=== cordic_vectoring_iterative ===
Figure 1. Cell density map (cordic_vectoring_iterative).
Drawn at 4 px/µm. 10 x 10 tiles, from white (low) to dark blue (high), 0 to 100% covered.
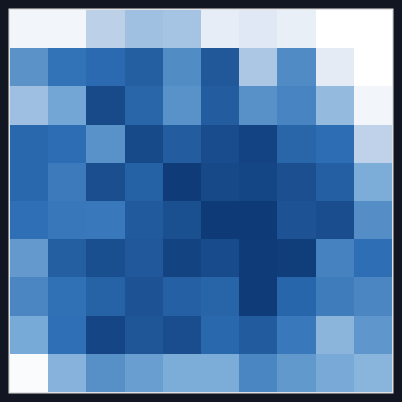
Figure 2. M1 wires (cordic_vectoring_iterative).
Drawn at 3 px/µm. Supply wires on this layer in grey.
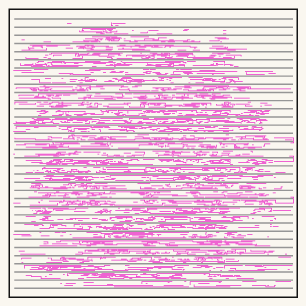
[src/rtl/cordic_vectoring_iterative.sv]
// Iterative vectoring-mode CORDIC: rotates (x,y) onto the +x axis six times, one step per
// clock, and returns the unscaled magnitude, the residual y and z_i + atan2(y_i, x_i).
module cordic_vectoring_iterative #(
  parameter int N_FRAC = 7
) (
  input  logic                     clk_i,
  input  logic                     rst_i,
  input  logic signed [N_FRAC:0]   x_i,
  input  logic signed [N_FRAC:0]   y_i,
  input  logic signed [N_FRAC:0]   z_i,
  input  logic                     data_in_valid_strobe_i,
  output logic signed [N_FRAC:0]   x_o,
  output logic signed [N_FRAC:0]   y_o,
  output logic signed [N_FRAC:0]   z_o,
  output logic                     data_out_valid_strobe_o,
  output logic                     busy_o
);

  localparam int DW    = N_FRAC + 1;
  localparam int W     = N_FRAC + 3;
  localparam int ITERS = 6;
  localparam logic [DW-1:0]       QTR  = DW'(1 << (N_FRAC - 1));
  localparam logic signed [W-1:0] MAXV = W'((1 << N_FRAC) - 1);
  localparam logic signed [W-1:0] MINV = W'(-(1 << N_FRAC));

  typedef enum logic [1:0] {IDLE, CALC, OUTPUT} state_e;

  state_e                state_q;
  logic signed [W-1:0]   x_q, y_q;
  logic [DW-1:0]         z_q;
  logic [2:0]            cnt_q;
  logic signed [DW-1:0]  xo_q, yo_q, zo_q;
  logic                  vld_q, busy_q;

  // Binary angle table, 256 units per turn.
  function automatic logic [DW-1:0] ang(input logic [2:0] i);
    case (i)
      3'd0:    ang = DW'(32);
      3'd1:    ang = DW'(18);
      3'd2:    ang = DW'(9);
      3'd3:    ang = DW'(5);
      3'd4:    ang = DW'(2);
      3'd5:    ang = DW'(1);
      default: ang = '0;
    endcase
  endfunction

  function automatic logic signed [DW-1:0] sat(input logic signed [W-1:0] v);
    if (v > MAXV)      sat = MAXV[DW-1:0];
    else if (v < MINV) sat = MINV[DW-1:0];
    else               sat = v[DW-1:0];
  endfunction

  // Quadrant pre-rotation brings the vector into the right half-plane; the two guard
  // bits keep negation of the most negative input exact.
  logic signed [W-1:0] xe, ye, px_d, py_d;
  logic [DW-1:0]       pz_d;

  assign xe = {{2{x_i[N_FRAC]}}, x_i};
  assign ye = {{2{y_i[N_FRAC]}}, y_i};

  always_comb begin
    px_d = xe;
    py_d = ye;
    pz_d = z_i;
    if (x_i[N_FRAC]) begin
      if (!y_i[N_FRAC]) begin
        px_d = ye;
        py_d = -xe;
        pz_d = z_i + QTR;
      end else begin
        px_d = -ye;
        py_d = xe;
        pz_d = z_i - QTR;
      end
    end
  end

  logic signed [W-1:0] xs, ys, x_d, y_d;
  logic [DW-1:0]       z_d;

  assign xs = x_q >>> cnt_q;
  assign ys = y_q >>> cnt_q;

  always_comb begin
    if (!y_q[W-1]) begin
      x_d = x_q + ys;
      y_d = y_q - xs;
      z_d = z_q + ang(cnt_q);
    end else begin
      x_d = x_q - ys;
      y_d = y_q + xs;
      z_d = z_q - ang(cnt_q);
    end
  end

  always_ff @(posedge clk_i or negedge rst_i) begin
    if (!rst_i) begin
      state_q <= IDLE;
      x_q     <= '0;
      y_q     <= '0;
      z_q     <= '0;
      cnt_q   <= '0;
      xo_q    <= '0;
      yo_q    <= '0;
      zo_q    <= '0;
      vld_q   <= 1'b0;
      busy_q  <= 1'b0;
    end else begin
      case (state_q)
        IDLE: begin
          if (data_in_valid_strobe_i) begin
            x_q     <= px_d;
            y_q     <= py_d;
            z_q     <= pz_d;
            cnt_q   <= '0;
            busy_q  <= 1'b1;
            state_q <= CALC;
          end
        end
        CALC: begin
          x_q   <= x_d;
          y_q   <= y_d;
          z_q   <= z_d;
          cnt_q <= cnt_q + 3'd1;
          if (cnt_q == 3'(ITERS - 1)) begin
            xo_q    <= sat(x_d);
            yo_q    <= sat(y_d);
            zo_q    <= z_d;
            vld_q   <= 1'b1;
            state_q <= OUTPUT;
          end
        end
        OUTPUT: begin
          vld_q   <= 1'b0;
          busy_q  <= 1'b0;
          state_q <= IDLE;
        end
        default: begin
          vld_q   <= 1'b0;
          busy_q  <= 1'b0;
          state_q <= IDLE;
        end
      endcase
    end
  end

  assign x_o                     = xo_q;
  assign y_o                     = yo_q;
  assign z_o                     = zo_q;
  assign data_out_valid_strobe_o = vld_q;
  assign busy_o                  = busy_q;

endmodule

[config.mk]
export PLATFORM = sky130hd
export DESIGN_NAME = cordic_vectoring_iterative
export DESIGN_NICKNAME = d
export VERILOG_FILES = /design/src/rtl/cordic_vectoring_iterative.sv
export SDC_FILE = /design/constraint.sdc
export NUM_CORES = 1
export LEC_CHECK = 0
export CAP_MARGIN = 20
export CORE_UTILIZATION = 60
export DETAILED_ROUTE_END_ITERATION = 8
export PLACE_DENSITY = 0.87
export SETUP_SLACK_MARGIN = 0.4
export SYNTH_ARGS = -nofsm -noshare
export SYNTH_HDL_FRONTEND = slang
export SYNTH_SLANG_ARGS = --single-unit
[constraint.sdc]
create_clock -name clk_i -period 11.05 [get_ports clk_i]
set_input_delay 2.21 -clock clk_i [delete_from_list [all_inputs] [get_ports clk_i]]
set_output_delay 2.21 -clock clk_i [all_outputs]
set_load 0.01 [all_outputs]
==> metrics.cfg <==
[cells_and_area]
fin_nets = 720
diodes = 0
final-comb-area_mm2 = 0.003493

[sta]
skew_ns = 0.01339
layout_min_cycle_time_ns = 4.955
worst_hold_slack_ns = 0.4813
setup_viol = 0
tightest_slew_ns = 1.022

[clocking]
cts_setup_buffers = 0
insertion_delay_ns = 0.35
cts_resized = 0

[synthesis]
top_cells_by_count = nand2_1 (69), dfrtp_1 (59), a21oi_1 (58)
floorplan.nets = 686
yosysCellCount = 620
ys_chip_area_mm2 = 0.005244

[floorplanning]
die_h_um = 95.49
taps = 105

[grt]
met3_usage_pct = 6.061
grt_max_degree = 60
antenna_found_initial = 0
use_met2_pct = 54.64

[drt]
drc_errors = 0
via_per_inst = 6.458

[run]
drv_cap = 0
log.warning_count = 30

[critical_path]
crit_path_max_fanout = 30
worstSetupPathType = reg -> reg
path_cells = inv_1, a31oi_1, and3_1, nor2_1, xnor2_1, ha_1, a21oi_1, o21ai_0, a41o_1, o21a_1, o21ai_0, nand2b_1, xnor3_2, nor2_2, o311ai_1

[placement]
numPortBuffers = 52
hpwl_mm = 10.17

[hold_path]
min_from = z_o[0]

[run_status]
status = finished clean

About Figure 1:
fullest tile = 96%
nearly empty tiles = 3.0%
mean over tiles = 64%

About Figure 2:
longest straight run = 44.2 µm
nets with wire on the layer = 648
share of all routed wire = 41%
met1 Use GR: 41.26%
WL final: 14.07 mm


=== rr_arb4_b4 ===
Figure 3. Clock wiring as the flow saved it (rr_arb4_b4).
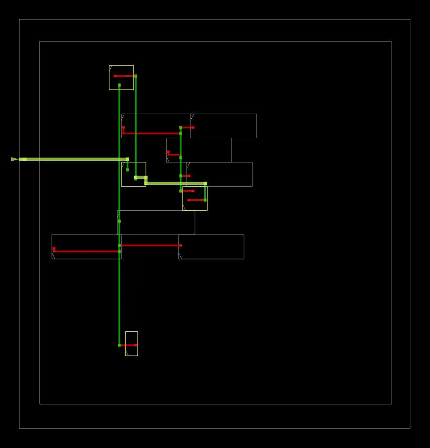
Figure 4. Cell density map (rr_arb4_b4).
Drawn at 8 px/µm. 9 x 9 tiles, from white (low) to dark blue (high), 0 to 100% covered.
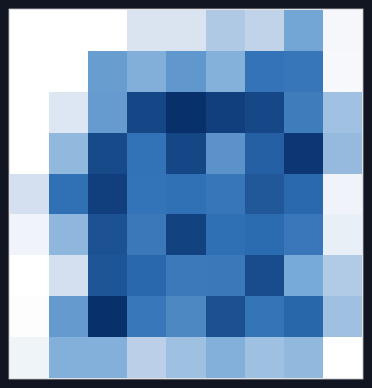
$ cat config.mk
export PLATFORM = sky130hd
export DESIGN_NAME = rr_arb4_b4
export DESIGN_NICKNAME = d
export VERILOG_FILES = /design/src/rtl/rr_arb4_b4_pkg.sv /design/src/rtl/rr_arb4_b4_pick4.sv /design/src/rtl/rr_arb4_b4.sv
export SDC_FILE = /design/constraint.sdc
export NUM_CORES = 1
export LEC_CHECK = 0
export CORE_AREA = 2 2 42 44
export CTS_CLUSTER_DIAMETER = 50
export CTS_CLUSTER_SIZE = 20
export DETAILED_ROUTE_END_ITERATION = 12
export DIE_AREA = 0 0 44 46
export PLACE_DENSITY = 0.71
export SETUP_SLACK_MARGIN = 0.1
export SLEW_MARGIN = 40
export SYNTH_ARGS = -nofsm -noshare
export SYNTH_HDL_FRONTEND = slang
export SYNTH_SLANG_ARGS = --single-unit
$ cat constraint.sdc
create_clock -name clk -period 1.73 [get_ports clk]
set_clock_uncertainty 0.2 [all_clocks]
set_input_delay 0.346 -clock clk [delete_from_list [all_inputs] [get_ports clk]]
set_output_delay 0.346 -clock clk [all_outputs]
set_load 0.01 [all_outputs]
$ cat src/rtl/rr_arb4_b4_pkg.sv
// Shared definitions for the rr_arb4_b4 round-robin arbiter: requester count,
// select width, the pointer reset value and a one-hot decode helper.
package rr_arb4_b4_pkg;

    localparam int unsigned ARB_N       = 4;
    localparam int unsigned ARB_SW      = 2;
    localparam logic [1:0]  ARB_PTR_RST = 2'b11;

    function automatic logic [ARB_N-1:0] onehot4(input logic [ARB_SW-1:0] idx);
        onehot4 = 4'b0001 << idx;
    endfunction

endpackage

$ cat src/rtl/rr_arb4_b4_pick4.sv
// Combinational round-robin picker: scans ptr+1 .. ptr+4 (mod 4) and returns
// the first requesting index plus an any-request flag.
module rr_pick4
    import rr_arb4_b4_pkg::*;
(
    input  logic [ARB_N-1:0]  req,
    input  logic [ARB_SW-1:0] ptr,
    output logic [ARB_SW-1:0] gnt,
    output logic              any
);

    logic [ARB_SW-1:0] gnt_s;
    logic              found_s;

    // Rotating priority search; the last slot (k=4) wraps back to ptr itself.
    always_comb begin
        gnt_s   = ptr;
        found_s = 1'b0;
        for (int k = 1; k <= 4; k++) begin
            if (!found_s && req[ptr + 2'(k)]) begin
                gnt_s   = ptr + 2'(k);
                found_s = 1'b1;
            end else begin
                found_s = found_s;
            end
        end
    end

    assign gnt = gnt_s;
    assign any = found_s;

endmodule

$ cat src/rtl/rr_arb4_b4.sv
// Four-requester round-robin arbiter with a registered valid/ready output stage.
// Optional burst lock on the current pointer when ARB_LOCK_EN is defined.
module rr_arb4_b4
    import rr_arb4_b4_pkg::*;
#(
    parameter int W = 4
) (
    input  logic                 clk,
    input  logic                 rst_n,
    input  logic [ARB_N-1:0]     REQ,
    input  logic [W-1:0]         I0,
    input  logic [W-1:0]         I1,
    input  logic [W-1:0]         I2,
    input  logic [W-1:0]         I3,
    output logic [ARB_N-1:0]     ACK,
    output logic [ARB_SW-1:0]    S,
    output logic [W-1:0]         O,
    output logic                 O_VALID,
    input  logic                 O_READY
`ifdef ARB_LOCK_EN
    ,
    input  logic [ARB_N-1:0]     LOCK
`endif
);

    logic [ARB_SW-1:0] ptr_r;
    logic [ARB_SW-1:0] s_r;
    logic [W-1:0]      o_r;
    logic              o_valid_r;

    logic              free_s;
    logic [ARB_SW-1:0] pick_gnt_s;
    logic              pick_any_s;
    logic              lock_hit_s;
    logic [ARB_SW-1:0] win_idx_s;
    logic              win_s;
    logic [W-1:0]      win_data_s;

    rr_pick4 u_pick (
        .req (REQ),
        .ptr (ptr_r),
        .gnt (pick_gnt_s),
        .any (pick_any_s)
    );

`ifdef ARB_LOCK_EN
    assign lock_hit_s = REQ[ptr_r] & LOCK[ptr_r];
`else
    assign lock_hit_s = 1'b0;
`endif

    assign free_s = !o_valid_r | O_READY;

    // Winner selection; a lock hit implies any-request, so win only needs pick_any_s.
    always_comb begin
        win_idx_s = lock_hit_s ? ptr_r : pick_gnt_s;
        win_s     = rst_n & free_s & pick_any_s;
        case (win_idx_s)
            2'd0:    win_data_s = I0;
            2'd1:    win_data_s = I1;
            2'd2:    win_data_s = I2;
            2'd3:    win_data_s = I3;
            default: win_data_s = I0;
        endcase
    end

    assign ACK = win_s ? onehot4(win_idx_s) : 4'b0000;

    // Output stage: capture on win, drain when consumed with nothing new, else hold.
    always_ff @(posedge clk) begin
        if (!rst_n) begin
            o_r       <= '0;
            o_valid_r <= 1'b0;
            s_r       <= ARB_PTR_RST;
            ptr_r     <= ARB_PTR_RST;
        end else if (win_s) begin
            o_r       <= win_data_s;
            o_valid_r <= 1'b1;
            s_r       <= win_idx_s;
            ptr_r     <= win_idx_s;
        end else if (free_s) begin
            o_valid_r <= 1'b0;
        end else begin
            o_valid_r <= o_valid_r;
        end
    end

    assign S       = s_r;
    assign O       = o_r;
    assign O_VALID = o_valid_r;

endmodule

==> metrics.cfg <==
[grt]
grt_usage_pct = 17.42
use_met2_pct = 35.29
grt_pass1_vias = 575

[run_status]
violations = negative setup slack
status = complete, but fails checks

[synthesis]
avgSynthCellArea_um2 = 8.643
yosysCellCount = 54
area_leaders = dfxtp_1 (30%), mux2i_1 (19%), o221ai_1 (7.5%)
ys_chip_area_um2 = 466.7

[drt]
wire_per_inst_um = 14.25
drt_iter0_markers = 5
wl_met1_um = 676
drc_errors = 0

[placement]
numPortBuffers = 33

[critical_path]
worst-path-buf-inv = 2
worstSetupPathType = reg -> out
crit_path_max_fanout = 8
path_cells = mux2i_2, o21ai_2, nor2_4, buf_4, nor2_1, buf_2
cp-endpoint = ACK[3]

[cells_and_area]
buf_share_pct = 42.52
sh_comb_area_pct = 37.01

[clocking]
postCtsHoldBufs = 0
cts_setup_buffers = 12

[sta]
fin_ws_ns = -0.2990
drv_slew = 0
setup_viol = 8

[floorplanning]
coreArea_mm2 = 0.001614

[hold_path]
min_from = O[1]
whs_endpoint = O[1]

## Picture notes: Figure 3
Late-Pin Clk Latency: 0.25 ns
Seq cells: 7

## Picture notes: Figure 4
mean over tiles = 51%
densest ninth of the die = centre
nearly empty tiles = 12%
tiles over 75% full = 25%
fullest tile = 100%


=== m_ext_unit ===
Figure 5. Clock wiring as the flow saved it (m_ext_unit).
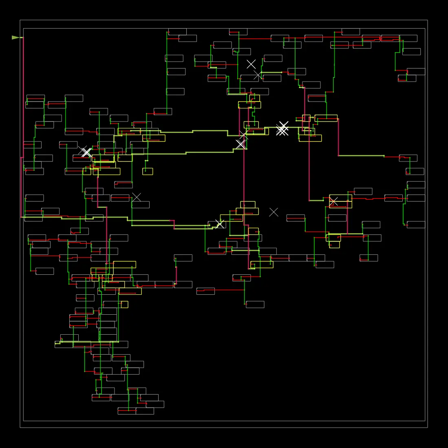
Figure 6. Cell density map (m_ext_unit).
Drawn at 2 px/µm. 17 x 17 tiles, from white (low) to dark blue (high), 0 to 100% covered.
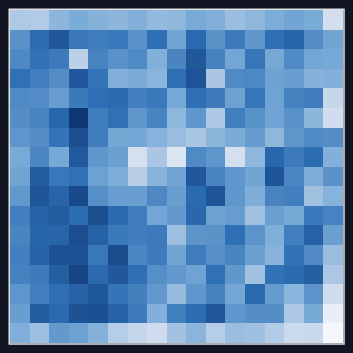
### src/rtl/riscv_pkg.sv
// RV32 constants shared between the instruction mux and the M-extension unit.
package riscv_pkg;

    localparam logic [6:0] OPC_OP    = 7'b0110011;
    localparam logic [6:0] F7_MULDIV = 7'h01;

    localparam logic [2:0] F3_MUL    = 3'b000;
    localparam logic [2:0] F3_MULH   = 3'b001;
    localparam logic [2:0] F3_MULHSU = 3'b010;
    localparam logic [2:0] F3_MULHU  = 3'b011;
    localparam logic [2:0] F3_DIV    = 3'b100;
    localparam logic [2:0] F3_DIVU   = 3'b101;
    localparam logic [2:0] F3_REM    = 3'b110;
    localparam logic [2:0] F3_REMU   = 3'b111;

    function automatic logic f3_rs1_signed(input logic [2:0] f3);
        return (f3 == F3_MUL) || (f3 == F3_MULH) || (f3 == F3_MULHSU) ||
               (f3 == F3_DIV) || (f3 == F3_REM);
    endfunction

    function automatic logic f3_rs2_signed(input logic [2:0] f3);
        return (f3 == F3_MUL) || (f3 == F3_MULH) ||
               (f3 == F3_DIV) || (f3 == F3_REM);
    endfunction

endpackage

### src/rtl/m_ext_signfix.sv
// Conditional two's-complement negate; yields |x| when i_neg is the sign of x.
module m_ext_signfix #(
    parameter int W = 32
) (
    input  logic [W-1:0] i_val,
    input  logic         i_neg,
    output logic [W-1:0] o_val
);

    assign o_val = i_neg ? (~i_val + W'(1)) : i_val;

endmodule

### src/rtl/m_ext_unit.sv
// Iterative RV32M multiply/divide: radix-2 shift-add / restoring divide,
// one bit per cycle, sharing a single accumulator/shift register pair.
module m_ext_unit
    import riscv_pkg::*;
#(
    parameter int XLEN = 32
) (
    input  logic            iCLK,
    input  logic            iRST,
    input  logic            iSTART,
    input  logic [2:0]      iFUNCT3,
    input  logic [XLEN-1:0] iALU_IN1_M,
    input  logic [XLEN-1:0] iALU_IN2_M,
    output logic [XLEN-1:0] oALU_OUT_M,
    output logic            oBUSY,
    output logic            oDONE
);

    localparam int CNT_W = $clog2(XLEN);

    typedef enum logic [1:0] {
        S_IDLE,
        S_CALC,
        S_DONE
    } state_t;

    state_t          r_state;
    state_t          w_state_nx;

    logic [XLEN-1:0] r_acc;
    logic [XLEN-1:0] r_q;
    logic [XLEN-1:0] r_op2;
    logic [XLEN-1:0] r_res;
    logic [2:0]      r_funct3;
    logic            r_neg;
    logic [CNT_W-1:0] r_cnt;

    logic            w_s1;
    logic            w_s2;
    logic            w_neg;
    logic [XLEN-1:0] w_abs1;
    logic [XLEN-1:0] w_abs2;
    logic            w_div_zero;
    logic            w_ovf;
    logic            w_special;
    logic [XLEN-1:0] w_special_res;
    logic            w_last;

    logic [XLEN:0]   w_mul_sum;
    logic [XLEN:0]   w_div_shl;
    logic [XLEN:0]   w_div_diff;
    logic            w_div_ge;
    logic [XLEN-1:0] w_acc_nx;
    logic [XLEN-1:0] w_q_nx;

    logic [2*XLEN-1:0] w_fix_in;
    logic [2*XLEN-1:0] w_fix;
    logic [XLEN-1:0]   w_fix_res;

    // Operand preparation
    assign w_s1 = f3_rs1_signed(iFUNCT3) & iALU_IN1_M[XLEN-1];
    assign w_s2 = f3_rs2_signed(iFUNCT3) & iALU_IN2_M[XLEN-1];
    // Remainder follows the dividend; product and quotient follow the sign xor.
    assign w_neg = (iFUNCT3[2] && iFUNCT3[1]) ? w_s1 : (w_s1 ^ w_s2);

    m_ext_signfix #(.W(XLEN)) u_abs1 (
        .i_val (iALU_IN1_M),
        .i_neg (w_s1),
        .o_val (w_abs1)
    );

    m_ext_signfix #(.W(XLEN)) u_abs2 (
        .i_val (iALU_IN2_M),
        .i_neg (w_s2),
        .o_val (w_abs2)
    );

    assign w_div_zero = iFUNCT3[2] && (iALU_IN2_M == '0);
    assign w_ovf      = ((iFUNCT3 == F3_DIV) || (iFUNCT3 == F3_REM)) &&
                        (iALU_IN1_M == {1'b1, {(XLEN-1){1'b0}}}) &&
                        (iALU_IN2_M == '1);
    assign w_special  = w_div_zero || w_ovf;

    always_comb begin
        w_special_res = '0;
        if (w_div_zero) begin
            w_special_res = iFUNCT3[1] ? iALU_IN1_M : '1;
        end else if (w_ovf) begin
            w_special_res = iFUNCT3[1] ? '0 : {1'b1, {(XLEN-1){1'b0}}};
        end
    end

    // One iteration of the shared engine
    assign w_mul_sum  = {1'b0, r_acc} + {1'b0, (r_q[0] ? r_op2 : '0)};
    assign w_div_shl  = {r_acc, r_q[XLEN-1]};
    assign w_div_diff = w_div_shl - {1'b0, r_op2};
    assign w_div_ge   = (w_div_shl >= {1'b0, r_op2});

    always_comb begin
        if (r_funct3[2]) begin
            w_acc_nx = w_div_ge ? w_div_diff[XLEN-1:0] : w_div_shl[XLEN-1:0];
            w_q_nx   = {r_q[XLEN-2:0], w_div_ge};
        end else begin
            w_acc_nx = w_mul_sum[XLEN:1];
            w_q_nx   = {w_mul_sum[0], r_q[XLEN-1:1]};
        end
    end

    assign w_last = (r_cnt == CNT_W'(XLEN-1));

    // Result sign correction: one 2*XLEN negator covers product, quotient and remainder
    always_comb begin
        if (!r_funct3[2]) begin
            w_fix_in = {w_acc_nx, w_q_nx};
        end else if (!r_funct3[1]) begin
            w_fix_in = {{XLEN{1'b0}}, w_q_nx};
        end else begin
            w_fix_in = {{XLEN{1'b0}}, w_acc_nx};
        end
    end

    m_ext_signfix #(.W(2*XLEN)) u_fix (
        .i_val (w_fix_in),
        .i_neg (r_neg),
        .o_val (w_fix)
    );

    assign w_fix_res = ((r_funct3 == F3_MUL) || r_funct3[2]) ? w_fix[XLEN-1:0]
                                                             : w_fix[2*XLEN-1:XLEN];

    // FSM: state register
    always_ff @(posedge iCLK) begin
        if (iRST) begin
            r_state <= S_IDLE;
        end else begin
            r_state <= w_state_nx;
        end
    end

    // FSM: next state
    always_comb begin
        w_state_nx = r_state;
        case (r_state)
            S_IDLE: if (iSTART) w_state_nx = w_special ? S_DONE : S_CALC;
            S_CALC: if (w_last) w_state_nx = S_DONE;
            S_DONE: w_state_nx = S_IDLE;
            default: w_state_nx = S_IDLE;
        endcase
    end

    // FSM: outputs
    always_comb begin
        oBUSY = (r_state != S_IDLE);
        oDONE = (r_state == S_DONE);
    end

    // Datapath
    always_ff @(posedge iCLK) begin
        if (iRST) begin
            r_acc    <= '0;
            r_q      <= '0;
            r_op2    <= '0;
            r_res    <= '0;
            r_funct3 <= '0;
            r_neg    <= 1'b0;
            r_cnt    <= '0;
        end else begin
            case (r_state)
                S_IDLE: begin
                    if (iSTART) begin
                        r_funct3 <= iFUNCT3;
                        r_neg    <= w_neg;
                        r_acc    <= '0;
                        r_q      <= w_abs1;
                        r_op2    <= w_abs2;
                        r_cnt    <= '0;
                        if (w_special) r_res <= w_special_res;
                    end
                end
                S_CALC: begin
                    r_acc <= w_acc_nx;
                    r_q   <= w_q_nx;
                    r_cnt <= r_cnt + CNT_W'(1);
                    if (w_last) r_res <= w_fix_res;
                end
                default: ;
            endcase
        end
    end

    assign oALU_OUT_M = r_res;

endmodule

### config.mk
export PLATFORM = sky130hd
export DESIGN_NAME = m_ext_unit
export DESIGN_NICKNAME = d
export VERILOG_FILES = /design/src/rtl/riscv_pkg.sv /design/src/rtl/m_ext_signfix.sv /design/src/rtl/m_ext_unit.sv
export SDC_FILE = /design/constraint.sdc
export NUM_CORES = 1
export LEC_CHECK = 0
export ABC_AREA = 0
export CAP_MARGIN = 20
export CORE_MARGIN = 1
export CORE_UTILIZATION = 55
export DETAILED_ROUTE_END_ITERATION = 6
export GPL_TIMING_DRIVEN = 0
export PLACE_DENSITY = 0.75
export SETUP_SLACK_MARGIN = 0.05
export SYNTH_ARGS = -nofsm -noshare
export SYNTH_HDL_FRONTEND = slang
export SYNTH_SLANG_ARGS = --single-unit
### constraint.sdc
create_clock -name iCLK -period 13.2 [get_ports iCLK]
set_input_delay 1.32 -clock iCLK [delete_from_list [all_inputs] [get_ports iCLK]]
set_output_delay 1.32 -clock iCLK [all_outputs]
set_load 0.05 [all_outputs]
==> metrics.cfg <==
[run_status]
status = complete, but fails checks
violations = design-rule violations

[critical_path]
critPathLaunch = r_funct3[2]
critPathArrivalTime_ns = 10.05
worst_r2r_path_depth = 23
ff2ff_setup_slack_ns = 3.49
slowest_delay_ns = 0.80
cp_slowest_cell = clkbuf_1
r2r-start = r_funct3[2]

[clocking]
cts.clk_slew.worst_paths_ns = 0.08
cts_max_path_buffers = 2

[drt]
drc_errors = 47
wire_per_inst_um = 27.04
drt.antenna.violating_nets = 0
vias = 18628
wl_met3_mm = 10.54
wl_met1_mm = 26.16
wl_met2_mm = 27.89

[cells_and_area]
num-nonclk-inverters = 60
buf_share_pct = 9.519
clockNetworkAreaShare_pct = 3.657
layout.area.top_class = combinational gates
buffers_excl_clock = 247
drive_gt1_share_pct = 5.067
diodes = 0
seq_area_mm2 = 0.002783

[floorplanning]
taps = 335
die-width_um = 166.6
die_h_um = 166.6

[synthesis]
adder_share_pct = 6.144
ys_seq_share_pct = 18.67
edf_count = 0
yosysCellCount = 2116
avgSynthCellArea_um2 = 7.045
xor_share_pct = 7.461
ys_sh_aoi_pct = 32.09

[grt]
met3_usage_pct = 16.02

[placement]
gp_congestion = 1.125

[hold_path]
min_from = r_op2[0]

[sta]
rsz0062_at_grt = no
fin_ws_ns = 3.488
drv_slew = 0

[run]
log.warning_count = 27

[pwr]
seq-power_w = 0.000467

About Figure 5:
clock sinks: 139
Clk. pwr: 0.000527 W
Late-Pin Clk Latency: 0.45 ns
clock buf count: 17

About Figure 6:
mean over tiles = 60%
fullest tile = 97%
tiles over 75% full = 18%


=== spad_quench_ctrl ===
Figure 7. Cell density map (spad_quench_ctrl).
Drawn at 4 px/µm. 9 x 9 tiles, from white (low) to dark blue (high), 0 to 100% covered.
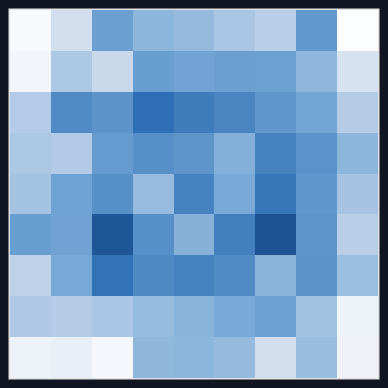
--- src/rtl/spad_pkg.sv ---
// Shared state encoding and default timing for the SPAD quench sequencer.
package spad_pkg;

   typedef enum logic [3:0] {
      S_IDLE    = 4'b0001,
      S_QUENCH  = 4'b0010,
      S_RESET   = 4'b0100,
      S_HOLDOFF = 4'b1000
   } state_t;

   localparam int I_IDLE    = 0;
   localparam int I_QUENCH  = 1;
   localparam int I_RESET   = 2;
   localparam int I_HOLDOFF = 3;

   localparam int DEF_QUENCH_CYC  = 5;
   localparam int DEF_RESET_CYC   = 5;
   localparam int DEF_HOLDOFF_CYC = 10;
   localparam int DEF_WINDOW_CYC  = 50000;
   localparam int DEF_CNT_W       = 16;

endpackage

--- src/rtl/spad_gate_counter.sv ---
// Gate window timer with saturating photon accumulator and latched result.
module spad_gate_counter
   import spad_pkg::*;
#(
   parameter int WINDOW_CYC = DEF_WINDOW_CYC,
   parameter int CNT_W      = DEF_CNT_W
) (
   input  logic             clk,
   input  logic             rst_n,
   input  logic             enable,
   input  logic             accept,
   output logic [CNT_W-1:0] photon_cnt,
   output logic             cnt_valid,
   output logic             cnt_ovf
);

   localparam logic [15:0]      LAST = 16'(WINDOW_CYC - 1);
   localparam logic [CNT_W-1:0] MAX  = '1;
   localparam logic [CNT_W-1:0] ONE  = CNT_W'(1);

   logic [15:0]      wt;
   logic [CNT_W-1:0] acc;
   logic [CNT_W-1:0] acc_nx;
   logic             sat;
   logic             sat_nx;
   logic             wrap;

   // an accept landing on the wrap cycle belongs to the closing window
   always_comb begin
      acc_nx = acc;
      sat_nx = sat;
      if (accept) begin
         if (acc == MAX) sat_nx = 1'b1;
         else            acc_nx = acc + ONE;
      end
   end

   assign wrap = (wt == LAST);

   always_ff @(posedge clk or negedge rst_n) begin
      if (!rst_n) begin
         wt         <= '0;
         acc        <= '0;
         sat        <= 1'b0;
         photon_cnt <= '0;
         cnt_valid  <= 1'b0;
         cnt_ovf    <= 1'b0;
      end else begin
         cnt_valid <= 1'b0;
         if (!enable) begin
            wt  <= '0;
            acc <= '0;
            sat <= 1'b0;
         end else if (wrap) begin
            wt         <= '0;
            photon_cnt <= acc_nx;
            cnt_ovf    <= sat_nx;
            cnt_valid  <= 1'b1;
            acc        <= '0;
            sat        <= 1'b0;
         end else begin
            wt  <= wt + 16'd1;
            acc <= acc_nx;
            sat <= sat_nx;
         end
      end
   end

endmodule

--- src/rtl/spad_quench_ctrl.sv ---
// Event-driven SPAD quench/reset sequencer with gated photon counting.
module spad_quench_ctrl
   import spad_pkg::*;
#(
   parameter int QUENCH_CYC  = DEF_QUENCH_CYC,
   parameter int RESET_CYC   = DEF_RESET_CYC,
   parameter int HOLDOFF_CYC = DEF_HOLDOFF_CYC,
   parameter int WINDOW_CYC  = DEF_WINDOW_CYC,
   parameter int CNT_W       = DEF_CNT_W,
   parameter bit RST_PIN_EN  = 1'b0
) (
   input  logic             clk,
   input  logic             rst_n,
   input  logic             enable,
   input  logic             aval_in,
   output logic             quench_en_n,
   output logic             quench_pwm,
   output logic             rst_en,
   output logic             rst_pwm,
   output logic             busy,
   output logic [CNT_W-1:0] photon_cnt,
   output logic             cnt_valid,
   output logic             cnt_ovf
);

   localparam logic [7:0] Q_LD = 8'(QUENCH_CYC - 1);
   localparam logic [7:0] R_LD = 8'(RESET_CYC - 1);
   localparam logic [7:0] H_LD =
      (HOLDOFF_CYC == 0) ? 8'd0 : 8'(HOLDOFF_CYC - 1);

   logic   s1, s2, s3;
   logic   det;
   logic   accept;
   state_t state, state_nx;
   logic [7:0] tmr, tmr_nx;

   always_ff @(posedge clk or negedge rst_n) begin
      if (!rst_n) begin
         s1 <= 1'b0;
         s2 <= 1'b0;
         s3 <= 1'b0;
      end else begin
         s1 <= aval_in;
         s2 <= s1;
         s3 <= s2;
      end
   end

   assign det = s2 & ~s3;

   always_ff @(posedge clk or negedge rst_n) begin
      if (!rst_n) begin
         state       <= S_IDLE;
         tmr         <= '0;
         quench_en_n <= 1'b1;
         rst_en      <= 1'b0;
      end else begin
         state       <= state_nx;
         tmr         <= tmr_nx;
         quench_en_n <= ~enable;
         rst_en      <= enable & RST_PIN_EN;
      end
   end

   always_comb begin
      state_nx = state;
      tmr_nx   = tmr;
      accept   = 1'b0;
      unique case (1'b1)
         state[I_IDLE]: begin
            if (enable && det) begin
               state_nx = S_QUENCH;
               tmr_nx   = Q_LD;
               accept   = 1'b1;
            end
         end
         state[I_QUENCH]: begin
            if (tmr == 8'd0) begin
               state_nx = S_RESET;
               tmr_nx   = R_LD;
            end else tmr_nx = tmr - 8'd1;
         end
         state[I_RESET]: begin
            if (tmr == 8'd0) begin
               state_nx = (HOLDOFF_CYC == 0) ? S_IDLE : S_HOLDOFF;
               tmr_nx   = H_LD;
            end else tmr_nx = tmr - 8'd1;
         end
         state[I_HOLDOFF]: begin
            if (tmr == 8'd0) state_nx = S_IDLE;
            else             tmr_nx   = tmr - 8'd1;
         end
         default: begin
            state_nx = S_IDLE;
            tmr_nx   = '0;
         end
      endcase
   end

   // outputs come straight off the one-hot state flops
   assign quench_pwm = state[I_QUENCH];
   assign rst_pwm    = state[I_RESET] & RST_PIN_EN;
   assign busy       = ~state[I_IDLE];

   spad_gate_counter #(
      .WINDOW_CYC (WINDOW_CYC),
      .CNT_W      (CNT_W)
   ) u_gate (
      .clk        (clk),
      .rst_n      (rst_n),
      .enable     (enable),
      .accept     (accept),
      .photon_cnt (photon_cnt),
      .cnt_valid  (cnt_valid),
      .cnt_ovf    (cnt_ovf)
   );

endmodule

--- config.mk ---
export PLATFORM = sky130hd
export DESIGN_NAME = spad_quench_ctrl
export DESIGN_NICKNAME = d
export VERILOG_FILES = /design/src/rtl/spad_pkg.sv /design/src/rtl/spad_gate_counter.sv /design/src/rtl/spad_quench_ctrl.sv
export SDC_FILE = /design/constraint.sdc
export NUM_CORES = 1
export LEC_CHECK = 0
export CAP_MARGIN = 0
export CORE_UTILIZATION = 40
export CTS_BUF_LIST = sky130_fd_sc_hd__clkbuf_16
export DETAILED_ROUTE_END_ITERATION = 7
export PLACE_DENSITY_LB_ADDON = 0.08
export SLEW_MARGIN = 25
export SYNTH_ARGS = -nofsm -noshare
export SYNTH_HDL_FRONTEND = slang
export SYNTH_HIERARCHICAL = 1
export SYNTH_SLANG_ARGS = --single-unit
export TNS_END_PERCENT = 20
--- constraint.sdc ---
create_clock -name clk -period 2.4 [get_ports clk]
set_input_delay 0.24 -clock clk [delete_from_list [all_inputs] [get_ports clk]]
set_output_delay 0.24 -clock clk [all_outputs]
set_load 0.1 [all_outputs]
==> metrics.cfg <==
[run_status]
status = finished clean

[cells_and_area]
layout.area.top_class = registers
stdcell_area_mm2 = 0.003935
sh_comb_area_pct = 37.33
fin_nets = 368
seq_cells = 67
sh_seq_area_pct = 42.67
final_cell_mix = dfrtp_1 (65), nor2_1 (43), nand2_1 (34)
largest_registers = u_gate/acc: 16 flops, u_gate/photon_cnt: 16 flops, u_gate/wt: 16 flops

[critical_path]
r2r-end = tmr[2]
crit_path_max_fanout = 8
worst_r2r_path_depth = 6
r2r-start = tmr[0]
critPathArrivalTime_ns = 2.23
startpoint_type = flip-flop
cp_data_required_time_ns = 2.61

[pwr]
seq-power_w = 0.00140
power_density_mw_per_mm2 = 942.8
swShare_pct = 30.84

[drt]
wl_mm = 6.583
vias = 2413
wl_met2_mm = 2.691

[grt]
antenna_found_initial = 0

[sta]
drv_slew = 0
tightest_slew_ns = 0.8326
slew_headroom_pct = 44.50
worst_hold_slack_ns = 0.008088

[synthesis]
ys.flops = 67

[clocking]
postCtsHoldBufs = 0
h-tree-depth = 3
cts_max_path_buffers = 2
cts_setup_buffers = 0

[floorplanning]
placement_rows = 32

[placement]
numPortBuffers = 24

About Figure 7:
tiles over 75% full = 2.5%
nearly empty tiles = 1.2%
fullest tile = 86%
mean over tiles = 45%
fin util: 50.66%
fp util: 41.72%
Core Region: 0.007767 mm²


=== freelist_release_queue ===
$ cat config.mk
export PLATFORM = sky130hd
export DESIGN_NAME = freelist_release_queue
export DESIGN_NICKNAME = d
export VERILOG_FILES = /design/src/rtl/freelist_release_queue.sv
export SDC_FILE = /design/constraint.sdc
export NUM_CORES = 2
export LEC_CHECK = 0
export CAP_MARGIN = 20
export CORE_AREA = 2 2 562 564
export DETAILED_ROUTE_END_ITERATION = 8
export DIE_AREA = 0 0 564 566
export GPL_TIMING_DRIVEN = 0
export HOLD_SLACK_MARGIN = 0.02
export PLACE_DENSITY = 0.42
export SLEW_MARGIN = 40
export SYNTH_ARGS = -nofsm -noshare
export SYNTH_HDL_FRONTEND = slang
export SYNTH_SLANG_ARGS = --single-unit
$ cat constraint.sdc
create_clock -name clk -period 34.7 [get_ports clk]
set_clock_uncertainty 0.05 [all_clocks]
set_input_delay 3.47 -clock clk [delete_from_list [all_inputs] [get_ports clk]]
set_output_delay 3.47 -clock clk [all_outputs]
set_load 0.02 [all_outputs]
$ cat src/rtl/freelist_release_queue.sv
`default_nettype none
// +--------------------------------------------------------------------------+
// | Module   : freelist_release_queue                                        |
// | Purpose  : Return path of the free-list. Captures per-lane release       |
// |            requests with their iteration tags, grants one pending lane   |
// |            per cycle into a small FIFO, and presents {src, src_it} to    |
// |            the free-list controller with a valid/ready handshake.        |
// | Ports    : clk, reset (async, active-high)                               |
// |            release_in / it_in   - per-lane request and iteration tag     |
// |            release_busy         - lane has a pending, ungranted request  |
// |            out_valid/out_ready  - head handshake                         |
// |            out_src / out_src_it - head lane index and tag                |
// |            fifo_count           - occupied FIFO entries                  |
// |            drop_err             - sticky, a request hit a busy lane      |
// | Config   : RELEASE_ROUND_ROBIN_EN selects rotating grant priority;       |
// |            undefined gives fixed lowest-index-first priority.            |
// | Revision : 1.0 - initial release                                         |
// +--------------------------------------------------------------------------+
module freelist_release_queue #(
   parameter int WORD_WIDTH = 8,
   parameter int ITER_WIDTH = 9,
   parameter int STEP_RANGE = 128,
   parameter int FIFO_DEPTH = 8
) (
   input  logic                             clk,
   input  logic                             reset,
   input  logic [STEP_RANGE-1:0]            release_in,
   input  logic [STEP_RANGE*ITER_WIDTH-1:0] it_in,
   output logic [STEP_RANGE-1:0]            release_busy,
   output logic                             out_valid,
   input  logic                             out_ready,
   output logic [WORD_WIDTH-1:0]            out_src,
   output logic [ITER_WIDTH-1:0]            out_src_it,
   output logic [$clog2(FIFO_DEPTH):0]      fifo_count,
   output logic                             drop_err
);

   localparam int IDX_W = (STEP_RANGE > 1) ? $clog2(STEP_RANGE) : 1;
   localparam int PTR_W = $clog2(FIFO_DEPTH);
   localparam int CNT_W = PTR_W + 1;
   localparam logic [CNT_W-1:0] FULL_COUNT = CNT_W'(FIFO_DEPTH);

   logic [STEP_RANGE-1:0] pending;
   logic [ITER_WIDTH-1:0] tag [STEP_RANGE];

   logic [IDX_W-1:0]      mem_src [FIFO_DEPTH];
   logic [ITER_WIDTH-1:0] mem_it  [FIFO_DEPTH];
   logic [PTR_W-1:0]      wr_ptr;
   logic [PTR_W-1:0]      rd_ptr;

   logic                  pop;
   logic                  push;
   logic [IDX_W-1:0]      grant_idx;
   logic [PTR_W-1:0]      next_rd;
   logic [CNT_W-1:0]      next_count;
   logic                  head_from_push;

   assign release_busy = pending;
   assign out_valid    = (fifo_count != '0);
   assign pop          = out_valid & out_ready;
   // A full FIFO still accepts a push when the head leaves on the same edge.
   assign push         = (|pending) & ((fifo_count != FULL_COUNT) | pop);

`ifdef RELEASE_ROUND_ROBIN_EN
   logic [IDX_W-1:0] last_grant;

   // Scan from farthest to nearest lane after last_grant so the nearest
   // pending lane (starting at last_grant+1, wrapping) is the final write.
   always_comb begin
      int               idx;
      logic [IDX_W-1:0] sel;
      grant_idx = '0;
      idx       = 0;
      sel       = '0;
      for (int k = STEP_RANGE - 1; k >= 0; k--) begin
         idx = int'(last_grant) + 1 + k;
         if (idx >= STEP_RANGE) idx = idx - STEP_RANGE;
         sel = IDX_W'(idx);
         if (pending[sel]) grant_idx = sel;
      end
   end

   always_ff @(posedge clk or posedge reset) begin
      if (reset)     last_grant <= '0;
      else if (push) last_grant <= grant_idx;
   end
`else
   // Highest index first so the lowest pending lane is the final write.
   always_comb begin
      grant_idx = '0;
      for (int i = STEP_RANGE - 1; i >= 0; i--) begin
         if (pending[IDX_W'(i)]) grant_idx = IDX_W'(i);
      end
   end
`endif

   // Pending mask, tags and sticky drop flag. A request on a lane that is
   // already pending is dropped even if that lane is granted on this edge.
   always_ff @(posedge clk or posedge reset) begin
      if (reset) begin
         pending  <= '0;
         drop_err <= 1'b0;
         for (int i = 0; i < STEP_RANGE; i++) tag[i] <= '0;
      end else begin
         if (|(release_in & pending)) drop_err <= 1'b1;
         for (int i = 0; i < STEP_RANGE; i++) begin
            if (release_in[i] && !pending[i]) begin
               pending[i] <= 1'b1;
               tag[i]     <= it_in[i*ITER_WIDTH +: ITER_WIDTH];
            end else if (push && (grant_idx == IDX_W'(i))) begin
               pending[i] <= 1'b0;
            end
         end
      end
   end

   always_ff @(posedge clk) begin
      if (push) begin
         mem_src[wr_ptr] <= grant_idx;
         mem_it[wr_ptr]  <= tag[grant_idx];
      end
   end

   // The head after this edge is the entry being pushed exactly when it
   // lands in the slot the read pointer will point at.
   always_comb begin
      next_rd        = rd_ptr + PTR_W'(pop);
      next_count     = fifo_count + CNT_W'(push) - CNT_W'(pop);
      head_from_push = push && (wr_ptr == next_rd);
   end

   always_ff @(posedge clk or posedge reset) begin
      if (reset) begin
         wr_ptr     <= '0;
         rd_ptr     <= '0;
         fifo_count <= '0;
         out_src    <= '0;
         out_src_it <= '0;
      end else begin
         if (push) wr_ptr <= wr_ptr + 1'b1;
         rd_ptr     <= next_rd;
         fifo_count <= next_count;
         // Head registers hold their last value once the FIFO drains.
         if (next_count != '0) begin
            if (head_from_push) begin
               out_src    <= WORD_WIDTH'(grant_idx);
               out_src_it <= tag[grant_idx];
            end else begin
               out_src    <= WORD_WIDTH'(mem_src[next_rd]);
               out_src_it <= mem_it[next_rd];
            end
         end
      end
   end

endmodule
`default_nettype wire
Figure 8. M1 wires (freelist_release_queue).
Drawn at 1 px/µm. Supply wires on this layer in grey.
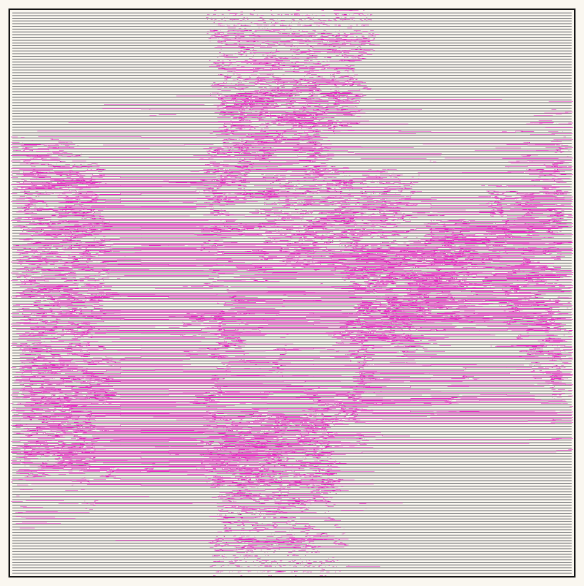
nets with wire on the layer = 4,572
share of all routed wire = 40%
longest straight run = 351 µm
main direction = horizontal

==> metrics.cfg <==
[floorplanning]
placement_rows = 206
die_h_um = 566

[placement]
numPortBuffers = 855
dp.cells = 8302

[clocking]
clkSinkCount = 850

[critical_path]
r2r-start = release_busy[9]
worst-path-buf-inv = 7
cp_data_required_time_ns = 35.34
critPathLaunch = release_busy[9]
cp-endpoint = out_src_it[5]
crit_path_max_fanout = 17
ff2ff_setup_slack_ns = 27.13

[sta]
tightest_slew_ns = 1.018
fin_ws_ns = 27.13

[drt]
top_layer = met5

[run_status]
status = finished clean

[synthesis]
xor_share_pct = 0.1564

[cells_and_area]
fin_nets = 5552


=== pc_sequencer ===
Figure 9. Cell density map (pc_sequencer).
Drawn at 3 px/µm. 11 x 11 tiles, from white (low) to dark blue (high), 0 to 100% covered.
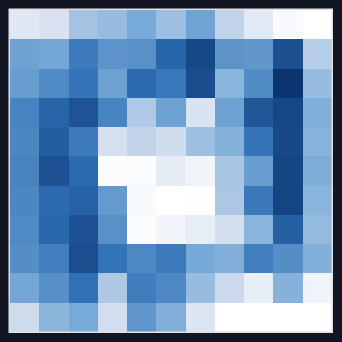
Figure 10. Clock wires, drivers and flops (pc_sequencer).
Drawn at 3 px/µm.
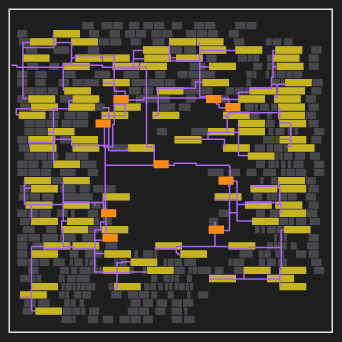
==> config.mk <==
export PLATFORM = sky130hd
export DESIGN_NAME = pc_sequencer
export DESIGN_NICKNAME = d
export VERILOG_FILES = /design/src/rtl/pc_sequencer.sv
export SDC_FILE = /design/constraint.sdc
export NUM_CORES = 1
export LEC_CHECK = 0
export CAP_MARGIN = 20
export CORE_MARGIN = 2
export CORE_UTILIZATION = 41
export DETAILED_ROUTE_END_ITERATION = 7
export PLACE_DENSITY = 0.88
export SLEW_MARGIN = 25
export SYNTH_ARGS = -nofsm -noshare
export SYNTH_HDL_FRONTEND = slang
export SYNTH_SLANG_ARGS = --single-unit
==> constraint.sdc <==
create_clock -name clk -period 4.83 [get_ports clk]
set_input_delay 0.7245 -clock clk [delete_from_list [all_inputs] [get_ports clk]]
set_output_delay 0.7245 -clock clk [all_outputs]
set_load 0.1 [all_outputs]
==> src/rtl/pc_sequencer.sv <==
// Fetch/decode/issue controller for program_counter: fetches over a req/ack port,
// resolves branches and jumps against the status flags, and waits for the execute unit.
module pc_sequencer #(
   parameter int AW = 32,
   parameter int IW = 32
) (
   input  logic          clk,
   input  logic          rst,
   input  logic [AW-1:0] pc_out,
   input  logic [3:0]    status,
   output logic          imem_req,
   output logic [AW-1:0] imem_addr,
   input  logic          imem_ack,
   input  logic [IW-1:0] imem_rdata,
   output logic          exec_valid,
   output logic [IW-1:0] exec_instr,
   input  logic          exec_done,
   output logic [1:0]    ps,
   output logic [AW-1:0] pc_in,
   output logic          halt,
   output logic [31:0]   instr_count
);

   typedef enum logic [2:0] {
      S_IDLE,
      S_FETCH,
      S_DECODE,
      S_EXEC,
      S_UPDATE,
      S_HALT
   } state_t;

   localparam logic [1:0] PS_HOLD   = 2'b00;
   localparam logic [1:0] PS_INC    = 2'b01;
   localparam logic [1:0] PS_LOAD   = 2'b10;
   localparam logic [1:0] PS_OFFSET = 2'b11;

   state_t        state_reg, state_next;
   logic [IW-1:0] ir_reg;
   logic [1:0]    ps_next_reg;
   logic [AW-1:0] pc_in_reg;
   logic [31:0]   count_reg;

   logic [3:0]    opcode;
   logic [3:0]    cond;
   logic [AW-1:0] branch_offset;
   logic [AW-1:0] jump_target;
   logic          cond_taken;
   logic          flag_n, flag_z, flag_c, flag_v;

   assign opcode        = ir_reg[IW-1 -: 4];
   assign cond          = ir_reg[27:24];
   assign branch_offset = {{(AW-24){ir_reg[23]}}, ir_reg[23:0]};
   assign jump_target   = {{(AW-24){1'b0}}, ir_reg[23:0]};
   assign {flag_n, flag_z, flag_c, flag_v} = status;

   always_comb begin
      cond_taken = 1'b0;
      case (cond)
         4'h0:    cond_taken = 1'b1;
         4'h1:    cond_taken = flag_z;
         4'h2:    cond_taken = !flag_z;
         4'h3:    cond_taken = flag_c;
         4'h4:    cond_taken = !flag_c;
         4'h5:    cond_taken = flag_n;
         4'h6:    cond_taken = !flag_n;
         4'h7:    cond_taken = flag_v;
         4'h8:    cond_taken = !flag_v;
         4'h9:    cond_taken = (flag_n == flag_v);
         4'hA:    cond_taken = (flag_n != flag_v);
         4'hB:    cond_taken = !flag_z && (flag_n == flag_v);
         4'hC:    cond_taken = flag_z || (flag_n != flag_v);
         default: cond_taken = 1'b0;
      endcase
   end

   always_ff @(posedge clk or negedge rst) begin
      if (!rst) begin
         state_reg <= S_IDLE;
      end else begin
         state_reg <= state_next;
      end
   end

   always_comb begin
      state_next = state_reg;
      case (state_reg)
         S_IDLE:   state_next = S_FETCH;
         S_FETCH:  if (imem_ack) state_next = S_DECODE;
         S_DECODE: begin
            case (opcode)
               4'hA, 4'hB: state_next = S_UPDATE;
               4'hF:       state_next = S_HALT;
               default:    state_next = S_EXEC;
            endcase
         end
         S_EXEC:   if (exec_done) state_next = S_UPDATE;
         S_UPDATE: state_next = S_FETCH;
         S_HALT:   state_next = S_HALT;
         default:  state_next = S_IDLE;
      endcase
   end

   // IR, the pending PC command and the retire counter; pc_in only changes on taken redirects.
   always_ff @(posedge clk or negedge rst) begin
      if (!rst) begin
         ir_reg      <= '0;
         ps_next_reg <= PS_HOLD;
         pc_in_reg   <= '0;
         count_reg   <= '0;
      end else begin
         case (state_reg)
            S_FETCH: begin
               if (imem_ack) ir_reg <= imem_rdata;
            end
            S_DECODE: begin
               case (opcode)
                  4'hA: begin
                     if (cond_taken) begin
                        ps_next_reg <= PS_OFFSET;
                        pc_in_reg   <= branch_offset;
                     end else begin
                        ps_next_reg <= PS_INC;
                     end
                  end
                  4'hB: begin
                     ps_next_reg <= PS_LOAD;
                     pc_in_reg   <= jump_target;
                  end
                  default: ps_next_reg <= PS_INC;
               endcase
            end
            S_UPDATE: count_reg <= count_reg + 32'd1;
            default: ;
         endcase
      end
   end

   always_comb begin
      imem_req   = (state_reg == S_FETCH);
      exec_valid = (state_reg == S_EXEC);
      halt       = (state_reg == S_HALT);
      ps         = (state_reg == S_UPDATE) ? ps_next_reg : PS_HOLD;
   end

   // The PC is frozen (ps=00) throughout FETCH, so the address follows the register directly.
   assign imem_addr   = pc_out;
   assign exec_instr  = ir_reg;
   assign pc_in       = pc_in_reg;
   assign instr_count = count_reg;

endmodule

==> metrics.cfg <==
[run_status]
status = finished clean

[sta]
slew_headroom_pct = 32.96
layout_min_cycle_time_ns = 3.179

[drt]
wl_met3_um = 774
drt.antenna.violating_nets = 0
drt_iter0_markers = 88

[critical_path]
ff2ff_setup_slack_ns = 2.41
cp-endpoint = exec_valid
crit_path_max_fanout = 10
critPathLaunch = state_reg[1]
r2r-end = pc_in[4]

[floorplanning]
die-width_um = 107.2
fp_util_pct = 42.29

[cells_and_area]
seq_cells = 94
seq_area_mm2 = 0.002352
fin_nets = 524
utilization_pct = 55.96

[clocking]
cts_max_path_buffers = 2
cts_setup_buffers = 0

[synthesis]
async_flop_share_pct = 100.0
top_area_share_pct = 53.88
ys_sh_aoi_pct = 3.812

[grt]
grt_usage_pct = 16.31

[placement]
dp.cells = 575

## Picture notes: Figure 9
nearly empty tiles = 6.6%
fullest tile = 98%
mean over tiles = 49%
tiles over 75% full = 18%

## Picture notes: Figure 10
clock wires -> purple  # length 1,110 µm
flip-flops -> yellow  # count 94
clock-net drivers -> orange  # count 9
flops lie = widely spread
routed clock nets = 10


=== jtag_host_driver ===
Figure 11. Cell density map (jtag_host_driver).
Drawn at 4 px/µm. 9 x 9 tiles, from white (low) to dark blue (high), 0 to 100% covered.
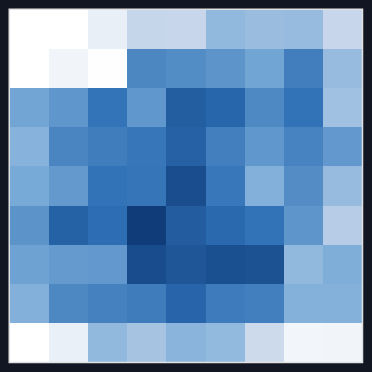
Figure 12. Clock wires, drivers and flops (jtag_host_driver).
Drawn at 4 px/µm.
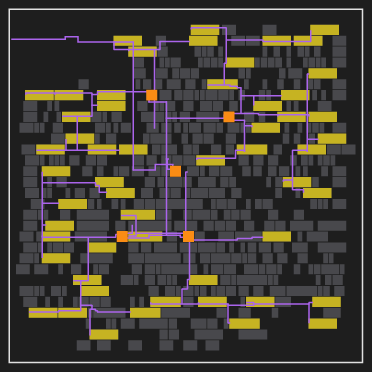
[src/rtl/jtag_host_driver.sv]
// JTAG host driver: turns TAP reset / IR scan / DR scan commands into
// TCK/TMS/TDI pin activity and gathers TDO into a response word.
module jtag_host_driver #(
   parameter int MAX_LEN  = 16,
   parameter int LEN_W    = $clog2(MAX_LEN + 1),
   parameter int TCK_HALF = 2
) (
   input  logic               clk,
   input  logic               rst,
   input  logic               cmd_valid,
   output logic               cmd_ready,
   input  logic [1:0]         cmd_op,
   input  logic [LEN_W-1:0]   cmd_len,
   input  logic [MAX_LEN-1:0] cmd_data,
   output logic               rsp_valid,
   input  logic               rsp_ready,
   output logic [MAX_LEN-1:0] rsp_data,
   output logic               busy,
   output logic               TCK,
   output logic               TMS,
   output logic               TDI,
   input  logic               TDO
);

   localparam int SLOT_W = LEN_W + 3;
   localparam int PH_W   = $clog2(2 * TCK_HALF);
   localparam int IDX_W  = $clog2(MAX_LEN);

   localparam logic [PH_W-1:0] PH_HI  = PH_W'(TCK_HALF);
   localparam logic [PH_W-1:0] PH_END = PH_W'(2 * TCK_HALF - 1);

   localparam logic [1:0] OP_NOP = 2'd0;
   localparam logic [1:0] OP_RST = 2'd1;
   localparam logic [1:0] OP_IR  = 2'd2;

   typedef enum logic [2:0] {
      S_IDLE,
      S_PRE,
      S_SHIFT,
      S_POST,
      S_RESP
   } state_t;

   state_t             state_q;
   state_t             state_d;
   logic [1:0]         op_q;
   logic [LEN_W-1:0]   len_q;
   logic [MAX_LEN-1:0] data_q;
   logic [MAX_LEN-1:0] rsp_q;
   logic [PH_W-1:0]    phase_q;
   logic [SLOT_W-1:0]  slot_q;
   logic               null_q;
   logic               tms_idle_q;

   logic               accept;
   logic               run;
   logic               slot_end;
   logic               shift_last;
   logic               post_last;
   logic [SLOT_W-1:0]  pre_last;
   logic [LEN_W-1:0]   len_clamp;
   logic               null_d;
   logic               tms_seq;
   logic [IDX_W-1:0]   idx;

   assign cmd_ready = (state_q == S_IDLE) && !rst;
   assign accept    = cmd_valid && cmd_ready;
   assign run       = (state_q inside {S_PRE, S_SHIFT, S_POST}) && !null_q;
   assign slot_end  = run && (phase_q == PH_END);
   assign idx       = slot_q[IDX_W-1:0];

   assign len_clamp = (cmd_len > LEN_W'(MAX_LEN)) ? LEN_W'(MAX_LEN) : cmd_len;
   assign null_d    = (cmd_op == OP_NOP) ||
                      ((cmd_op != OP_RST) && (len_clamp == '0));

   assign shift_last = ((slot_q + SLOT_W'(1)) == SLOT_W'(len_q));
   assign post_last  = (slot_q == SLOT_W'(1));

   // last preamble slot index for the latched opcode
   always_comb begin
      pre_last = SLOT_W'(2);
      unique case (op_q)
         OP_RST:  pre_last = SLOT_W'(5);
         OP_IR:   pre_last = SLOT_W'(3);
         default: pre_last = SLOT_W'(2);
      endcase
   end

   // TMS value for the current slot of the walk through the TAP FSM
   always_comb begin
      tms_seq = 1'b0;
      unique case (state_q)
         S_PRE: begin
            unique case (op_q)
               OP_RST:  tms_seq = (slot_q < SLOT_W'(5));
               OP_IR:   tms_seq = (slot_q < SLOT_W'(2));
               default: tms_seq = (slot_q == '0);
            endcase
         end
         S_SHIFT: tms_seq = shift_last;
         S_POST:  tms_seq = (slot_q == '0);
         default: tms_seq = 1'b0;
      endcase
   end

   // state register
   always_ff @(posedge clk) begin
      if (rst) state_q <= S_IDLE;
      else     state_q <= state_d;
   end

   // next-state decode
   always_comb begin
      state_d = state_q;
      unique case (state_q)
         S_IDLE: if (accept) state_d = S_PRE;
         S_PRE: begin
            if (null_q)
               state_d = S_RESP;
            else if (slot_end && (slot_q == pre_last))
               state_d = (op_q == OP_RST) ? S_RESP : S_SHIFT;
         end
         S_SHIFT: if (slot_end && shift_last) state_d = S_POST;
         S_POST:  if (slot_end && post_last) state_d = S_RESP;
         S_RESP:  if (rsp_ready) state_d = S_IDLE;
         default: state_d = S_IDLE;
      endcase
   end

   // command latch, bit-slot timing and TDO capture
   always_ff @(posedge clk) begin
      if (rst) begin
         op_q       <= OP_NOP;
         len_q      <= '0;
         data_q     <= '0;
         rsp_q      <= '0;
         phase_q    <= '0;
         slot_q     <= '0;
         null_q     <= 1'b0;
         tms_idle_q <= 1'b1;
      end else if (accept) begin
         op_q       <= cmd_op;
         len_q      <= len_clamp;
         data_q     <= cmd_data;
         rsp_q      <= '0;
         phase_q    <= '0;
         slot_q     <= '0;
         null_q     <= null_d;
         tms_idle_q <= 1'b0;
      end else if (run) begin
         phase_q <= slot_end ? '0 : phase_q + PH_W'(1);
         if (slot_end) begin
            slot_q <= (state_d != state_q) ? '0 : slot_q + SLOT_W'(1);
            if (state_q == S_SHIFT) rsp_q[idx] <= TDO;
         end
      end
   end

   assign TCK       = run && (phase_q >= PH_HI);
   assign TMS       = run ? tms_seq : tms_idle_q;
   assign TDI       = (state_q == S_SHIFT) && !null_q && data_q[idx];
   assign rsp_valid = (state_q == S_RESP);
   assign rsp_data  = rsp_q;
   assign busy      = (state_q != S_IDLE);

endmodule
[config.mk]
export PLATFORM = sky130hd
export DESIGN_NAME = jtag_host_driver
export DESIGN_NICKNAME = d
export VERILOG_FILES = /design/src/rtl/jtag_host_driver.sv
export SDC_FILE = /design/constraint.sdc
export NUM_CORES = 1
export LEC_CHECK = 0
export CORE_UTILIZATION = 40
export CTS_BUF_LIST = sky130_fd_sc_hd__clkbuf_4
export DETAILED_ROUTE_END_ITERATION = 16
export GPL_ROUTABILITY_DRIVEN = 0
export PLACE_DENSITY = 0.65
export SLEW_MARGIN = 20
export SYNTH_ARGS = -nofsm -noshare
export SYNTH_HDL_FRONTEND = slang
export SYNTH_SLANG_ARGS = --single-unit
[constraint.sdc]
create_clock -name clk -period 2.34 [get_ports clk]
set_clock_uncertainty 0.2 [all_clocks]
set_input_delay 0.468 -clock clk [delete_from_list [all_inputs] [get_ports clk]]
set_output_delay 0.468 -clock clk [all_outputs]
set_load 0.05 [all_outputs]
==> metrics.cfg <==
[grt]
use_met2_pct = 37.07
use_met1_pct = 27.28
grt_pass1_vias = 2748

[sta]
layout_min_cycle_time_ns = 3.097
setup_viol = 10
tightest_slew_ns = 0.5752
fin_ws_ns = -0.7567

[critical_path]
cp.depth = 7
ff2ff_setup_slack_ns = -0.32
crit_family = multiplexers

[placement]
place_ws_ns = -0.4154
hpwl_mm = 5.358

[clocking]
cts_buffers = 5

[drt]
wl_mm = 7.541

[run_status]
violations = negative setup slack
status = complete, but fails checks

[pwr]
p_sw_w = 0.0005117
internal_power_w = 0.001360
peakVddDrop_mv = 0.3806
power_frac_seq_pct = 52.7

[cells_and_area]
clockNetworkAreaShare_pct = 2.023

[synthesis]
logic_family = simple AND/OR/NAND/NOR gates
simple_gate_share_pct = 31.91
ys_sh_aoi_pct = 13.90

[floorplanning]
die_h_um = 87.92

Notes on Figure 11 above:
tiles over 75% full = 17%
densest ninth of the die = centre
mean over tiles = 53%
fullest tile = 95%
emptiest ninth of the die = north-west

Notes on Figure 12 above:
flip-flops -> yellow  # count 54
clock wires -> purple  # length 703 µm
clock-net drivers -> orange  # count 5
flops lie = widely spread
routed clock nets = 6


=== store_drain_unit ===
<file path="src/rtl/store_drain_unit_pkg.sv">
`default_nettype none
// ============================================================================
// Module      : store_drain_unit_pkg
// Description : Shared memory-interface types and the write-buffer entry.
// Revision    : 1.0 - initial release
// ============================================================================
package store_drain_unit_pkg;

    localparam int C_ADDR_W    = 32;
    localparam int C_BLOCK_W   = 64;
    localparam int C_TAG_W     = 4;
    localparam int C_ROB_IDX_W = 5;

    typedef logic [C_ADDR_W-1:0]    ADDR;
    typedef logic [C_BLOCK_W-1:0]   MEM_BLOCK;
    typedef logic [C_TAG_W-1:0]     MEM_TAG;
    typedef logic [C_ROB_IDX_W-1:0] ROB_IDX;

    typedef enum logic [1:0] {
        BYTE   = 2'd0,
        HALF   = 2'd1,
        WORD   = 2'd2,
        DOUBLE = 2'd3
    } MEM_SIZE;

    typedef enum logic [1:0] {
        MEM_NONE  = 2'd0,
        MEM_LOAD  = 2'd1,
        MEM_STORE = 2'd2
    } MEM_COMMAND;

    typedef enum logic [0:0] {
        DRAIN_IDLE = 1'b0,
        DRAIN_REQ  = 1'b1
    } drain_state_t;

    typedef struct packed {
        logic     valid;
        ADDR      addr;
        MEM_BLOCK data;
        logic [7:0] mask;
        MEM_SIZE  size;
        ROB_IDX   rob_idx;
    } wb_entry_t;

endpackage
`default_nettype wire

</file>
<file path="src/rtl/store_align.sv">
`default_nettype none
// ============================================================================
// Module      : store_align
// Description : Places a right-justified store into its 64-bit block.
// Revision    : 1.0 - initial release
// ============================================================================
module store_align
    import store_drain_unit_pkg::*;
(
    input  ADDR        addr,
    input  MEM_SIZE    size,
    input  MEM_BLOCK   data,
    output ADDR        block_addr,
    output MEM_BLOCK   block_data,
    output logic [7:0] mask,
    output logic       misaligned
);

    logic [2:0] w_off;

    assign w_off      = addr[2:0];
    assign block_addr = {addr[31:3], 3'b000};
    assign block_data = data << {w_off, 3'b000};

    always_comb begin
        mask       = 8'h00;
        misaligned = 1'b0;
        case (size)
            BYTE: begin
                mask       = 8'h01 << w_off;
                misaligned = 1'b0;
            end
            HALF: begin
                mask       = 8'h03 << w_off;
                misaligned = addr[0];
            end
            WORD: begin
                mask       = 8'h0F << w_off;
                misaligned = (addr[1:0] != 2'b00);
            end
            DOUBLE: begin
                mask       = 8'hFF;
                misaligned = (addr[2:0] != 3'b000);
            end
            default: begin
                mask       = 8'h00;
                misaligned = 1'b0;
            end
        endcase
    end

endmodule
`default_nettype wire

</file>
<file path="src/rtl/store_drain_unit.sv">
`default_nettype none
// ============================================================================
// Module      : store_drain_unit
// Description : Buffers committed stores and drains them in order to memory.
// Revision    : 1.0 - initial release
// ============================================================================
module store_drain_unit
    import store_drain_unit_pkg::*;
#(
    parameter int WB_DEPTH = 4,
    parameter int WB_IDX_W = $clog2(WB_DEPTH)
) (
    input  logic                          clock,
    input  logic                          reset,
    input  logic                          dc_req_valid,
    input  ADDR                           dc_req_addr,
    input  MEM_SIZE                       dc_req_size,
    input  MEM_COMMAND                    dc_req_cmd,
    input  MEM_BLOCK                      dc_store_data,
    input  ROB_IDX                        dc_rob_idx,
    output logic                          dc_req_accept,
    input  logic                          mem_grant_i,
    input  MEM_TAG                        mem_tag_i,
    output MEM_COMMAND                    proc2mem_command,
    output ADDR                           proc2mem_addr,
    output MEM_BLOCK                      proc2mem_data,
    output MEM_SIZE                       proc2mem_size,
    output logic [7:0]                    proc2mem_mask,
    output logic                          store_done_valid,
    output ROB_IDX                        store_done_rob_idx,
    output logic                          misaligned_o,
    output logic                          wb_empty,
    output logic [$clog2(WB_DEPTH+1)-1:0] wb_count
);

    localparam int               CNT_W  = $clog2(WB_DEPTH + 1);
    localparam logic [CNT_W-1:0] C_FULL = CNT_W'(WB_DEPTH);

    wb_entry_t           r_wb [WB_DEPTH];
    logic [WB_IDX_W-1:0] r_head;
    logic [WB_IDX_W-1:0] r_tail;
    logic [CNT_W-1:0]    r_count;
    logic [CNT_W-1:0]    w_count_next;
    drain_state_t        r_state;
    drain_state_t        w_state_next;
    logic                r_done_valid;
    ROB_IDX              r_done_rob;
    logic                r_misaligned;

    ADDR        w_blk_addr;
    MEM_BLOCK   w_blk_data;
    logic [7:0] w_blk_mask;
    logic       w_misaligned;
    wb_entry_t  w_new_entry;
    wb_entry_t  w_head_entry;
    logic       w_take;
    logic       w_push;
    logic       w_issue;
    logic       w_pop;

    store_align u_align (
        .addr       (dc_req_addr),
        .size       (dc_req_size),
        .data       (dc_store_data),
        .block_addr (w_blk_addr),
        .block_data (w_blk_data),
        .mask       (w_blk_mask),
        .misaligned (w_misaligned)
    );

    // Accept depends on occupancy only, so a full buffer stalls even on a pop cycle.
    assign dc_req_accept = (r_count < C_FULL);
    assign w_take        = dc_req_valid && dc_req_accept && (dc_req_cmd == MEM_STORE);
    assign w_push        = w_take && !w_misaligned;
    assign w_head_entry  = r_wb[r_head];
    assign w_issue       = (r_state == DRAIN_REQ) && w_head_entry.valid;
    assign w_pop         = w_issue && mem_grant_i && (mem_tag_i != '0);
    assign w_count_next  = r_count + CNT_W'(w_push) - CNT_W'(w_pop);

    always_comb begin
        w_new_entry         = '0;
        w_new_entry.valid   = 1'b1;
        w_new_entry.addr    = w_blk_addr;
        w_new_entry.data    = w_blk_data;
        w_new_entry.mask    = w_blk_mask;
        w_new_entry.size    = dc_req_size;
        w_new_entry.rob_idx = dc_rob_idx;
    end

    generate
        for (genvar i = 0; i < WB_DEPTH; i++) begin : g_entry
            always_ff @(posedge clock or posedge reset) begin
                if (reset) begin
                    r_wb[i] <= '0;
                end else if (w_push && (r_tail == WB_IDX_W'(i))) begin
                    r_wb[i] <= w_new_entry;
                end else if (w_pop && (r_head == WB_IDX_W'(i))) begin
                    r_wb[i].valid <= 1'b0;
                end
            end
        end
    endgenerate

    always_ff @(posedge clock or posedge reset) begin
        if (reset) begin
            r_head  <= '0;
            r_tail  <= '0;
            r_count <= '0;
        end else begin
            if (w_push) begin
                r_tail <= r_tail + WB_IDX_W'(1);
            end
            if (w_pop) begin
                r_head <= r_head + WB_IDX_W'(1);
            end
            r_count <= w_count_next;
        end
    end

    always_ff @(posedge clock or posedge reset) begin
        if (reset) begin
            r_state <= DRAIN_IDLE;
        end else begin
            r_state <= w_state_next;
        end
    end

    // Looking at the next count lets a store enqueued into an empty buffer issue one cycle later.
    always_comb begin
        w_state_next = r_state;
        case (r_state)
            DRAIN_IDLE: begin
                if (w_count_next != '0) begin
                    w_state_next = DRAIN_REQ;
                end
            end
            DRAIN_REQ: begin
                if (w_count_next == '0) begin
                    w_state_next = DRAIN_IDLE;
                end
            end
            default: begin
                w_state_next = DRAIN_IDLE;
            end
        endcase
    end

    always_ff @(posedge clock or posedge reset) begin
        if (reset) begin
            r_done_valid <= 1'b0;
            r_done_rob   <= '0;
            r_misaligned <= 1'b0;
        end else begin
            r_done_valid <= w_pop;
            r_done_rob   <= w_pop ? w_head_entry.rob_idx : '0;
            r_misaligned <= w_take && w_misaligned;
        end
    end

    assign proc2mem_command   = w_issue ? MEM_STORE : MEM_NONE;
    assign proc2mem_addr      = w_issue ? w_head_entry.addr : '0;
    assign proc2mem_data      = w_issue ? w_head_entry.data : '0;
    assign proc2mem_mask      = w_issue ? w_head_entry.mask : 8'h00;
    assign proc2mem_size      = w_issue ? w_head_entry.size : BYTE;
    assign store_done_valid   = r_done_valid;
    assign store_done_rob_idx = r_done_rob;
    assign misaligned_o       = r_misaligned;
    assign wb_empty           = (r_count == '0);
    assign wb_count           = r_count;

endmodule
`default_nettype wire
</file>
<file path="config.mk">
export PLATFORM = sky130hd
export DESIGN_NAME = store_drain_unit
export DESIGN_NICKNAME = d
export VERILOG_FILES = /design/src/rtl/store_drain_unit_pkg.sv /design/src/rtl/store_align.sv /design/src/rtl/store_drain_unit.sv
export SDC_FILE = /design/constraint.sdc
export NUM_CORES = 1
export LEC_CHECK = 0
export CAP_MARGIN = 10
export CORE_MARGIN = 2
export CORE_UTILIZATION = 39
export DETAILED_ROUTE_END_ITERATION = 10
export HOLD_SLACK_MARGIN = 0.06
export REMOVE_ABC_BUFFERS = 1
export SYNTH_ARGS = -nofsm -noshare
export SYNTH_HDL_FRONTEND = slang
export SYNTH_SLANG_ARGS = --single-unit
</file>
<file path="constraint.sdc">
create_clock -name clock -period 16.3 [get_ports clock]
set_clock_uncertainty 0.15 [all_clocks]
set_input_delay 3.26 -clock clock [delete_from_list [all_inputs] [get_ports clock]]
set_output_delay 3.26 -clock clock [all_outputs]
set_load 0.01 [all_outputs]
</file>
Figure 13. Clock wiring as the flow saved it (store_drain_unit).
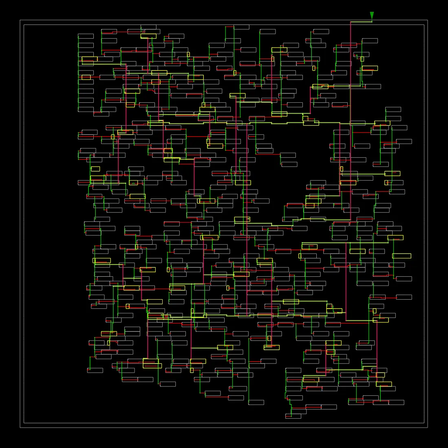
Seq cells: 451
clock sinks: 451
clock buf count: 72

Figure 14. Cell density map (store_drain_unit).
Drawn at 1.5 px/µm. 24 x 24 tiles, from white (low) to dark blue (high), 0 to 100% covered.
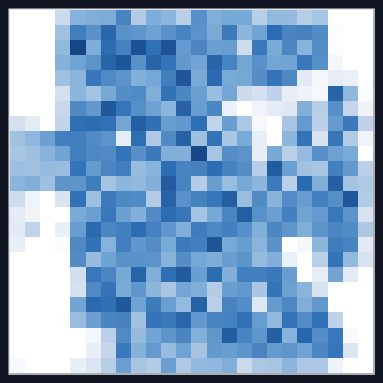
tiles over 75% full = 7.6%
mean over tiles = 43%
fullest tile = 91%
emptiest ninth of the die = south-west
nearly empty tiles = 16%

==> metrics.cfg <==
[synthesis]
synthDistinctLibCells = 45
logic_family = multiplexers
synthCells = 1868
top_cells_by_count = dfrtp_1 (451), nand2_1 (333), o21ai_0 (272)
avgSynthCellArea_um2 = 11.84
largest_area_cell = dfrtp_1
yosysCellCount = 1868

[critical_path]
worst_r2r_path_depth = 11
cp_slowest_cell = dfrtp_4
cp-endpoint = proc2mem_data[10]
cp-end-kind = output port
crit_path_max_fanout = 70
startpoint_type = flip-flop
cp_data_required_time_ns = 12.89

[pwr]
peakVddDrop_mv = 0.1411
power.group.top = registers
total_power_w = 0.004275
p_clk_share_pct = 25.1
seq-power_w = 0.00177
static-leakage-power_nw = 11.95
powerComb_w = 0.00143

[placement]
dpl-instance-area_mm2 = 0.02462

[cells_and_area]
seq_area_mm2 = 0.01130
clockNetworkAreaShare_pct = 5.832
final_cell_mix = dfrtp_1 (448), nand2_1 (333), o21ai_0 (272)
num-fill-cells = 5066
top_register = r_wb
num-nonclk-inverters = 29
fin_nets = 2142

[sta]
slew_headroom_pct = 27.66
drv_slew = 0
worst_hold_slack_ns = 0.3257
setup_viol = 0
rsz0062_at_grt = no
tightest_slew_ns = 1.080

[drt]
drt_iter0_markers = 1017
top_layer = met5

[run_status]
status = finished clean

[run]
drv_cap = 0

[grt]
met3_usage_pct = 4.043
grt.busiest_layer = met2

[floorplanning]
die-area_mm2 = 0.05865
coreArea_mm2 = 0.05628


=== jtcop_mcu_mbox_flat ===
Figure 15. Clock wiring as the flow saved it (jtcop_mcu_mbox_flat).
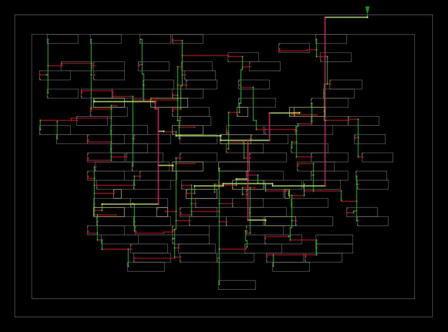
Figure 16. Clock wires, drivers and flops (jtcop_mcu_mbox_flat).
Drawn at 3 px/µm.
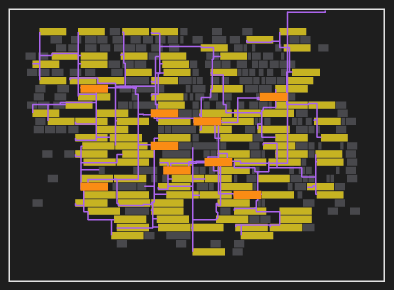
Figure 17. M3 wires (jtcop_mcu_mbox_flat).
Drawn at 4 px/µm.
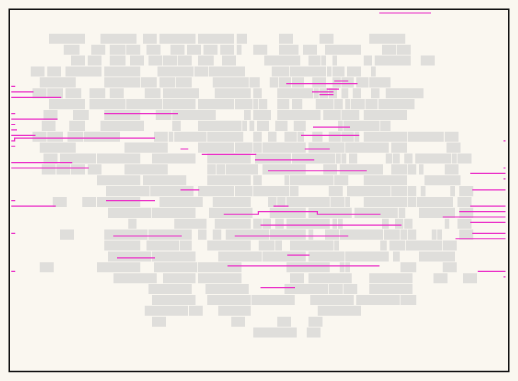
`src/rtl/jtcop_mcu_mbox_if.sv`:
```
// Signal bundle for jtcop_mcu_mbox: main-CPU command/reply side plus the MCU port-0 side.
// The master modport drives the bus inputs; the slave modport is the mailbox itself.
interface jtcop_mcu_mbox_if #(
    parameter int DW    = 16,
    parameter int DEPTH = 4
);
    localparam int LANES = DW / 8;
    localparam int LW    = (LANES > 1) ? $clog2(LANES) : 1;
    localparam int CW    = $clog2(DEPTH);

    logic          main_we;
    logic [DW-1:0] main_din;
    logic [DW-1:0] main_dout;
    logic          full;
    logic [CW:0]   level;
    logic          ovf;
    logic [LW-1:0] mcu_lane;
    logic          mcu_rd;
    logic          mcu_wr;
    logic          mcu_pop;
    logic          mcu_clr;
    logic [7:0]    mcu_p0o;
    logic [7:0]    mcu_p0i;
    logic          mcu_intn;

    modport master (
        output main_we, main_din, mcu_lane, mcu_rd, mcu_wr, mcu_pop, mcu_clr, mcu_p0o,
        input  main_dout, full, level, ovf, mcu_p0i, mcu_intn
    );

    modport slave (
        input  main_we, main_din, mcu_lane, mcu_rd, mcu_wr, mcu_pop, mcu_clr, mcu_p0o,
        output main_dout, full, level, ovf, mcu_p0i, mcu_intn
    );
endinterface

```
`src/rtl/jtcop_mcu_mbox.sv`:
```
// Main-CPU to i8751 mailbox: DEPTH-entry command FIFO, byte-lane reply register
// and level-based INT1, all in the clk24 domain.
module jtcop_mcu_mbox #(
    parameter int DW    = 16,
    parameter int DEPTH = 4,
    parameter bit SYNC  = 1'b1
) (
    input  logic           rst24,
    input  logic           clk24,
    jtcop_mcu_mbox_if.slave mbox
);
    localparam int LANES = DW / 8;
    localparam int CW    = $clog2(DEPTH);
    localparam logic [CW:0] FULL_LVL = (CW+1)'(DEPTH);

    logic          we_s;
    logic          we_l_q;
    logic          pop_l_q;
    logic [DW-1:0] mem_q [DEPTH];
    logic [CW-1:0] hd_q, hd_d;
    logic [CW-1:0] tl_q, tl_d;
    logic [CW:0]   level_q, level_d;
    logic          ovf_q, ovf_d;
    logic          full_q;
    logic          intn_q;
    logic [7:0]    p0i_q;
    logic [7:0]    rd_byte;
    logic [DW-1:0] dout_q;
    logic          push_edge, pop_edge;
    logic          push_eff, pop_eff, drop;

    // ---- main_we capture: optional 2-flop synchroniser ----
    if (SYNC) begin : g_sync
        logic we_p0_q, we_p1_q;
        always_ff @(posedge clk24 or posedge rst24) begin
            if (rst24) begin
                we_p0_q <= 1'b0;
                we_p1_q <= 1'b0;
            end else begin
                we_p0_q <= mbox.main_we;
                we_p1_q <= we_p0_q;
            end
        end
        assign we_s = we_p1_q;
    end else begin : g_nosync
        assign we_s = mbox.main_we;
    end

    assign push_edge = we_s & ~we_l_q;
    assign pop_edge  = mbox.mcu_pop & ~pop_l_q;

    // ---- FIFO next state ----
    // A full FIFO still accepts a push when a pop retires the head in the same cycle.
    always_comb begin
        pop_eff  = pop_edge && (level_q != '0);
        push_eff = push_edge && ((level_q != FULL_LVL) || pop_eff);
        drop     = push_edge && !push_eff;
        hd_d     = pop_eff  ? hd_q + 1'b1 : hd_q;
        tl_d     = push_eff ? tl_q + 1'b1 : tl_q;
        level_d  = level_q;
        if (push_eff && !pop_eff)
            level_d = level_q + 1'b1;
        else if (pop_eff && !push_eff)
            level_d = level_q - 1'b1;
        ovf_d = ovf_q;
        if (drop)
            ovf_d = 1'b1;
        else if (mbox.mcu_clr)
            ovf_d = 1'b0;
    end

    // Head-entry byte for the MCU; out-of-range lanes and an empty FIFO read all ones.
    always_comb begin
        rd_byte = 8'hFF;
        if (level_q != '0) begin
            for (int i = 0; i < LANES; i++) begin
                if (int'(mbox.mcu_lane) == i)
                    rd_byte = mem_q[hd_q][8*i +: 8];
            end
        end
    end

    // Storage carries no reset so it can map onto plain registers or distributed RAM.
    always_ff @(posedge clk24) begin
        if (push_eff)
            mem_q[tl_q] <= mbox.main_din;
    end

    // ---- control, flags and registered outputs ----
    always_ff @(posedge clk24 or posedge rst24) begin
        if (rst24) begin
            we_l_q  <= 1'b0;
            pop_l_q <= 1'b0;
            hd_q    <= '0;
            tl_q    <= '0;
            level_q <= '0;
            ovf_q   <= 1'b0;
            full_q  <= 1'b0;
            intn_q  <= 1'b1;
            p0i_q   <= 8'h00;
            dout_q  <= '0;
        end else begin
            we_l_q  <= we_s;
            pop_l_q <= mbox.mcu_pop;
            hd_q    <= hd_d;
            tl_q    <= tl_d;
            level_q <= level_d;
            ovf_q   <= ovf_d;
            full_q  <= (level_d == FULL_LVL);
            intn_q  <= (level_d == '0);
            if (mbox.mcu_rd)
                p0i_q <= rd_byte;
            for (int i = 0; i < LANES; i++) begin
                if (mbox.mcu_wr && (int'(mbox.mcu_lane) == i))
                    dout_q[8*i +: 8] <= mbox.mcu_p0o;
            end
        end
    end

    assign mbox.main_dout = dout_q;
    assign mbox.full      = full_q;
    assign mbox.level     = level_q;
    assign mbox.ovf       = ovf_q;
    assign mbox.mcu_p0i   = p0i_q;
    assign mbox.mcu_intn  = intn_q;
endmodule

```
`src/flat_wrapper.sv`:
```
// flat-port wrapper written by rule: the top's interface ports become plain ports
module jtcop_mcu_mbox_flat 
#(
    parameter int DW    = 16,
    parameter int DEPTH = 4,
    parameter bit SYNC  = 1'b1
)
  (rst24, clk24, mbox_main_we, mbox_main_din, mbox_mcu_lane, mbox_mcu_rd, mbox_mcu_wr, mbox_mcu_pop, mbox_mcu_clr, mbox_mcu_p0o, mbox_main_dout, mbox_full, mbox_level, mbox_ovf, mbox_mcu_p0i, mbox_mcu_intn);
  jtcop_mcu_mbox_if #(.DW(DW), .DEPTH(DEPTH)) mbox_i ();
  input  logic rst24;
  input  logic clk24;
  input wire logic [$bits(mbox_i.main_we)-1:0] mbox_main_we;
  input wire logic [$bits(mbox_i.main_din)-1:0] mbox_main_din;
  input wire logic [$bits(mbox_i.mcu_lane)-1:0] mbox_mcu_lane;
  input wire logic [$bits(mbox_i.mcu_rd)-1:0] mbox_mcu_rd;
  input wire logic [$bits(mbox_i.mcu_wr)-1:0] mbox_mcu_wr;
  input wire logic [$bits(mbox_i.mcu_pop)-1:0] mbox_mcu_pop;
  input wire logic [$bits(mbox_i.mcu_clr)-1:0] mbox_mcu_clr;
  input wire logic [$bits(mbox_i.mcu_p0o)-1:0] mbox_mcu_p0o;
  output wire logic [$bits(mbox_i.main_dout)-1:0] mbox_main_dout;
  output wire logic [$bits(mbox_i.full)-1:0] mbox_full;
  output wire logic [$bits(mbox_i.level)-1:0] mbox_level;
  output wire logic [$bits(mbox_i.ovf)-1:0] mbox_ovf;
  output wire logic [$bits(mbox_i.mcu_p0i)-1:0] mbox_mcu_p0i;
  output wire logic [$bits(mbox_i.mcu_intn)-1:0] mbox_mcu_intn;
  assign mbox_i.main_we = mbox_main_we;
  assign mbox_i.main_din = mbox_main_din;
  assign mbox_i.mcu_lane = mbox_mcu_lane;
  assign mbox_i.mcu_rd = mbox_mcu_rd;
  assign mbox_i.mcu_wr = mbox_mcu_wr;
  assign mbox_i.mcu_pop = mbox_mcu_pop;
  assign mbox_i.mcu_clr = mbox_mcu_clr;
  assign mbox_i.mcu_p0o = mbox_mcu_p0o;
  assign mbox_main_dout = mbox_i.main_dout;
  assign mbox_full = mbox_i.full;
  assign mbox_level = mbox_i.level;
  assign mbox_ovf = mbox_i.ovf;
  assign mbox_mcu_p0i = mbox_i.mcu_p0i;
  assign mbox_mcu_intn = mbox_i.mcu_intn;
  jtcop_mcu_mbox #(.DW(DW), .DEPTH(DEPTH), .SYNC(SYNC)) u_core (.rst24(rst24), .clk24(clk24), .mbox(mbox_i));
endmodule
```
`config.mk`:
```
export PLATFORM = sky130hd
export DESIGN_NAME = jtcop_mcu_mbox_flat
export DESIGN_NICKNAME = d
export VERILOG_FILES = /design/src/rtl/jtcop_mcu_mbox_if.sv /design/src/rtl/jtcop_mcu_mbox.sv /design/src/flat_wrapper.sv
export SDC_FILE = /design/constraint.sdc
export NUM_CORES = 1
export LEC_CHECK = 0
export CORE_ASPECT_RATIO = 0.7
export CORE_MARGIN = 5
export CORE_UTILIZATION = 45
export DETAILED_ROUTE_END_ITERATION = 7
export PLACE_DENSITY = 0.77
export SLEW_MARGIN = 25
export SYNTH_ARGS = -nofsm -noshare
export SYNTH_HDL_FRONTEND = slang
export SYNTH_SLANG_ARGS = --single-unit
```
`constraint.sdc`:
```
create_clock -name clk24 -period 5.43 [get_ports clk24]
set_input_delay 0.543 -clock clk24 [delete_from_list [all_inputs] [get_ports clk24]]
set_output_delay 0.543 -clock clk24 [all_outputs]
set_load 0.02 [all_outputs]
```
==> metrics.cfg <==
[clocking]
postCtsHoldBufs = 0
cts_tree = done

[synthesis]
yosysCellCount = 252
async_flop_share_pct = 37.25
area_leaders = edfxtp_1 (47%), dfrtp_1 (22%), mux2_2 (6.5%)
xor_share_pct = 0.8480

[sta]
slew_headroom_pct = 44.09
tightest_slew_ns = 0.8386

[cells_and_area]
top_register = u_core.mem_q
num-fill-cells = 708
drive_gt1_share_pct = 17.50
stdcell_area_mm2 = 0.005142

[floorplanning]
taps = 124
placement_rows = 29

[run_status]
status = finished clean

[grt]
grt_pass1_wl_mm = 13.22

[critical_path]
r2r-end = u_core.mem_q[3][3]

[pwr]
internal_power_w = 0.001701
seq-power_w = 0.00106

[placement]
numPortBuffers = 61

Notes on Figure 15 above:
Clk. pwr: 0.000661 W
Clock Skew: 0.008742 ns
total CTS buffers: 9
Seq cells: 102
Late-Pin Clk Latency: 0.34 ns

Notes on Figure 16 above:
flip-flops -> yellow  # count 102
clock wires -> purple  # length 1,140 µm
clock-net drivers -> orange  # count 9
routed clock nets = 10

Notes on Figure 17 above:
nets with wire on the layer = 43
longest straight run = 37.7 µm
wire length on this layer = 556 µm
main direction = horizontal
WL final: 8.173 mm
M3 GR Usage: 5.213%
via count: 2,298


=== adpll_mod_gen_flat ===
--- config.mk ---
export PLATFORM = sky130hd
export DESIGN_NAME = adpll_mod_gen_flat
export DESIGN_NICKNAME = d
export VERILOG_FILES = /design/src/rtl/adpll_pkg.sv /design/src/rtl/adpll_mod_gen_if.sv /design/src/rtl/adpll_prbs9.sv /design/src/rtl/adpll_mod_gen.sv /design/src/flat_wrapper.sv
export SDC_FILE = /design/constraint.sdc
export NUM_CORES = 1
export LEC_CHECK = 0
export CELL_PAD_IN_SITES_DETAIL_PLACEMENT = 0
export CELL_PAD_IN_SITES_GLOBAL_PLACEMENT = 2
export CORE_ASPECT_RATIO = 1.2
export CORE_MARGIN = 2
export CORE_UTILIZATION = 30
export DETAILED_ROUTE_END_ITERATION = 8
export PLACE_DENSITY_LB_ADDON = 0.05
export REMOVE_ABC_BUFFERS = 1
export SLEW_MARGIN = 20
export SYNTH_ARGS = -nofsm -noshare
export SYNTH_HDL_FRONTEND = slang
export SYNTH_SLANG_ARGS = --single-unit
--- constraint.sdc ---
create_clock -name i_clk -period 2.1 [get_ports i_clk]
set_clock_uncertainty 0.2 [all_clocks]
set_input_delay 0.42 -clock i_clk [delete_from_list [all_inputs] [get_ports i_clk]]
set_output_delay 0.42 -clock i_clk [all_outputs]
set_load 0.005 [all_outputs]
--- src/rtl/adpll_pkg.sv ---
// Shared definitions for the ADPLL modulation data source: loop mode codes,
// data source selections, sequencer state encoding and PRBS9 constants.
package adpll_pkg;

    localparam logic [1:0] MODE_PD   = 2'd0;
    localparam logic [1:0] MODE_TEST = 2'd1;
    localparam logic [1:0] MODE_RX   = 2'd2;
    localparam logic [1:0] MODE_TX   = 2'd3;

    localparam logic [1:0] SRC_ZERO    = 2'd0;
    localparam logic [1:0] SRC_ALT     = 2'd1;
    localparam logic [1:0] SRC_PRBS9   = 2'd2;
    localparam logic [1:0] SRC_PAYLOAD = 2'd3;

    typedef enum logic [1:0] {
        ST_IDLE = 2'd0,
        ST_ARM  = 2'd1,
        ST_RUN  = 2'd2
    } state_t;

    // x^9 + x^5 + 1: feedback taken from bits 8 and 4
    localparam int         PRBS9_TAP_HI       = 8;
    localparam int         PRBS9_TAP_LO       = 4;
    localparam logic [8:0] PRBS9_DEFAULT_SEED = 9'h1FF;

endpackage

--- src/rtl/adpll_mod_gen_if.sv ---
// Payload word handshake between the CPU register file (master) and the
// modulation data source (slave).
//   payload        master->slave  payload word, shifted MSB first
//   payload_valid  master->slave  word offered
//   payload_ready  slave->master  holding register empty
interface adpll_mod_gen_if #(
    parameter int DATA_W = 32
);
    logic [DATA_W-1:0] payload;
    logic              payload_valid;
    logic              payload_ready;

    modport master (output payload, output payload_valid, input payload_ready);
    modport slave  (input payload, input payload_valid, output payload_ready);
endinterface

--- src/rtl/adpll_prbs9.sv ---
// 9-bit Fibonacci LFSR for x^9 + x^5 + 1.
//   i_clk   system clock
//   i_rst   synchronous active-low reset
//   i_load  load i_seed (all-zero seed is replaced by the default seed)
//   i_seed  seed value
//   i_adv   advance one step
//   o_out   current output bit, lfsr[8]
module adpll_prbs9
    import adpll_pkg::*;
(
    input  logic       i_clk,
    input  logic       i_rst,
    input  logic       i_load,
    input  logic [8:0] i_seed,
    input  logic       i_adv,
    output logic       o_out
);

    logic [8:0] r_lfsr;

    always_ff @(posedge i_clk) begin
        if (!i_rst) begin
            r_lfsr <= PRBS9_DEFAULT_SEED;
        end else if (i_load) begin
            // the all-zero state is a lock-up state for this LFSR
            r_lfsr <= (i_seed == 9'd0) ? PRBS9_DEFAULT_SEED : i_seed;
        end else if (i_adv) begin
            r_lfsr <= {r_lfsr[7:0], r_lfsr[PRBS9_TAP_HI] ^ r_lfsr[PRBS9_TAP_LO]};
        end
    end

    assign o_out = r_lfsr[8];

endmodule

--- src/rtl/adpll_mod_gen.sv ---
// Transmit modulation data source for the ADPLL. Emits one data_mod symbol
// every (sym_period+1) clocks while enabled, in TX mode and locked.
//   i_clk, i_rst     system clock, synchronous active-low reset
//   i_en             block enable
//   i_adpll_mode     loop mode (PD/TEST/RX/TX)
//   i_channel_lock   ADPLL lock indication
//   i_sym_period     clocks per symbol minus 1 (latched on RUN entry)
//   i_src_sel        zero / alternating / PRBS9 / payload (latched)
//   i_seed           PRBS9 seed (loaded on RUN entry)
//   pl_if            payload valid/ready handshake into the holding register
//   o_data_mod       modulation bit
//   o_sym_strobe     one-cycle pulse on each data_mod update
//   o_busy           state is RUN
//   o_underflow      sticky: payload exhausted in RUN
//   o_bit_count      symbols emitted since RUN entry
//
// state | meaning
// IDLE  | disabled or loop not in TX
// ARM   | enabled in TX, waiting for channel lock
// RUN   | emitting symbols
module adpll_mod_gen
    import adpll_pkg::*;
#(
    parameter int SYM_CNT_W = 5,
    parameter int DATA_W    = 32,
    parameter int BCNT_W    = 16
) (
    input  logic                 i_clk,
    input  logic                 i_rst,
    input  logic                 i_en,
    input  logic [1:0]           i_adpll_mode,
    input  logic                 i_channel_lock,
    input  logic [SYM_CNT_W-1:0] i_sym_period,
    input  logic [1:0]           i_src_sel,
    input  logic [8:0]           i_seed,
    adpll_mod_gen_if.slave       pl_if,
    output logic                 o_data_mod,
    output logic                 o_sym_strobe,
    output logic                 o_busy,
    output logic                 o_underflow,
    output logic [BCNT_W-1:0]    o_bit_count
);

    localparam int SCNT_W = $clog2(DATA_W + 1);

    state_t                r_state;
    state_t                w_state_nxt;

    logic [SYM_CNT_W-1:0]  r_period;
    logic [SYM_CNT_W-1:0]  r_sym_cnt;
    logic [1:0]            r_src;
    logic                  r_alt;
    logic                  r_data_mod;
    logic                  r_strobe;
    logic                  r_busy;
    logic                  r_underflow;
    logic [BCNT_W-1:0]     r_bit_count;

    logic [DATA_W-1:0]     r_hold;
    logic                  r_hold_full;
    logic                  r_ready;
    logic [DATA_W-1:0]     r_shift;
    logic [SCNT_W-1:0]     r_scnt;

    logic                  w_go_idle;
    logic                  w_entry;
    logic                  w_stay;
    logic                  w_strobe;
    logic                  w_bit;
    logic                  w_prbs_out;
    logic                  w_shift_empty;
    logic                  w_shift_consume;
    logic                  w_underflow_evt;
    logic                  w_accept;
    logic                  w_xfer;
    logic                  w_hold_full_nxt;

    // state register
    always_ff @(posedge i_clk) begin
        if (!i_rst) begin
            r_state <= ST_IDLE;
        end else begin
            r_state <= w_state_nxt;
        end
    end

    // next state; dropping to IDLE overrides everything else
    assign w_go_idle = !i_en || (i_adpll_mode != MODE_TX);

    always_comb begin
        w_state_nxt = r_state;
        if (w_go_idle) begin
            w_state_nxt = ST_IDLE;
        end else begin
            case (r_state)
                ST_IDLE: w_state_nxt = ST_ARM;
                ST_ARM:  w_state_nxt = i_channel_lock ? ST_RUN : ST_ARM;
                ST_RUN:  w_state_nxt = i_channel_lock ? ST_RUN : ST_ARM;
                default: w_state_nxt = ST_IDLE;
            endcase
        end
    end

    // per-cycle controls derived from current and next state
    always_comb begin
        w_entry         = (r_state != ST_RUN) && (w_state_nxt == ST_RUN);
        w_stay          = (r_state == ST_RUN) && (w_state_nxt == ST_RUN);
        // a strobe due on the edge that leaves RUN is suppressed
        w_strobe        = w_stay && (r_sym_cnt == r_period);
        w_shift_empty   = (r_scnt == '0);
        w_shift_consume = w_strobe && (r_src == SRC_PAYLOAD) && !w_shift_empty;
        w_underflow_evt = w_strobe && (r_src == SRC_PAYLOAD) && w_shift_empty;
        w_accept        = pl_if.payload_valid && r_ready;
        // refill when empty, or when the current strobe takes the last bit
        w_xfer          = r_hold_full && (w_entry || w_stay) &&
                          (w_shift_empty || (w_shift_consume && (r_scnt == SCNT_W'(1))));
        // the transfer frees holding before a same-edge accept refills it
        w_hold_full_nxt = w_accept ? 1'b1 : (w_xfer ? 1'b0 : r_hold_full);

        w_bit = 1'b0;
        case (r_src)
            SRC_ZERO:    w_bit = 1'b0;
            SRC_ALT:     w_bit = r_alt;
            SRC_PRBS9:   w_bit = w_prbs_out;
            SRC_PAYLOAD: w_bit = w_shift_empty ? 1'b0 : r_shift[DATA_W-1];
            default:     w_bit = 1'b0;
        endcase
    end

    adpll_prbs9 u_prbs9 (
        .i_clk  (i_clk),
        .i_rst  (i_rst),
        .i_load (w_entry),
        .i_seed (i_seed),
        .i_adv  (w_strobe && (r_src == SRC_PRBS9)),
        .o_out  (w_prbs_out)
    );

    // symbol timing and registered outputs
    always_ff @(posedge i_clk) begin
        if (!i_rst) begin
            r_period    <= '0;
            r_src       <= SRC_ZERO;
            r_sym_cnt   <= '0;
            r_alt       <= 1'b1;
            r_data_mod  <= 1'b0;
            r_strobe    <= 1'b0;
            r_busy      <= 1'b0;
            r_underflow <= 1'b0;
            r_bit_count <= '0;
        end else begin
            r_busy <= (w_state_nxt == ST_RUN);
            if (w_entry) begin
                r_period    <= i_sym_period;
                r_src       <= i_src_sel;
                r_sym_cnt   <= '0;
                r_alt       <= 1'b1;
                r_data_mod  <= 1'b0;
                r_strobe    <= 1'b0;
                r_underflow <= 1'b0;
                r_bit_count <= '0;
            end else if (w_stay) begin
                if (w_strobe) begin
                    r_sym_cnt   <= '0;
                    r_strobe    <= 1'b1;
                    r_data_mod  <= w_bit;
                    r_bit_count <= r_bit_count + BCNT_W'(1);
                    if (r_src == SRC_ALT) begin
                        r_alt <= ~r_alt;
                    end
                    if (w_underflow_evt) begin
                        r_underflow <= 1'b1;
                    end
                end else begin
                    r_sym_cnt <= r_sym_cnt + SYM_CNT_W'(1);
                    r_strobe  <= 1'b0;
                end
            end else begin
                r_sym_cnt  <= '0;
                r_strobe   <= 1'b0;
                r_data_mod <= 1'b0;
            end
        end
    end

    // payload double buffer
    always_ff @(posedge i_clk) begin
        if (!i_rst) begin
            r_hold      <= '0;
            r_hold_full <= 1'b0;
            r_ready     <= 1'b1;
            r_shift     <= '0;
            r_scnt      <= '0;
        end else begin
            if (w_xfer) begin
                r_shift <= r_hold;
                r_scnt  <= SCNT_W'(DATA_W);
            end else if ((r_state == ST_RUN) && !w_stay) begin
                r_scnt <= '0;
            end else if (w_shift_consume) begin
                r_shift <= {r_shift[DATA_W-2:0], 1'b0};
                r_scnt  <= r_scnt - SCNT_W'(1);
            end

            if (w_accept) begin
                r_hold <= pl_if.payload;
            end
            r_hold_full <= w_hold_full_nxt;
            r_ready     <= !w_hold_full_nxt;
        end
    end

    assign pl_if.payload_ready = r_ready;
    assign o_data_mod          = r_data_mod;
    assign o_sym_strobe        = r_strobe;
    assign o_busy              = r_busy;
    assign o_underflow         = r_underflow;
    assign o_bit_count         = r_bit_count;

endmodule

--- src/flat_wrapper.sv ---
// flat-port wrapper written by rule: the top's interface ports become plain ports
module adpll_mod_gen_flat import adpll_pkg::*;
#(
    parameter int SYM_CNT_W = 5,
    parameter int DATA_W    = 32,
    parameter int BCNT_W    = 16
)
  (i_clk, i_rst, i_en, i_adpll_mode, i_channel_lock, i_sym_period, i_src_sel, i_seed, o_data_mod, o_sym_strobe, o_busy, o_underflow, o_bit_count, pl_if_payload, pl_if_payload_valid, pl_if_payload_ready);
  adpll_mod_gen_if #(.DATA_W(DATA_W)) pl_if_i ();
  input  logic i_clk;
  input  logic i_rst;
  input  logic i_en;
  input  logic [1:0] i_adpll_mode;
  input  logic i_channel_lock;
  input  logic [SYM_CNT_W-1:0] i_sym_period;
  input  logic [1:0] i_src_sel;
  input  logic [8:0] i_seed;
  output logic o_data_mod;
  output logic o_sym_strobe;
  output logic o_busy;
  output logic o_underflow;
  output logic [BCNT_W-1:0] o_bit_count;
  input wire logic [$bits(pl_if_i.payload)-1:0] pl_if_payload;
  input wire logic [$bits(pl_if_i.payload_valid)-1:0] pl_if_payload_valid;
  output wire logic [$bits(pl_if_i.payload_ready)-1:0] pl_if_payload_ready;
  assign pl_if_i.payload = pl_if_payload;
  assign pl_if_i.payload_valid = pl_if_payload_valid;
  assign pl_if_payload_ready = pl_if_i.payload_ready;
  adpll_mod_gen #(.SYM_CNT_W(SYM_CNT_W), .DATA_W(DATA_W), .BCNT_W(BCNT_W)) u_core (.i_clk(i_clk), .i_rst(i_rst), .i_en(i_en), .i_adpll_mode(i_adpll_mode), .i_channel_lock(i_channel_lock), .i_sym_period(i_sym_period), .i_src_sel(i_src_sel), .i_seed(i_seed), .pl_if(pl_if_i), .o_data_mod(o_data_mod), .o_sym_strobe(o_sym_strobe), .o_busy(o_busy), .o_underflow(o_underflow), .o_bit_count(o_bit_count));
endmodule
Figure 18. Clock wiring as the flow saved it (adpll_mod_gen_flat).
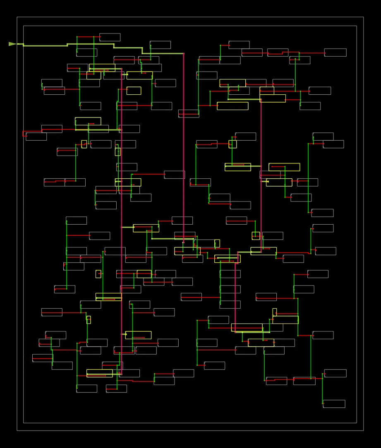
total CTS buffers: 17
Late-Pin Clk Latency: 0.42 ns
clock buf count: 23
Seq cells: 116

==> metrics.cfg <==
[synthesis]
adder_share_pct = 1.706
ys_seq_share_pct = 45.22
async_flop_share_pct = 0
edf_count = 0
avgSynthCellArea_um2 = 9.104
ys.flops = 116

[cells_and_area]
final_cell_mix = dfxtp_1 (110), nand2_1 (86), clkdlybuf4s50_1 (72)
buf_share_pct = 22.91
clockNetworkAreaShare_pct = 7.186

[drt]
via_per_inst = 4.902
drt_iter0_markers = 149
wl_mm = 14.81

[critical_path]
path_cells = inv_2, ha_4, nand2_8, nor3_4, buf_6, nand3_4, buf_6, or2_4, buf_8, o221ai_2
cp.depth = 10
worst-path-buf-inv = 4
ff2ff_setup_slack_ns = -0.16
cp_data_required_time_ns = 2.24
crit_family = simple AND/OR/NAND/NOR gates

[clocking]
cts.clk_slew.worst_paths_ns = 0.05
cts_setup_buffers = 23

[placement]
dpl-instance-area_mm2 = 0.006693

[sta]
post-route-period-util_pct = 107.7
timing_hold_violations_final = 0
fin_ws_ns = -0.1618
setup_viol = 60

[pwr]
peakVddDrop_mv = 0.4935
power_frac_comb_pct = 6.0
power_density_mw_per_mm2 = 655.6

[run]
log.warning_count = 30

[hold_path]
whs_endpoint = u_core.r_state[1]

[grt]
grt_pass1_wl_mm = 23.27

[run_status]
status = complete, but fails checks
violations = negative setup slack

[floorplanning]
fp_util_pct = 30.59


=== trig_counter_bank ===
`src/rtl/trig_pkg.sv`:
```
// Shared constants and helpers for the multi-channel trigger counter bank.
package trig_pkg;

  localparam int CNT_W_DEF = 16;

  localparam bit EDGE  = 1'b1;
  localparam bit LEVEL = 1'b0;

  // All-ones value of a counter of the given width (width 1..32).
  function automatic logic [31:0] cnt_max(input int width);
    logic [63:0] full;
    full = (64'd1 << width) - 64'd1;
    return full[31:0];
  endfunction

endpackage

```
`src/rtl/trig_counter_ch.sv`:
```
// One trigger channel: event detect, saturating counter, saturation flag and
// shadow snapshot register.
import trig_pkg::*;

module trig_counter_ch #(
  parameter int CNT_W     = CNT_W_DEF,
  parameter bit EDGE_MODE = EDGE
) (
  input  logic             clk,
  input  logic             reset,
  input  logic             in,
  input  logic             enable,
  input  logic             clear,
  input  logic             latch,
  output logic             sat,
  output logic [CNT_W-1:0] shadow
);

  localparam logic [CNT_W-1:0] MAX = CNT_W'(cnt_max(CNT_W));
  localparam logic [CNT_W-1:0] ONE = CNT_W'(1);

  logic [CNT_W-1:0] cnt;
  logic [CNT_W-1:0] cnt_next;
  logic             hist;
  logic             hit;

  assign hit      = (EDGE_MODE == EDGE) ? (in & ~hist) : in;
  assign cnt_next = cnt + ONE;

  // The snapshot takes the pre-update count, so it is independent of clear and
  // increment; clear wins over a same-cycle increment.
  always_ff @(posedge clk or posedge reset) begin
    if (reset) begin
      cnt    <= '0;
      sat    <= 1'b0;
      hist   <= 1'b0;
      shadow <= '0;
    end else begin
      hist <= in;
      if (latch)
        shadow <= cnt;
      if (clear) begin
        cnt <= '0;
        sat <= 1'b0;
      end else if (hit && enable && (cnt != MAX)) begin
        cnt <= cnt_next;
        sat <= (cnt_next == MAX);
      end
    end
  end

endmodule

```
`src/rtl/trig_counter_bank.sv`:
```
// N_CH-channel trigger counter bank with snapshot shadow registers and a
// registered readout mux.
import trig_pkg::*;

module trig_counter_bank #(
  parameter  int N_CH      = 8,
  parameter  int CNT_W     = CNT_W_DEF,
  parameter  bit EDGE_MODE = EDGE,
  localparam int SEL_W     = (N_CH > 1) ? $clog2(N_CH) : 1
) (
  input  logic             clk,
  input  logic             reset,
  input  logic [N_CH-1:0]  in,
  input  logic             enable,
  input  logic             clear,
  input  logic             latch,
  input  logic [SEL_W-1:0] rd_sel,
  output logic [CNT_W-1:0] rd_data,
  output logic [N_CH-1:0]  sat,
  output logic             latched_valid
);

  logic [CNT_W-1:0] shadow [N_CH];

  for (genvar i = 0; i < N_CH; i++) begin : g_ch
    trig_counter_ch #(
      .CNT_W     (CNT_W),
      .EDGE_MODE (EDGE_MODE)
    ) u_ch (
      .clk    (clk),
      .reset  (reset),
      .in     (in[i]),
      .enable (enable),
      .clear  (clear),
      .latch  (latch),
      .sat    (sat[i]),
      .shadow (shadow[i])
    );
  end

  // Selects beyond the last channel read as zero.
  always_ff @(posedge clk or posedge reset) begin
    if (reset) begin
      rd_data       <= '0;
      latched_valid <= 1'b0;
    end else begin
      latched_valid <= latch;
      if (int'(rd_sel) < N_CH)
        rd_data <= shadow[rd_sel];
      else
        rd_data <= '0;
    end
  end

endmodule

```
`config.mk`:
```
export PLATFORM = sky130hd
export DESIGN_NAME = trig_counter_bank
export DESIGN_NICKNAME = d
export VERILOG_FILES = /design/src/rtl/trig_pkg.sv /design/src/rtl/trig_counter_ch.sv /design/src/rtl/trig_counter_bank.sv
export SDC_FILE = /design/constraint.sdc
export NUM_CORES = 1
export LEC_CHECK = 0
export ABC_CLOCK_PERIOD_IN_PS = 9900
export CORE_MARGIN = 10
export CORE_UTILIZATION = 40
export DETAILED_ROUTE_END_ITERATION = 8
export PLACE_DENSITY = 0.56
export SLEW_MARGIN = 15
export SYNTH_ARGS = -nofsm -noshare
export SYNTH_HDL_FRONTEND = slang
export SYNTH_SLANG_ARGS = --single-unit
```
`constraint.sdc`:
```
create_clock -name clk -period 9.9 [get_ports clk]
set_clock_uncertainty 0.15 [all_clocks]
set_input_delay 1.98 -clock clk [delete_from_list [all_inputs] [get_ports clk]]
set_output_delay 1.98 -clock clk [all_outputs]
set_load 0.01 [all_outputs]
```
Figure 19. M1 wires (trig_counter_bank).
Drawn at 1 px/µm. Supply wires on this layer in grey.
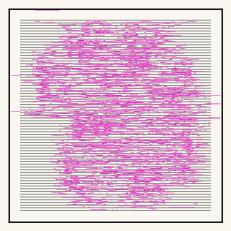
share of all routed wire = 50%
nets with wire on the layer = 1,242
main direction = horizontal
via count: 9,787
WL final: 34.54 mm

Figure 20. Clock wires, drivers and flops (trig_counter_bank).
Drawn at 2 px/µm.
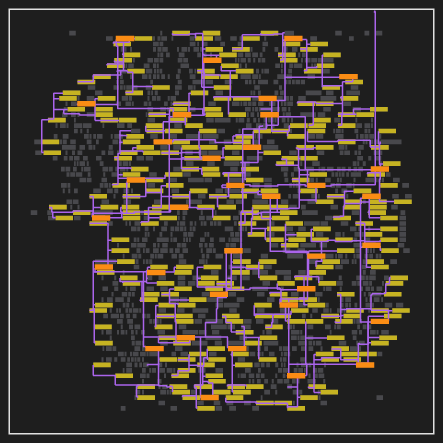
clock wires -> purple  # length 3,910 µm
clock-net drivers -> orange  # count 34
flip-flops -> yellow  # count 289
routed clock nets = 35

==> metrics.cfg <==
[synthesis]
mux_area_share_pct = 15.97
area_leaders = dfrtp_1 (49%), mux2_2 (11%), xor2_1 (5.5%)
edf_count = 0
ys.flop_type = dfrtp_1
logic_family = simple AND/OR/NAND/NOR gates
yosys_warnings = 0
top_cells_by_count = dfrtp_1 (289), nor2_1 (156), mux2_2 (144)
synth.most_common_cell = dfrtp_1

[drt]
drc_errors = 0
drt_iter0_markers = 689
wl_met3_mm = 1.344

[cells_and_area]
drive_gt1_share_pct = 20.14
fin_cells = 1801
diodes = 2
sh_seq_area_pct = 43.76
stdcell_area_mm2 = 0.01652

[sta]
fin_ws_ns = 5.923

[run_status]
status = finished clean

[pwr]
p_clk_share_pct = 50.3
power_density_mw_per_mm2 = 160.0

[floorplanning]
die-width_um = 211.5
die_h_um = 211.5

[critical_path]
r2r-end = g_ch[6].u_ch.cnt[15]

[clocking]
cts_resized = 0
insertion_delay_ns = 0.52

[placement]
gp_congestion = 0.8410
dpl-instance-area_mm2 = 0.01529

[grt]
antenna_found_initial = 2


=== datapath_flat ===
<file path="src/rtl/datapath_pkg.sv">
// datapath_pkg: shared widths and ALU function codes for the register-file
// datapath. Imported by the interface, the register file and the top.
package datapath_pkg;

    localparam int DATA_W   = 8;
    localparam int ADDR_W   = 4;
    localparam int NUM_REGS = 16;

    typedef enum logic [3:0] {
        OP_ZERO  = 4'b0000,
        OP_A     = 4'b0001,
        OP_B     = 4'b0010,
        OP_NOT   = 4'b0011,
        OP_ADD   = 4'b0100,
        OP_NEG   = 4'b0101,
        OP_AND   = 4'b0110,
        OP_OR    = 4'b0111,
        OP_EQ    = 4'b1000,
        OP_GT    = 4'b1001,
        OP_LT    = 4'b1010,
        OP_SUB   = 4'b1011,
        OP_XOR   = 4'b1100,
        OP_SHL   = 4'b1101,
        OP_SHR   = 4'b1110,
        OP_ZERO2 = 4'b1111
    } aluOp_t;

endpackage

</file>
<file path="src/rtl/datapath_if.sv">
// datapath_if: per-cycle control/data bundle between a controller and the
// datapath.
//   writeEnable, muxSel, inputData, dstSel, A_sel, B_sel, OP_Sel : controller -> datapath
//   aluOut                                                        : datapath -> controller
// master = controller side, slave = datapath side.
interface datapath_if;
    import datapath_pkg::*;

    logic              writeEnable;
    logic              muxSel;
    logic [DATA_W-1:0] inputData;
    logic [ADDR_W-1:0] dstSel;
    logic [ADDR_W-1:0] A_sel;
    logic [ADDR_W-1:0] B_sel;
    logic [3:0]        OP_Sel;
    logic [DATA_W-1:0] aluOut;

    modport master (
        output writeEnable, muxSel, inputData, dstSel, A_sel, B_sel, OP_Sel,
        input  aluOut
    );

    modport slave (
        input  writeEnable, muxSel, inputData, dstSel, A_sel, B_sel, OP_Sel,
        output aluOut
    );

endinterface

</file>
<file path="src/rtl/datapath_register_file.sv">
// register_file: sixteen 8-bit registers, two asynchronous read ports and
// one synchronous write port.
//   clk, reset   : rising-edge clock, synchronous active-high clear
//   writeEnable  : store writeData into regs[dstSel] at the edge
//   dstSel       : write index
//   aSel, bSel   : read indices
//   writeData    : write value
//   aData, bData : read values (pre-edge contents during a write)
module register_file
    import datapath_pkg::*;
(
    input  logic              clk,
    input  logic              reset,
    input  logic              writeEnable,
    input  logic [ADDR_W-1:0] dstSel,
    input  logic [ADDR_W-1:0] aSel,
    input  logic [ADDR_W-1:0] bSel,
    input  logic [DATA_W-1:0] writeData,
    output logic [DATA_W-1:0] aData,
    output logic [DATA_W-1:0] bData
);

    logic [DATA_W-1:0] regs [0:NUM_REGS-1];

    // Reset wins over a simultaneous write; dstSel is only looked at when
    // writeEnable is high, so unknown selects on idle cycles leave state alone.
    always_ff @(posedge clk) begin
        if (reset) begin
            for (int unsigned i = 0; i < NUM_REGS; i++) begin
                regs[i] <= '0;
            end
        end else if (writeEnable) begin
            regs[dstSel] <= writeData;
        end
    end

    assign aData = regs[aSel];
    assign bData = regs[bSel];

endmodule

</file>
<file path="src/rtl/datapath.sv">
// datapath: single-cycle execution core. Register file + combinational
// 16-function ALU + write-back mux; no internal control state.
//   clk, reset : rising-edge clock, synchronous active-high clear
//   bus        : datapath_if.slave carrying selects, op, write enable,
//                external data and the observable aluOut (0 during reset)
module datapath
    import datapath_pkg::*;
(
    input  logic     clk,
    input  logic     reset,
    datapath_if.slave bus
);

    logic [DATA_W-1:0] aData;
    logic [DATA_W-1:0] bData;
    logic [DATA_W-1:0] aluResult;
    logic [DATA_W-1:0] writeData;

    register_file regFile (
        .clk         (clk),
        .reset       (reset),
        .writeEnable (bus.writeEnable),
        .dstSel      (bus.dstSel),
        .aSel        (bus.A_sel),
        .bSel        (bus.B_sel),
        .writeData   (writeData),
        .aData       (aData),
        .bData       (bData)
    );

    always_comb begin
        aluResult = '0;
        case (aluOp_t'(bus.OP_Sel))
            OP_ZERO:  aluResult = '0;
            OP_A:     aluResult = aData;
            OP_B:     aluResult = bData;
            OP_NOT:   aluResult = ~aData;
            OP_ADD:   aluResult = aData + bData;
            OP_NEG:   aluResult = (~aData) + 8'd1;
            OP_AND:   aluResult = aData & bData;
            OP_OR:    aluResult = aData | bData;
            OP_EQ:    aluResult = {{(DATA_W-1){1'b0}}, aData == bData};
            OP_GT:    aluResult = {{(DATA_W-1){1'b0}}, aData > bData};
            OP_LT:    aluResult = {{(DATA_W-1){1'b0}}, aData < bData};
            OP_SUB:   aluResult = aData - bData;
            OP_XOR:   aluResult = aData ^ bData;
            OP_SHL:   aluResult = aData << 1;
            OP_SHR:   aluResult = aData >> 1;
            OP_ZERO2: aluResult = '0;
            default:  aluResult = '0;
        endcase
    end

    assign writeData  = bus.muxSel ? bus.inputData : aluResult;
    assign bus.aluOut = reset ? '0 : aluResult;

endmodule

</file>
<file path="src/flat_wrapper.sv">
// flat-port wrapper written by rule: the top's interface ports become plain ports
module datapath_flat import datapath_pkg::*;
  (clk, reset, bus_writeEnable, bus_muxSel, bus_inputData, bus_dstSel, bus_A_sel, bus_B_sel, bus_OP_Sel, bus_aluOut);
  datapath_if bus_i ();
  input  logic clk;
  input  logic reset;
  input wire logic [$bits(bus_i.writeEnable)-1:0] bus_writeEnable;
  input wire logic [$bits(bus_i.muxSel)-1:0] bus_muxSel;
  input wire logic [$bits(bus_i.inputData)-1:0] bus_inputData;
  input wire logic [$bits(bus_i.dstSel)-1:0] bus_dstSel;
  input wire logic [$bits(bus_i.A_sel)-1:0] bus_A_sel;
  input wire logic [$bits(bus_i.B_sel)-1:0] bus_B_sel;
  input wire logic [$bits(bus_i.OP_Sel)-1:0] bus_OP_Sel;
  output wire logic [$bits(bus_i.aluOut)-1:0] bus_aluOut;
  assign bus_i.writeEnable = bus_writeEnable;
  assign bus_i.muxSel = bus_muxSel;
  assign bus_i.inputData = bus_inputData;
  assign bus_i.dstSel = bus_dstSel;
  assign bus_i.A_sel = bus_A_sel;
  assign bus_i.B_sel = bus_B_sel;
  assign bus_i.OP_Sel = bus_OP_Sel;
  assign bus_aluOut = bus_i.aluOut;
  datapath u_core (.clk(clk), .reset(reset), .bus(bus_i));
endmodule
</file>
<file path="config.mk">
export PLATFORM = sky130hd
export DESIGN_NAME = datapath_flat
export DESIGN_NICKNAME = d
export VERILOG_FILES = /design/src/rtl/datapath_pkg.sv /design/src/rtl/datapath_if.sv /design/src/rtl/datapath_register_file.sv /design/src/rtl/datapath.sv /design/src/flat_wrapper.sv
export SDC_FILE = /design/constraint.sdc
export NUM_CORES = 1
export LEC_CHECK = 0
export ABC_AREA = 1
export CAP_MARGIN = 10
export CELL_PAD_IN_SITES_DETAIL_PLACEMENT = 2
export CELL_PAD_IN_SITES_GLOBAL_PLACEMENT = 2
export CORE_AREA = 2 2 139 209
export CTS_CLUSTER_SIZE = 14
export DETAILED_ROUTE_END_ITERATION = 10
export DIE_AREA = 0 0 141 211
export GPL_TIMING_DRIVEN = 0
export MAX_ROUTING_LAYER = met4
export PLACE_DENSITY = 0.77
export SLEW_MARGIN = 0
export SYNTH_ARGS = -nofsm -noshare
export SYNTH_HDL_FRONTEND = slang
export SYNTH_SLANG_ARGS = --single-unit
</file>
<file path="constraint.sdc">
create_clock -name clk -period 4.1 [get_ports clk]
set_input_delay 0.82 -clock clk [delete_from_list [all_inputs] [get_ports clk]]
set_output_delay 0.82 -clock clk [all_outputs]
set_load 0.01 [all_outputs]
</file>
Figure 21. Cell density map (datapath_flat).
Drawn at 2 px/µm. 14 x 21 tiles, from white (low) to dark blue (high), 0 to 100% covered.
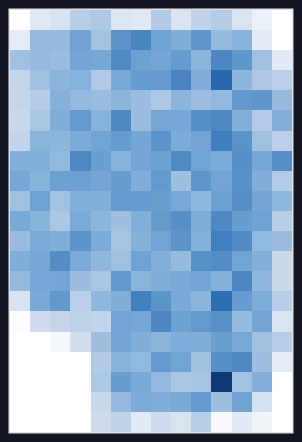
nearly empty tiles = 8.5%
mean over tiles = 41%
fullest tile = 96%

Figure 22. Clock wires, drivers and flops (datapath_flat).
Drawn at 2 px/µm.
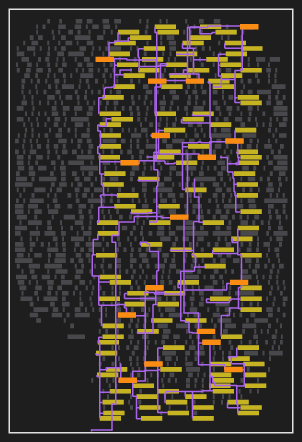
flip-flops -> yellow  # count 128
clock-net drivers -> orange  # count 17
clock wires -> purple  # length 2,110 µm
routed clock nets = 18
Clk. pwr: 0.00152 W
Clock Power Share: 33.0%

Figure 23. Clock wiring as the flow saved it (datapath_flat).
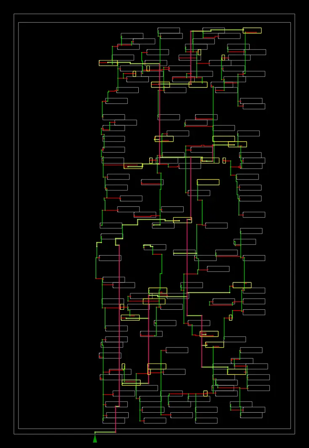
Late-Pin Clk Latency: 0.45 ns
Seq cells: 128

==> metrics.cfg <==
[clocking]
cts_root_buffer = clkbuf_16

[synthesis]
ys_chip_area_mm2 = 0.009106
top_cells_by_count = nand2_1 (253), inv_1 (149), nand3_1 (136)
async_flop_share_pct = 0
yosys_warnings = 0
ys.flops = 128

[placement]
gp_congestion = 0.9151

[grt]
grt_pass1_wl_mm = 72.91
use_met1_pct = 30.79

[cells_and_area]
buffers_excl_clock = 168
utilization_pct = 45.17
fin_cells = 1679
num-fill-cells = 3012

[drt]
top_layer = met4

[floorplanning]
placement_rows = 75
fp_util_pct = 32.67

[sta]
setup_viol = 44
worst_hold_slack_ns = 1.223
fin_ws_ns = -0.5689

[critical_path]
ff2ff_setup_slack_ns = 0.03

[run_status]
violations = negative setup slack
status = complete, but fails checks


=== fpmult_prep_seq ===
### src/rtl/fpmult_prep_seq.sv
// Floating-point multiplier front end: unpacks and classifies two operands, then forms
// the full significand product with an iterative radix-2^DIGIT_W multiplier.
module fpmult_prep_seq #(
   parameter int EXP_W   = 8,
   parameter int MAN_W   = 23,
   parameter int DIGIT_W = 4
) (
   input  logic                   clk,
   input  logic                   rst,
   input  logic                   in_valid,
   output logic                   in_ready,
   input  logic [EXP_W+MAN_W:0]   a,
   input  logic [EXP_W+MAN_W:0]   b,
   output logic                   out_valid,
   input  logic                   out_ready,
   output logic                   Sa,
   output logic                   Sb,
   output logic [EXP_W-1:0]       Ea,
   output logic [EXP_W-1:0]       Eb,
   output logic [2*MAN_W+1:0]     Mp,
   output logic [6:0]             InputExc
);

   localparam int SIG_W = MAN_W + 1;
   localparam int PW    = 2 * SIG_W;
   localparam int NCYC  = (SIG_W + DIGIT_W - 1) / DIGIT_W;
   localparam int BW    = NCYC * DIGIT_W;
   localparam int CW    = (NCYC > 1) ? $clog2(NCYC) : 1;

   typedef enum logic [1:0] {IDLE, MULT, DONE} state_t;

   state_t            state_reg;
   logic [PW-1:0]     mcand_reg;
   logic [BW-1:0]     mplier_reg;
   logic [PW-1:0]     acc_reg;
   logic [CW-1:0]     cnt_reg;

   logic [EXP_W-1:0]  exp_a, exp_b;
   logic [MAN_W-1:0]  frac_a, frac_b;
   logic              a_nan, b_nan, a_inf, b_inf, a_zero, b_zero;
   logic [6:0]        exc_in;
   logic [SIG_W-1:0]  sig_a_in, sig_b_in;
   logic              skip_mult;

   logic [PW-1:0]     pp_term [DIGIT_W];
   logic [PW-1:0]     digit_prod;
   logic [PW-1:0]     acc_next;

   assign exp_a  = a[EXP_W+MAN_W-1:MAN_W];
   assign exp_b  = b[EXP_W+MAN_W-1:MAN_W];
   assign frac_a = a[MAN_W-1:0];
   assign frac_b = b[MAN_W-1:0];

   assign a_nan  = (&exp_a) & (|frac_a);
   assign b_nan  = (&exp_b) & (|frac_b);
   assign a_inf  = (&exp_a) & ~(|frac_a);
   assign b_inf  = (&exp_b) & ~(|frac_b);
   assign a_zero = ~(|exp_a) & ~(|frac_a);
   assign b_zero = ~(|exp_b) & ~(|frac_b);

   assign exc_in    = {a_zero, b_zero, (a_nan | b_nan | a_inf | b_inf), a_nan, b_nan, a_inf, b_inf};
   assign skip_mult = exc_in[6] | exc_in[5] | exc_in[4];

   // Denormals keep a 0 hidden bit and are multiplied as-is.
   assign sig_a_in = {|exp_a, frac_a};
   assign sig_b_in = {|exp_b, frac_b};

   assign in_ready = (state_reg == IDLE);

   // The multiplicand is pre-shifted each cycle, so digit bit gi weighs mcand << gi.
   generate
      for (genvar gi = 0; gi < DIGIT_W; gi++) begin : g_pp
         assign pp_term[gi] = mplier_reg[gi] ? (mcand_reg << gi) : '0;
      end
   endgenerate

   always_comb begin
      digit_prod = '0;
      for (int i = 0; i < DIGIT_W; i++) begin
         digit_prod = digit_prod + pp_term[i];
      end
   end

   assign acc_next = acc_reg + digit_prod;

   always_ff @(posedge clk or negedge rst) begin
      if (!rst) begin
         state_reg  <= IDLE;
         mcand_reg  <= '0;
         mplier_reg <= '0;
         acc_reg    <= '0;
         cnt_reg    <= '0;
         out_valid  <= 1'b0;
         Sa         <= 1'b0;
         Sb         <= 1'b0;
         Ea         <= '0;
         Eb         <= '0;
         Mp         <= '0;
         InputExc   <= '0;
      end else begin
         case (state_reg)
            IDLE: begin
               if (in_valid) begin
                  Sa         <= a[EXP_W+MAN_W];
                  Sb         <= b[EXP_W+MAN_W];
                  Ea         <= exp_a;
                  Eb         <= exp_b;
                  InputExc   <= exc_in;
                  Mp         <= '0;
                  mcand_reg  <= PW'(sig_a_in);
                  mplier_reg <= BW'(sig_b_in);
                  acc_reg    <= '0;
                  cnt_reg    <= '0;
                  if (skip_mult) begin
                     out_valid <= 1'b1;
                     state_reg <= DONE;
                  end else begin
                     state_reg <= MULT;
                  end
               end
            end
            MULT: begin
               acc_reg    <= acc_next;
               mcand_reg  <= mcand_reg << DIGIT_W;
               mplier_reg <= mplier_reg >> DIGIT_W;
               cnt_reg    <= cnt_reg + CW'(1);
               if (cnt_reg == CW'(NCYC - 1)) begin
                  Mp        <= acc_next;
                  out_valid <= 1'b1;
                  state_reg <= DONE;
               end
            end
            DONE: begin
               if (out_ready) begin
                  out_valid <= 1'b0;
                  state_reg <= IDLE;
               end
            end
            default: state_reg <= IDLE;
         endcase
      end
   end

endmodule

### config.mk
export PLATFORM = sky130hd
export DESIGN_NAME = fpmult_prep_seq
export DESIGN_NICKNAME = d
export VERILOG_FILES = /design/src/rtl/fpmult_prep_seq.sv
export SDC_FILE = /design/constraint.sdc
export NUM_CORES = 1
export LEC_CHECK = 0
export CAP_MARGIN = 40
export CORE_UTILIZATION = 35
export CTS_CLUSTER_DIAMETER = 80
export DETAILED_ROUTE_END_ITERATION = 6
export SLEW_MARGIN = 20
export SYNTH_ARGS = -nofsm -noshare
export SYNTH_HDL_FRONTEND = slang
export SYNTH_SLANG_ARGS = --single-unit
### constraint.sdc
create_clock -name clk -period 6.8 [get_ports clk]
set_input_delay 1.36 -clock clk [delete_from_list [all_inputs] [get_ports clk]]
set_output_delay 1.36 -clock clk [all_outputs]
set_load 0.02 [all_outputs]
Figure 24. M1 wires (fpmult_prep_seq).
Drawn at 1 px/µm. Supply wires on this layer in grey.
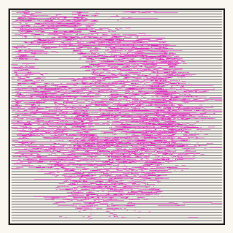
wire length on this layer = 20.7 mm
longest straight run = 49.7 µm
main direction = horizontal

==> metrics.cfg <==
[cells_and_area]
layout.area.top_class = combinational gates
seq_cells = 199
sh_seq_area_pct = 27.28
stdcell_area_mm2 = 0.01825
comb_cells = 1309

[hold_path]
hold_class = reg -> reg

[critical_path]
worstSetupPathType = reg -> reg
cpMostUsedCell = fa_1

[synthesis]
syn_area_mm2 = 0.01564
largest_area_cell = dfrtp_1
edf_count = 0
adder_share_pct = 21.33
avgSynthCellArea_um2 = 8.224
area_leaders = dfrtp_1 (32%), fa_1 (17%), nand2_1 (12%)

[sta]
skew_ns = 0.01759
layout_min_cycle_time_ns = 5.304
fin_ws_ns = 1.496
slew_headroom_pct = 43.18

[drt]
via_per_inst = 4.987

[floorplanning]
fp_util_pct = 35.45

[run_status]
status = finished clean

[grt]
use_met2_pct = 32.03

[clocking]
insertion_delay_ns = 0.51
cts_root_buffer = clkbuf_16



==> screenshots <==
M3 wires.
image #1
Drawn at 4 px/µm.
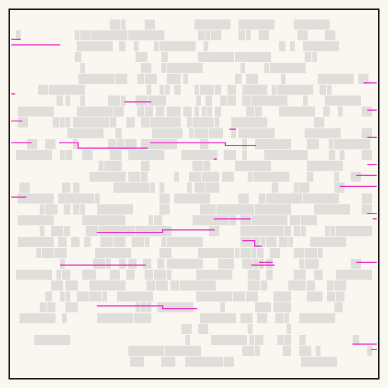
image #2
Drawn at 4 px/µm.
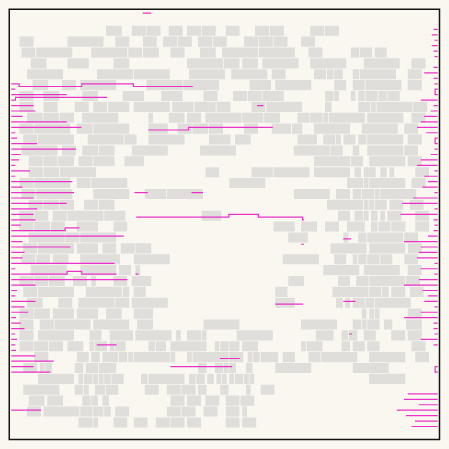
image #3
Drawn at 2 px/µm.
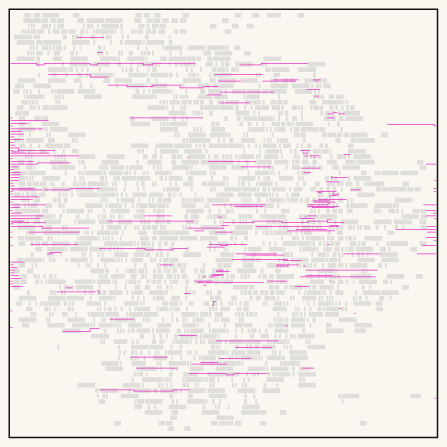
image #4
Drawn at 1 px/µm.
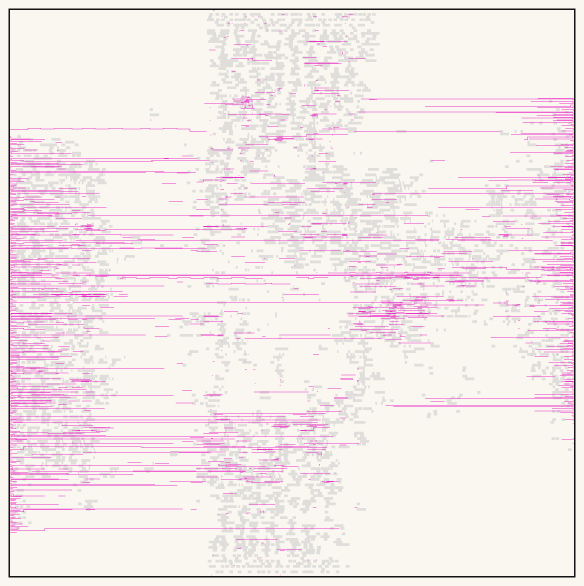
image #5
Drawn at 2 px/µm.
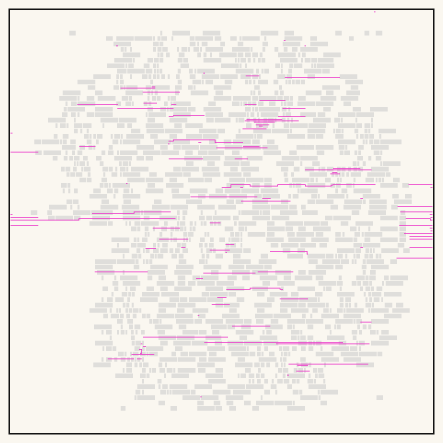
image #6
Drawn at 3 px/µm.
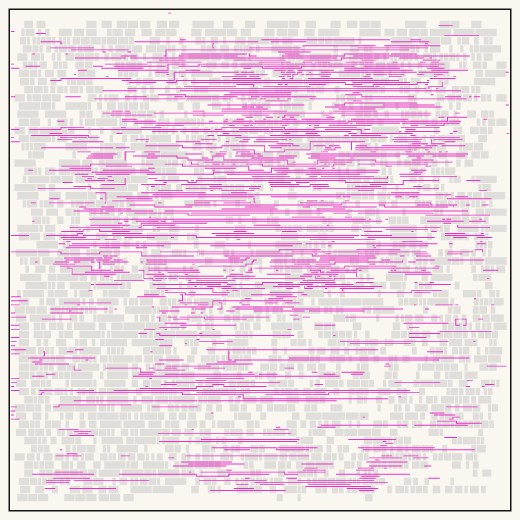
The one with the smallest die is image #1.
The one with the largest die is image #4.
For fpmult_prep_seq, see image #3.
For spad_quench_ctrl, see image #1.
For m_ext_unit, see image #6.
For pc_sequencer, see image #2.
For freelist_release_queue, see image #4.
For trig_counter_bank, see image #5.


==> gallery <==
M3 wires.
(a)
Drawn at 3 px/µm.
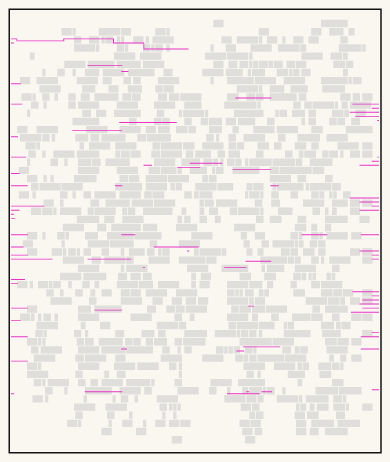
(b)
Drawn at 4 px/µm.
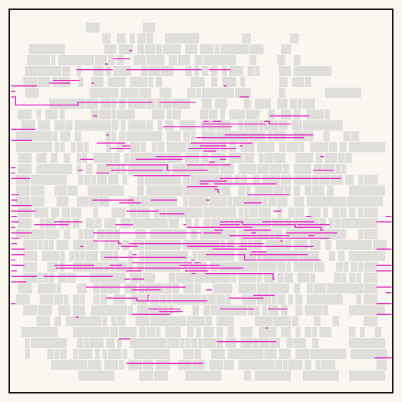
(c)
Drawn at 2 px/µm.
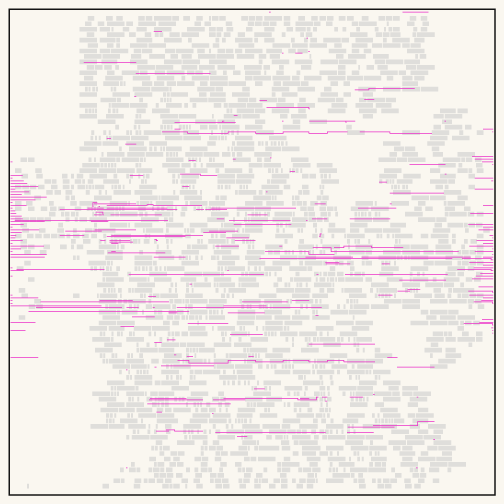
(d)
Drawn at 6 px/µm.
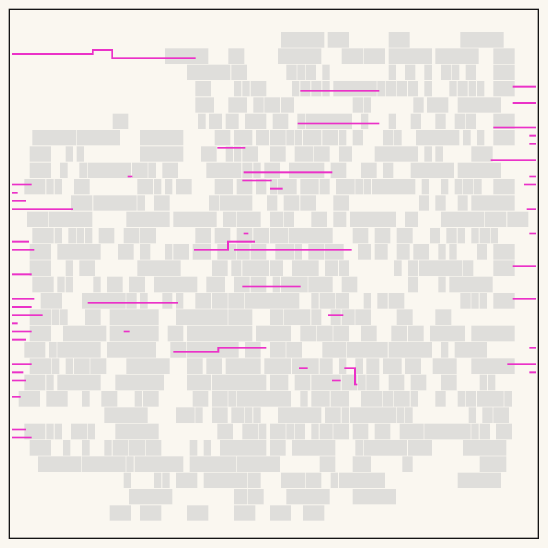
(e)
Drawn at 2 px/µm.
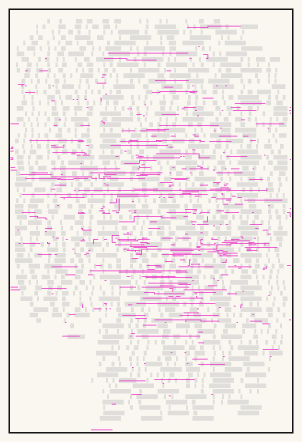
(f)
Drawn at 10 px/µm.
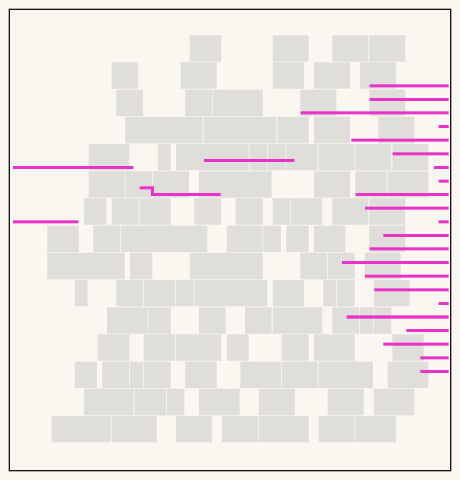
(d): jtag_host_driver
(f): rr_arb4_b4
(e): datapath_flat
(a): adpll_mod_gen_flat
(c): store_drain_unit
(b): cordic_vectoring_iterative
The one with the smallest die is (f).
The one with the largest die is (c).

Key to (b):
main direction = horizontal
share of all routed wire = 8.4%
nets with wire on the layer = 105

Power is estimated from default activity; no workload was simulated.
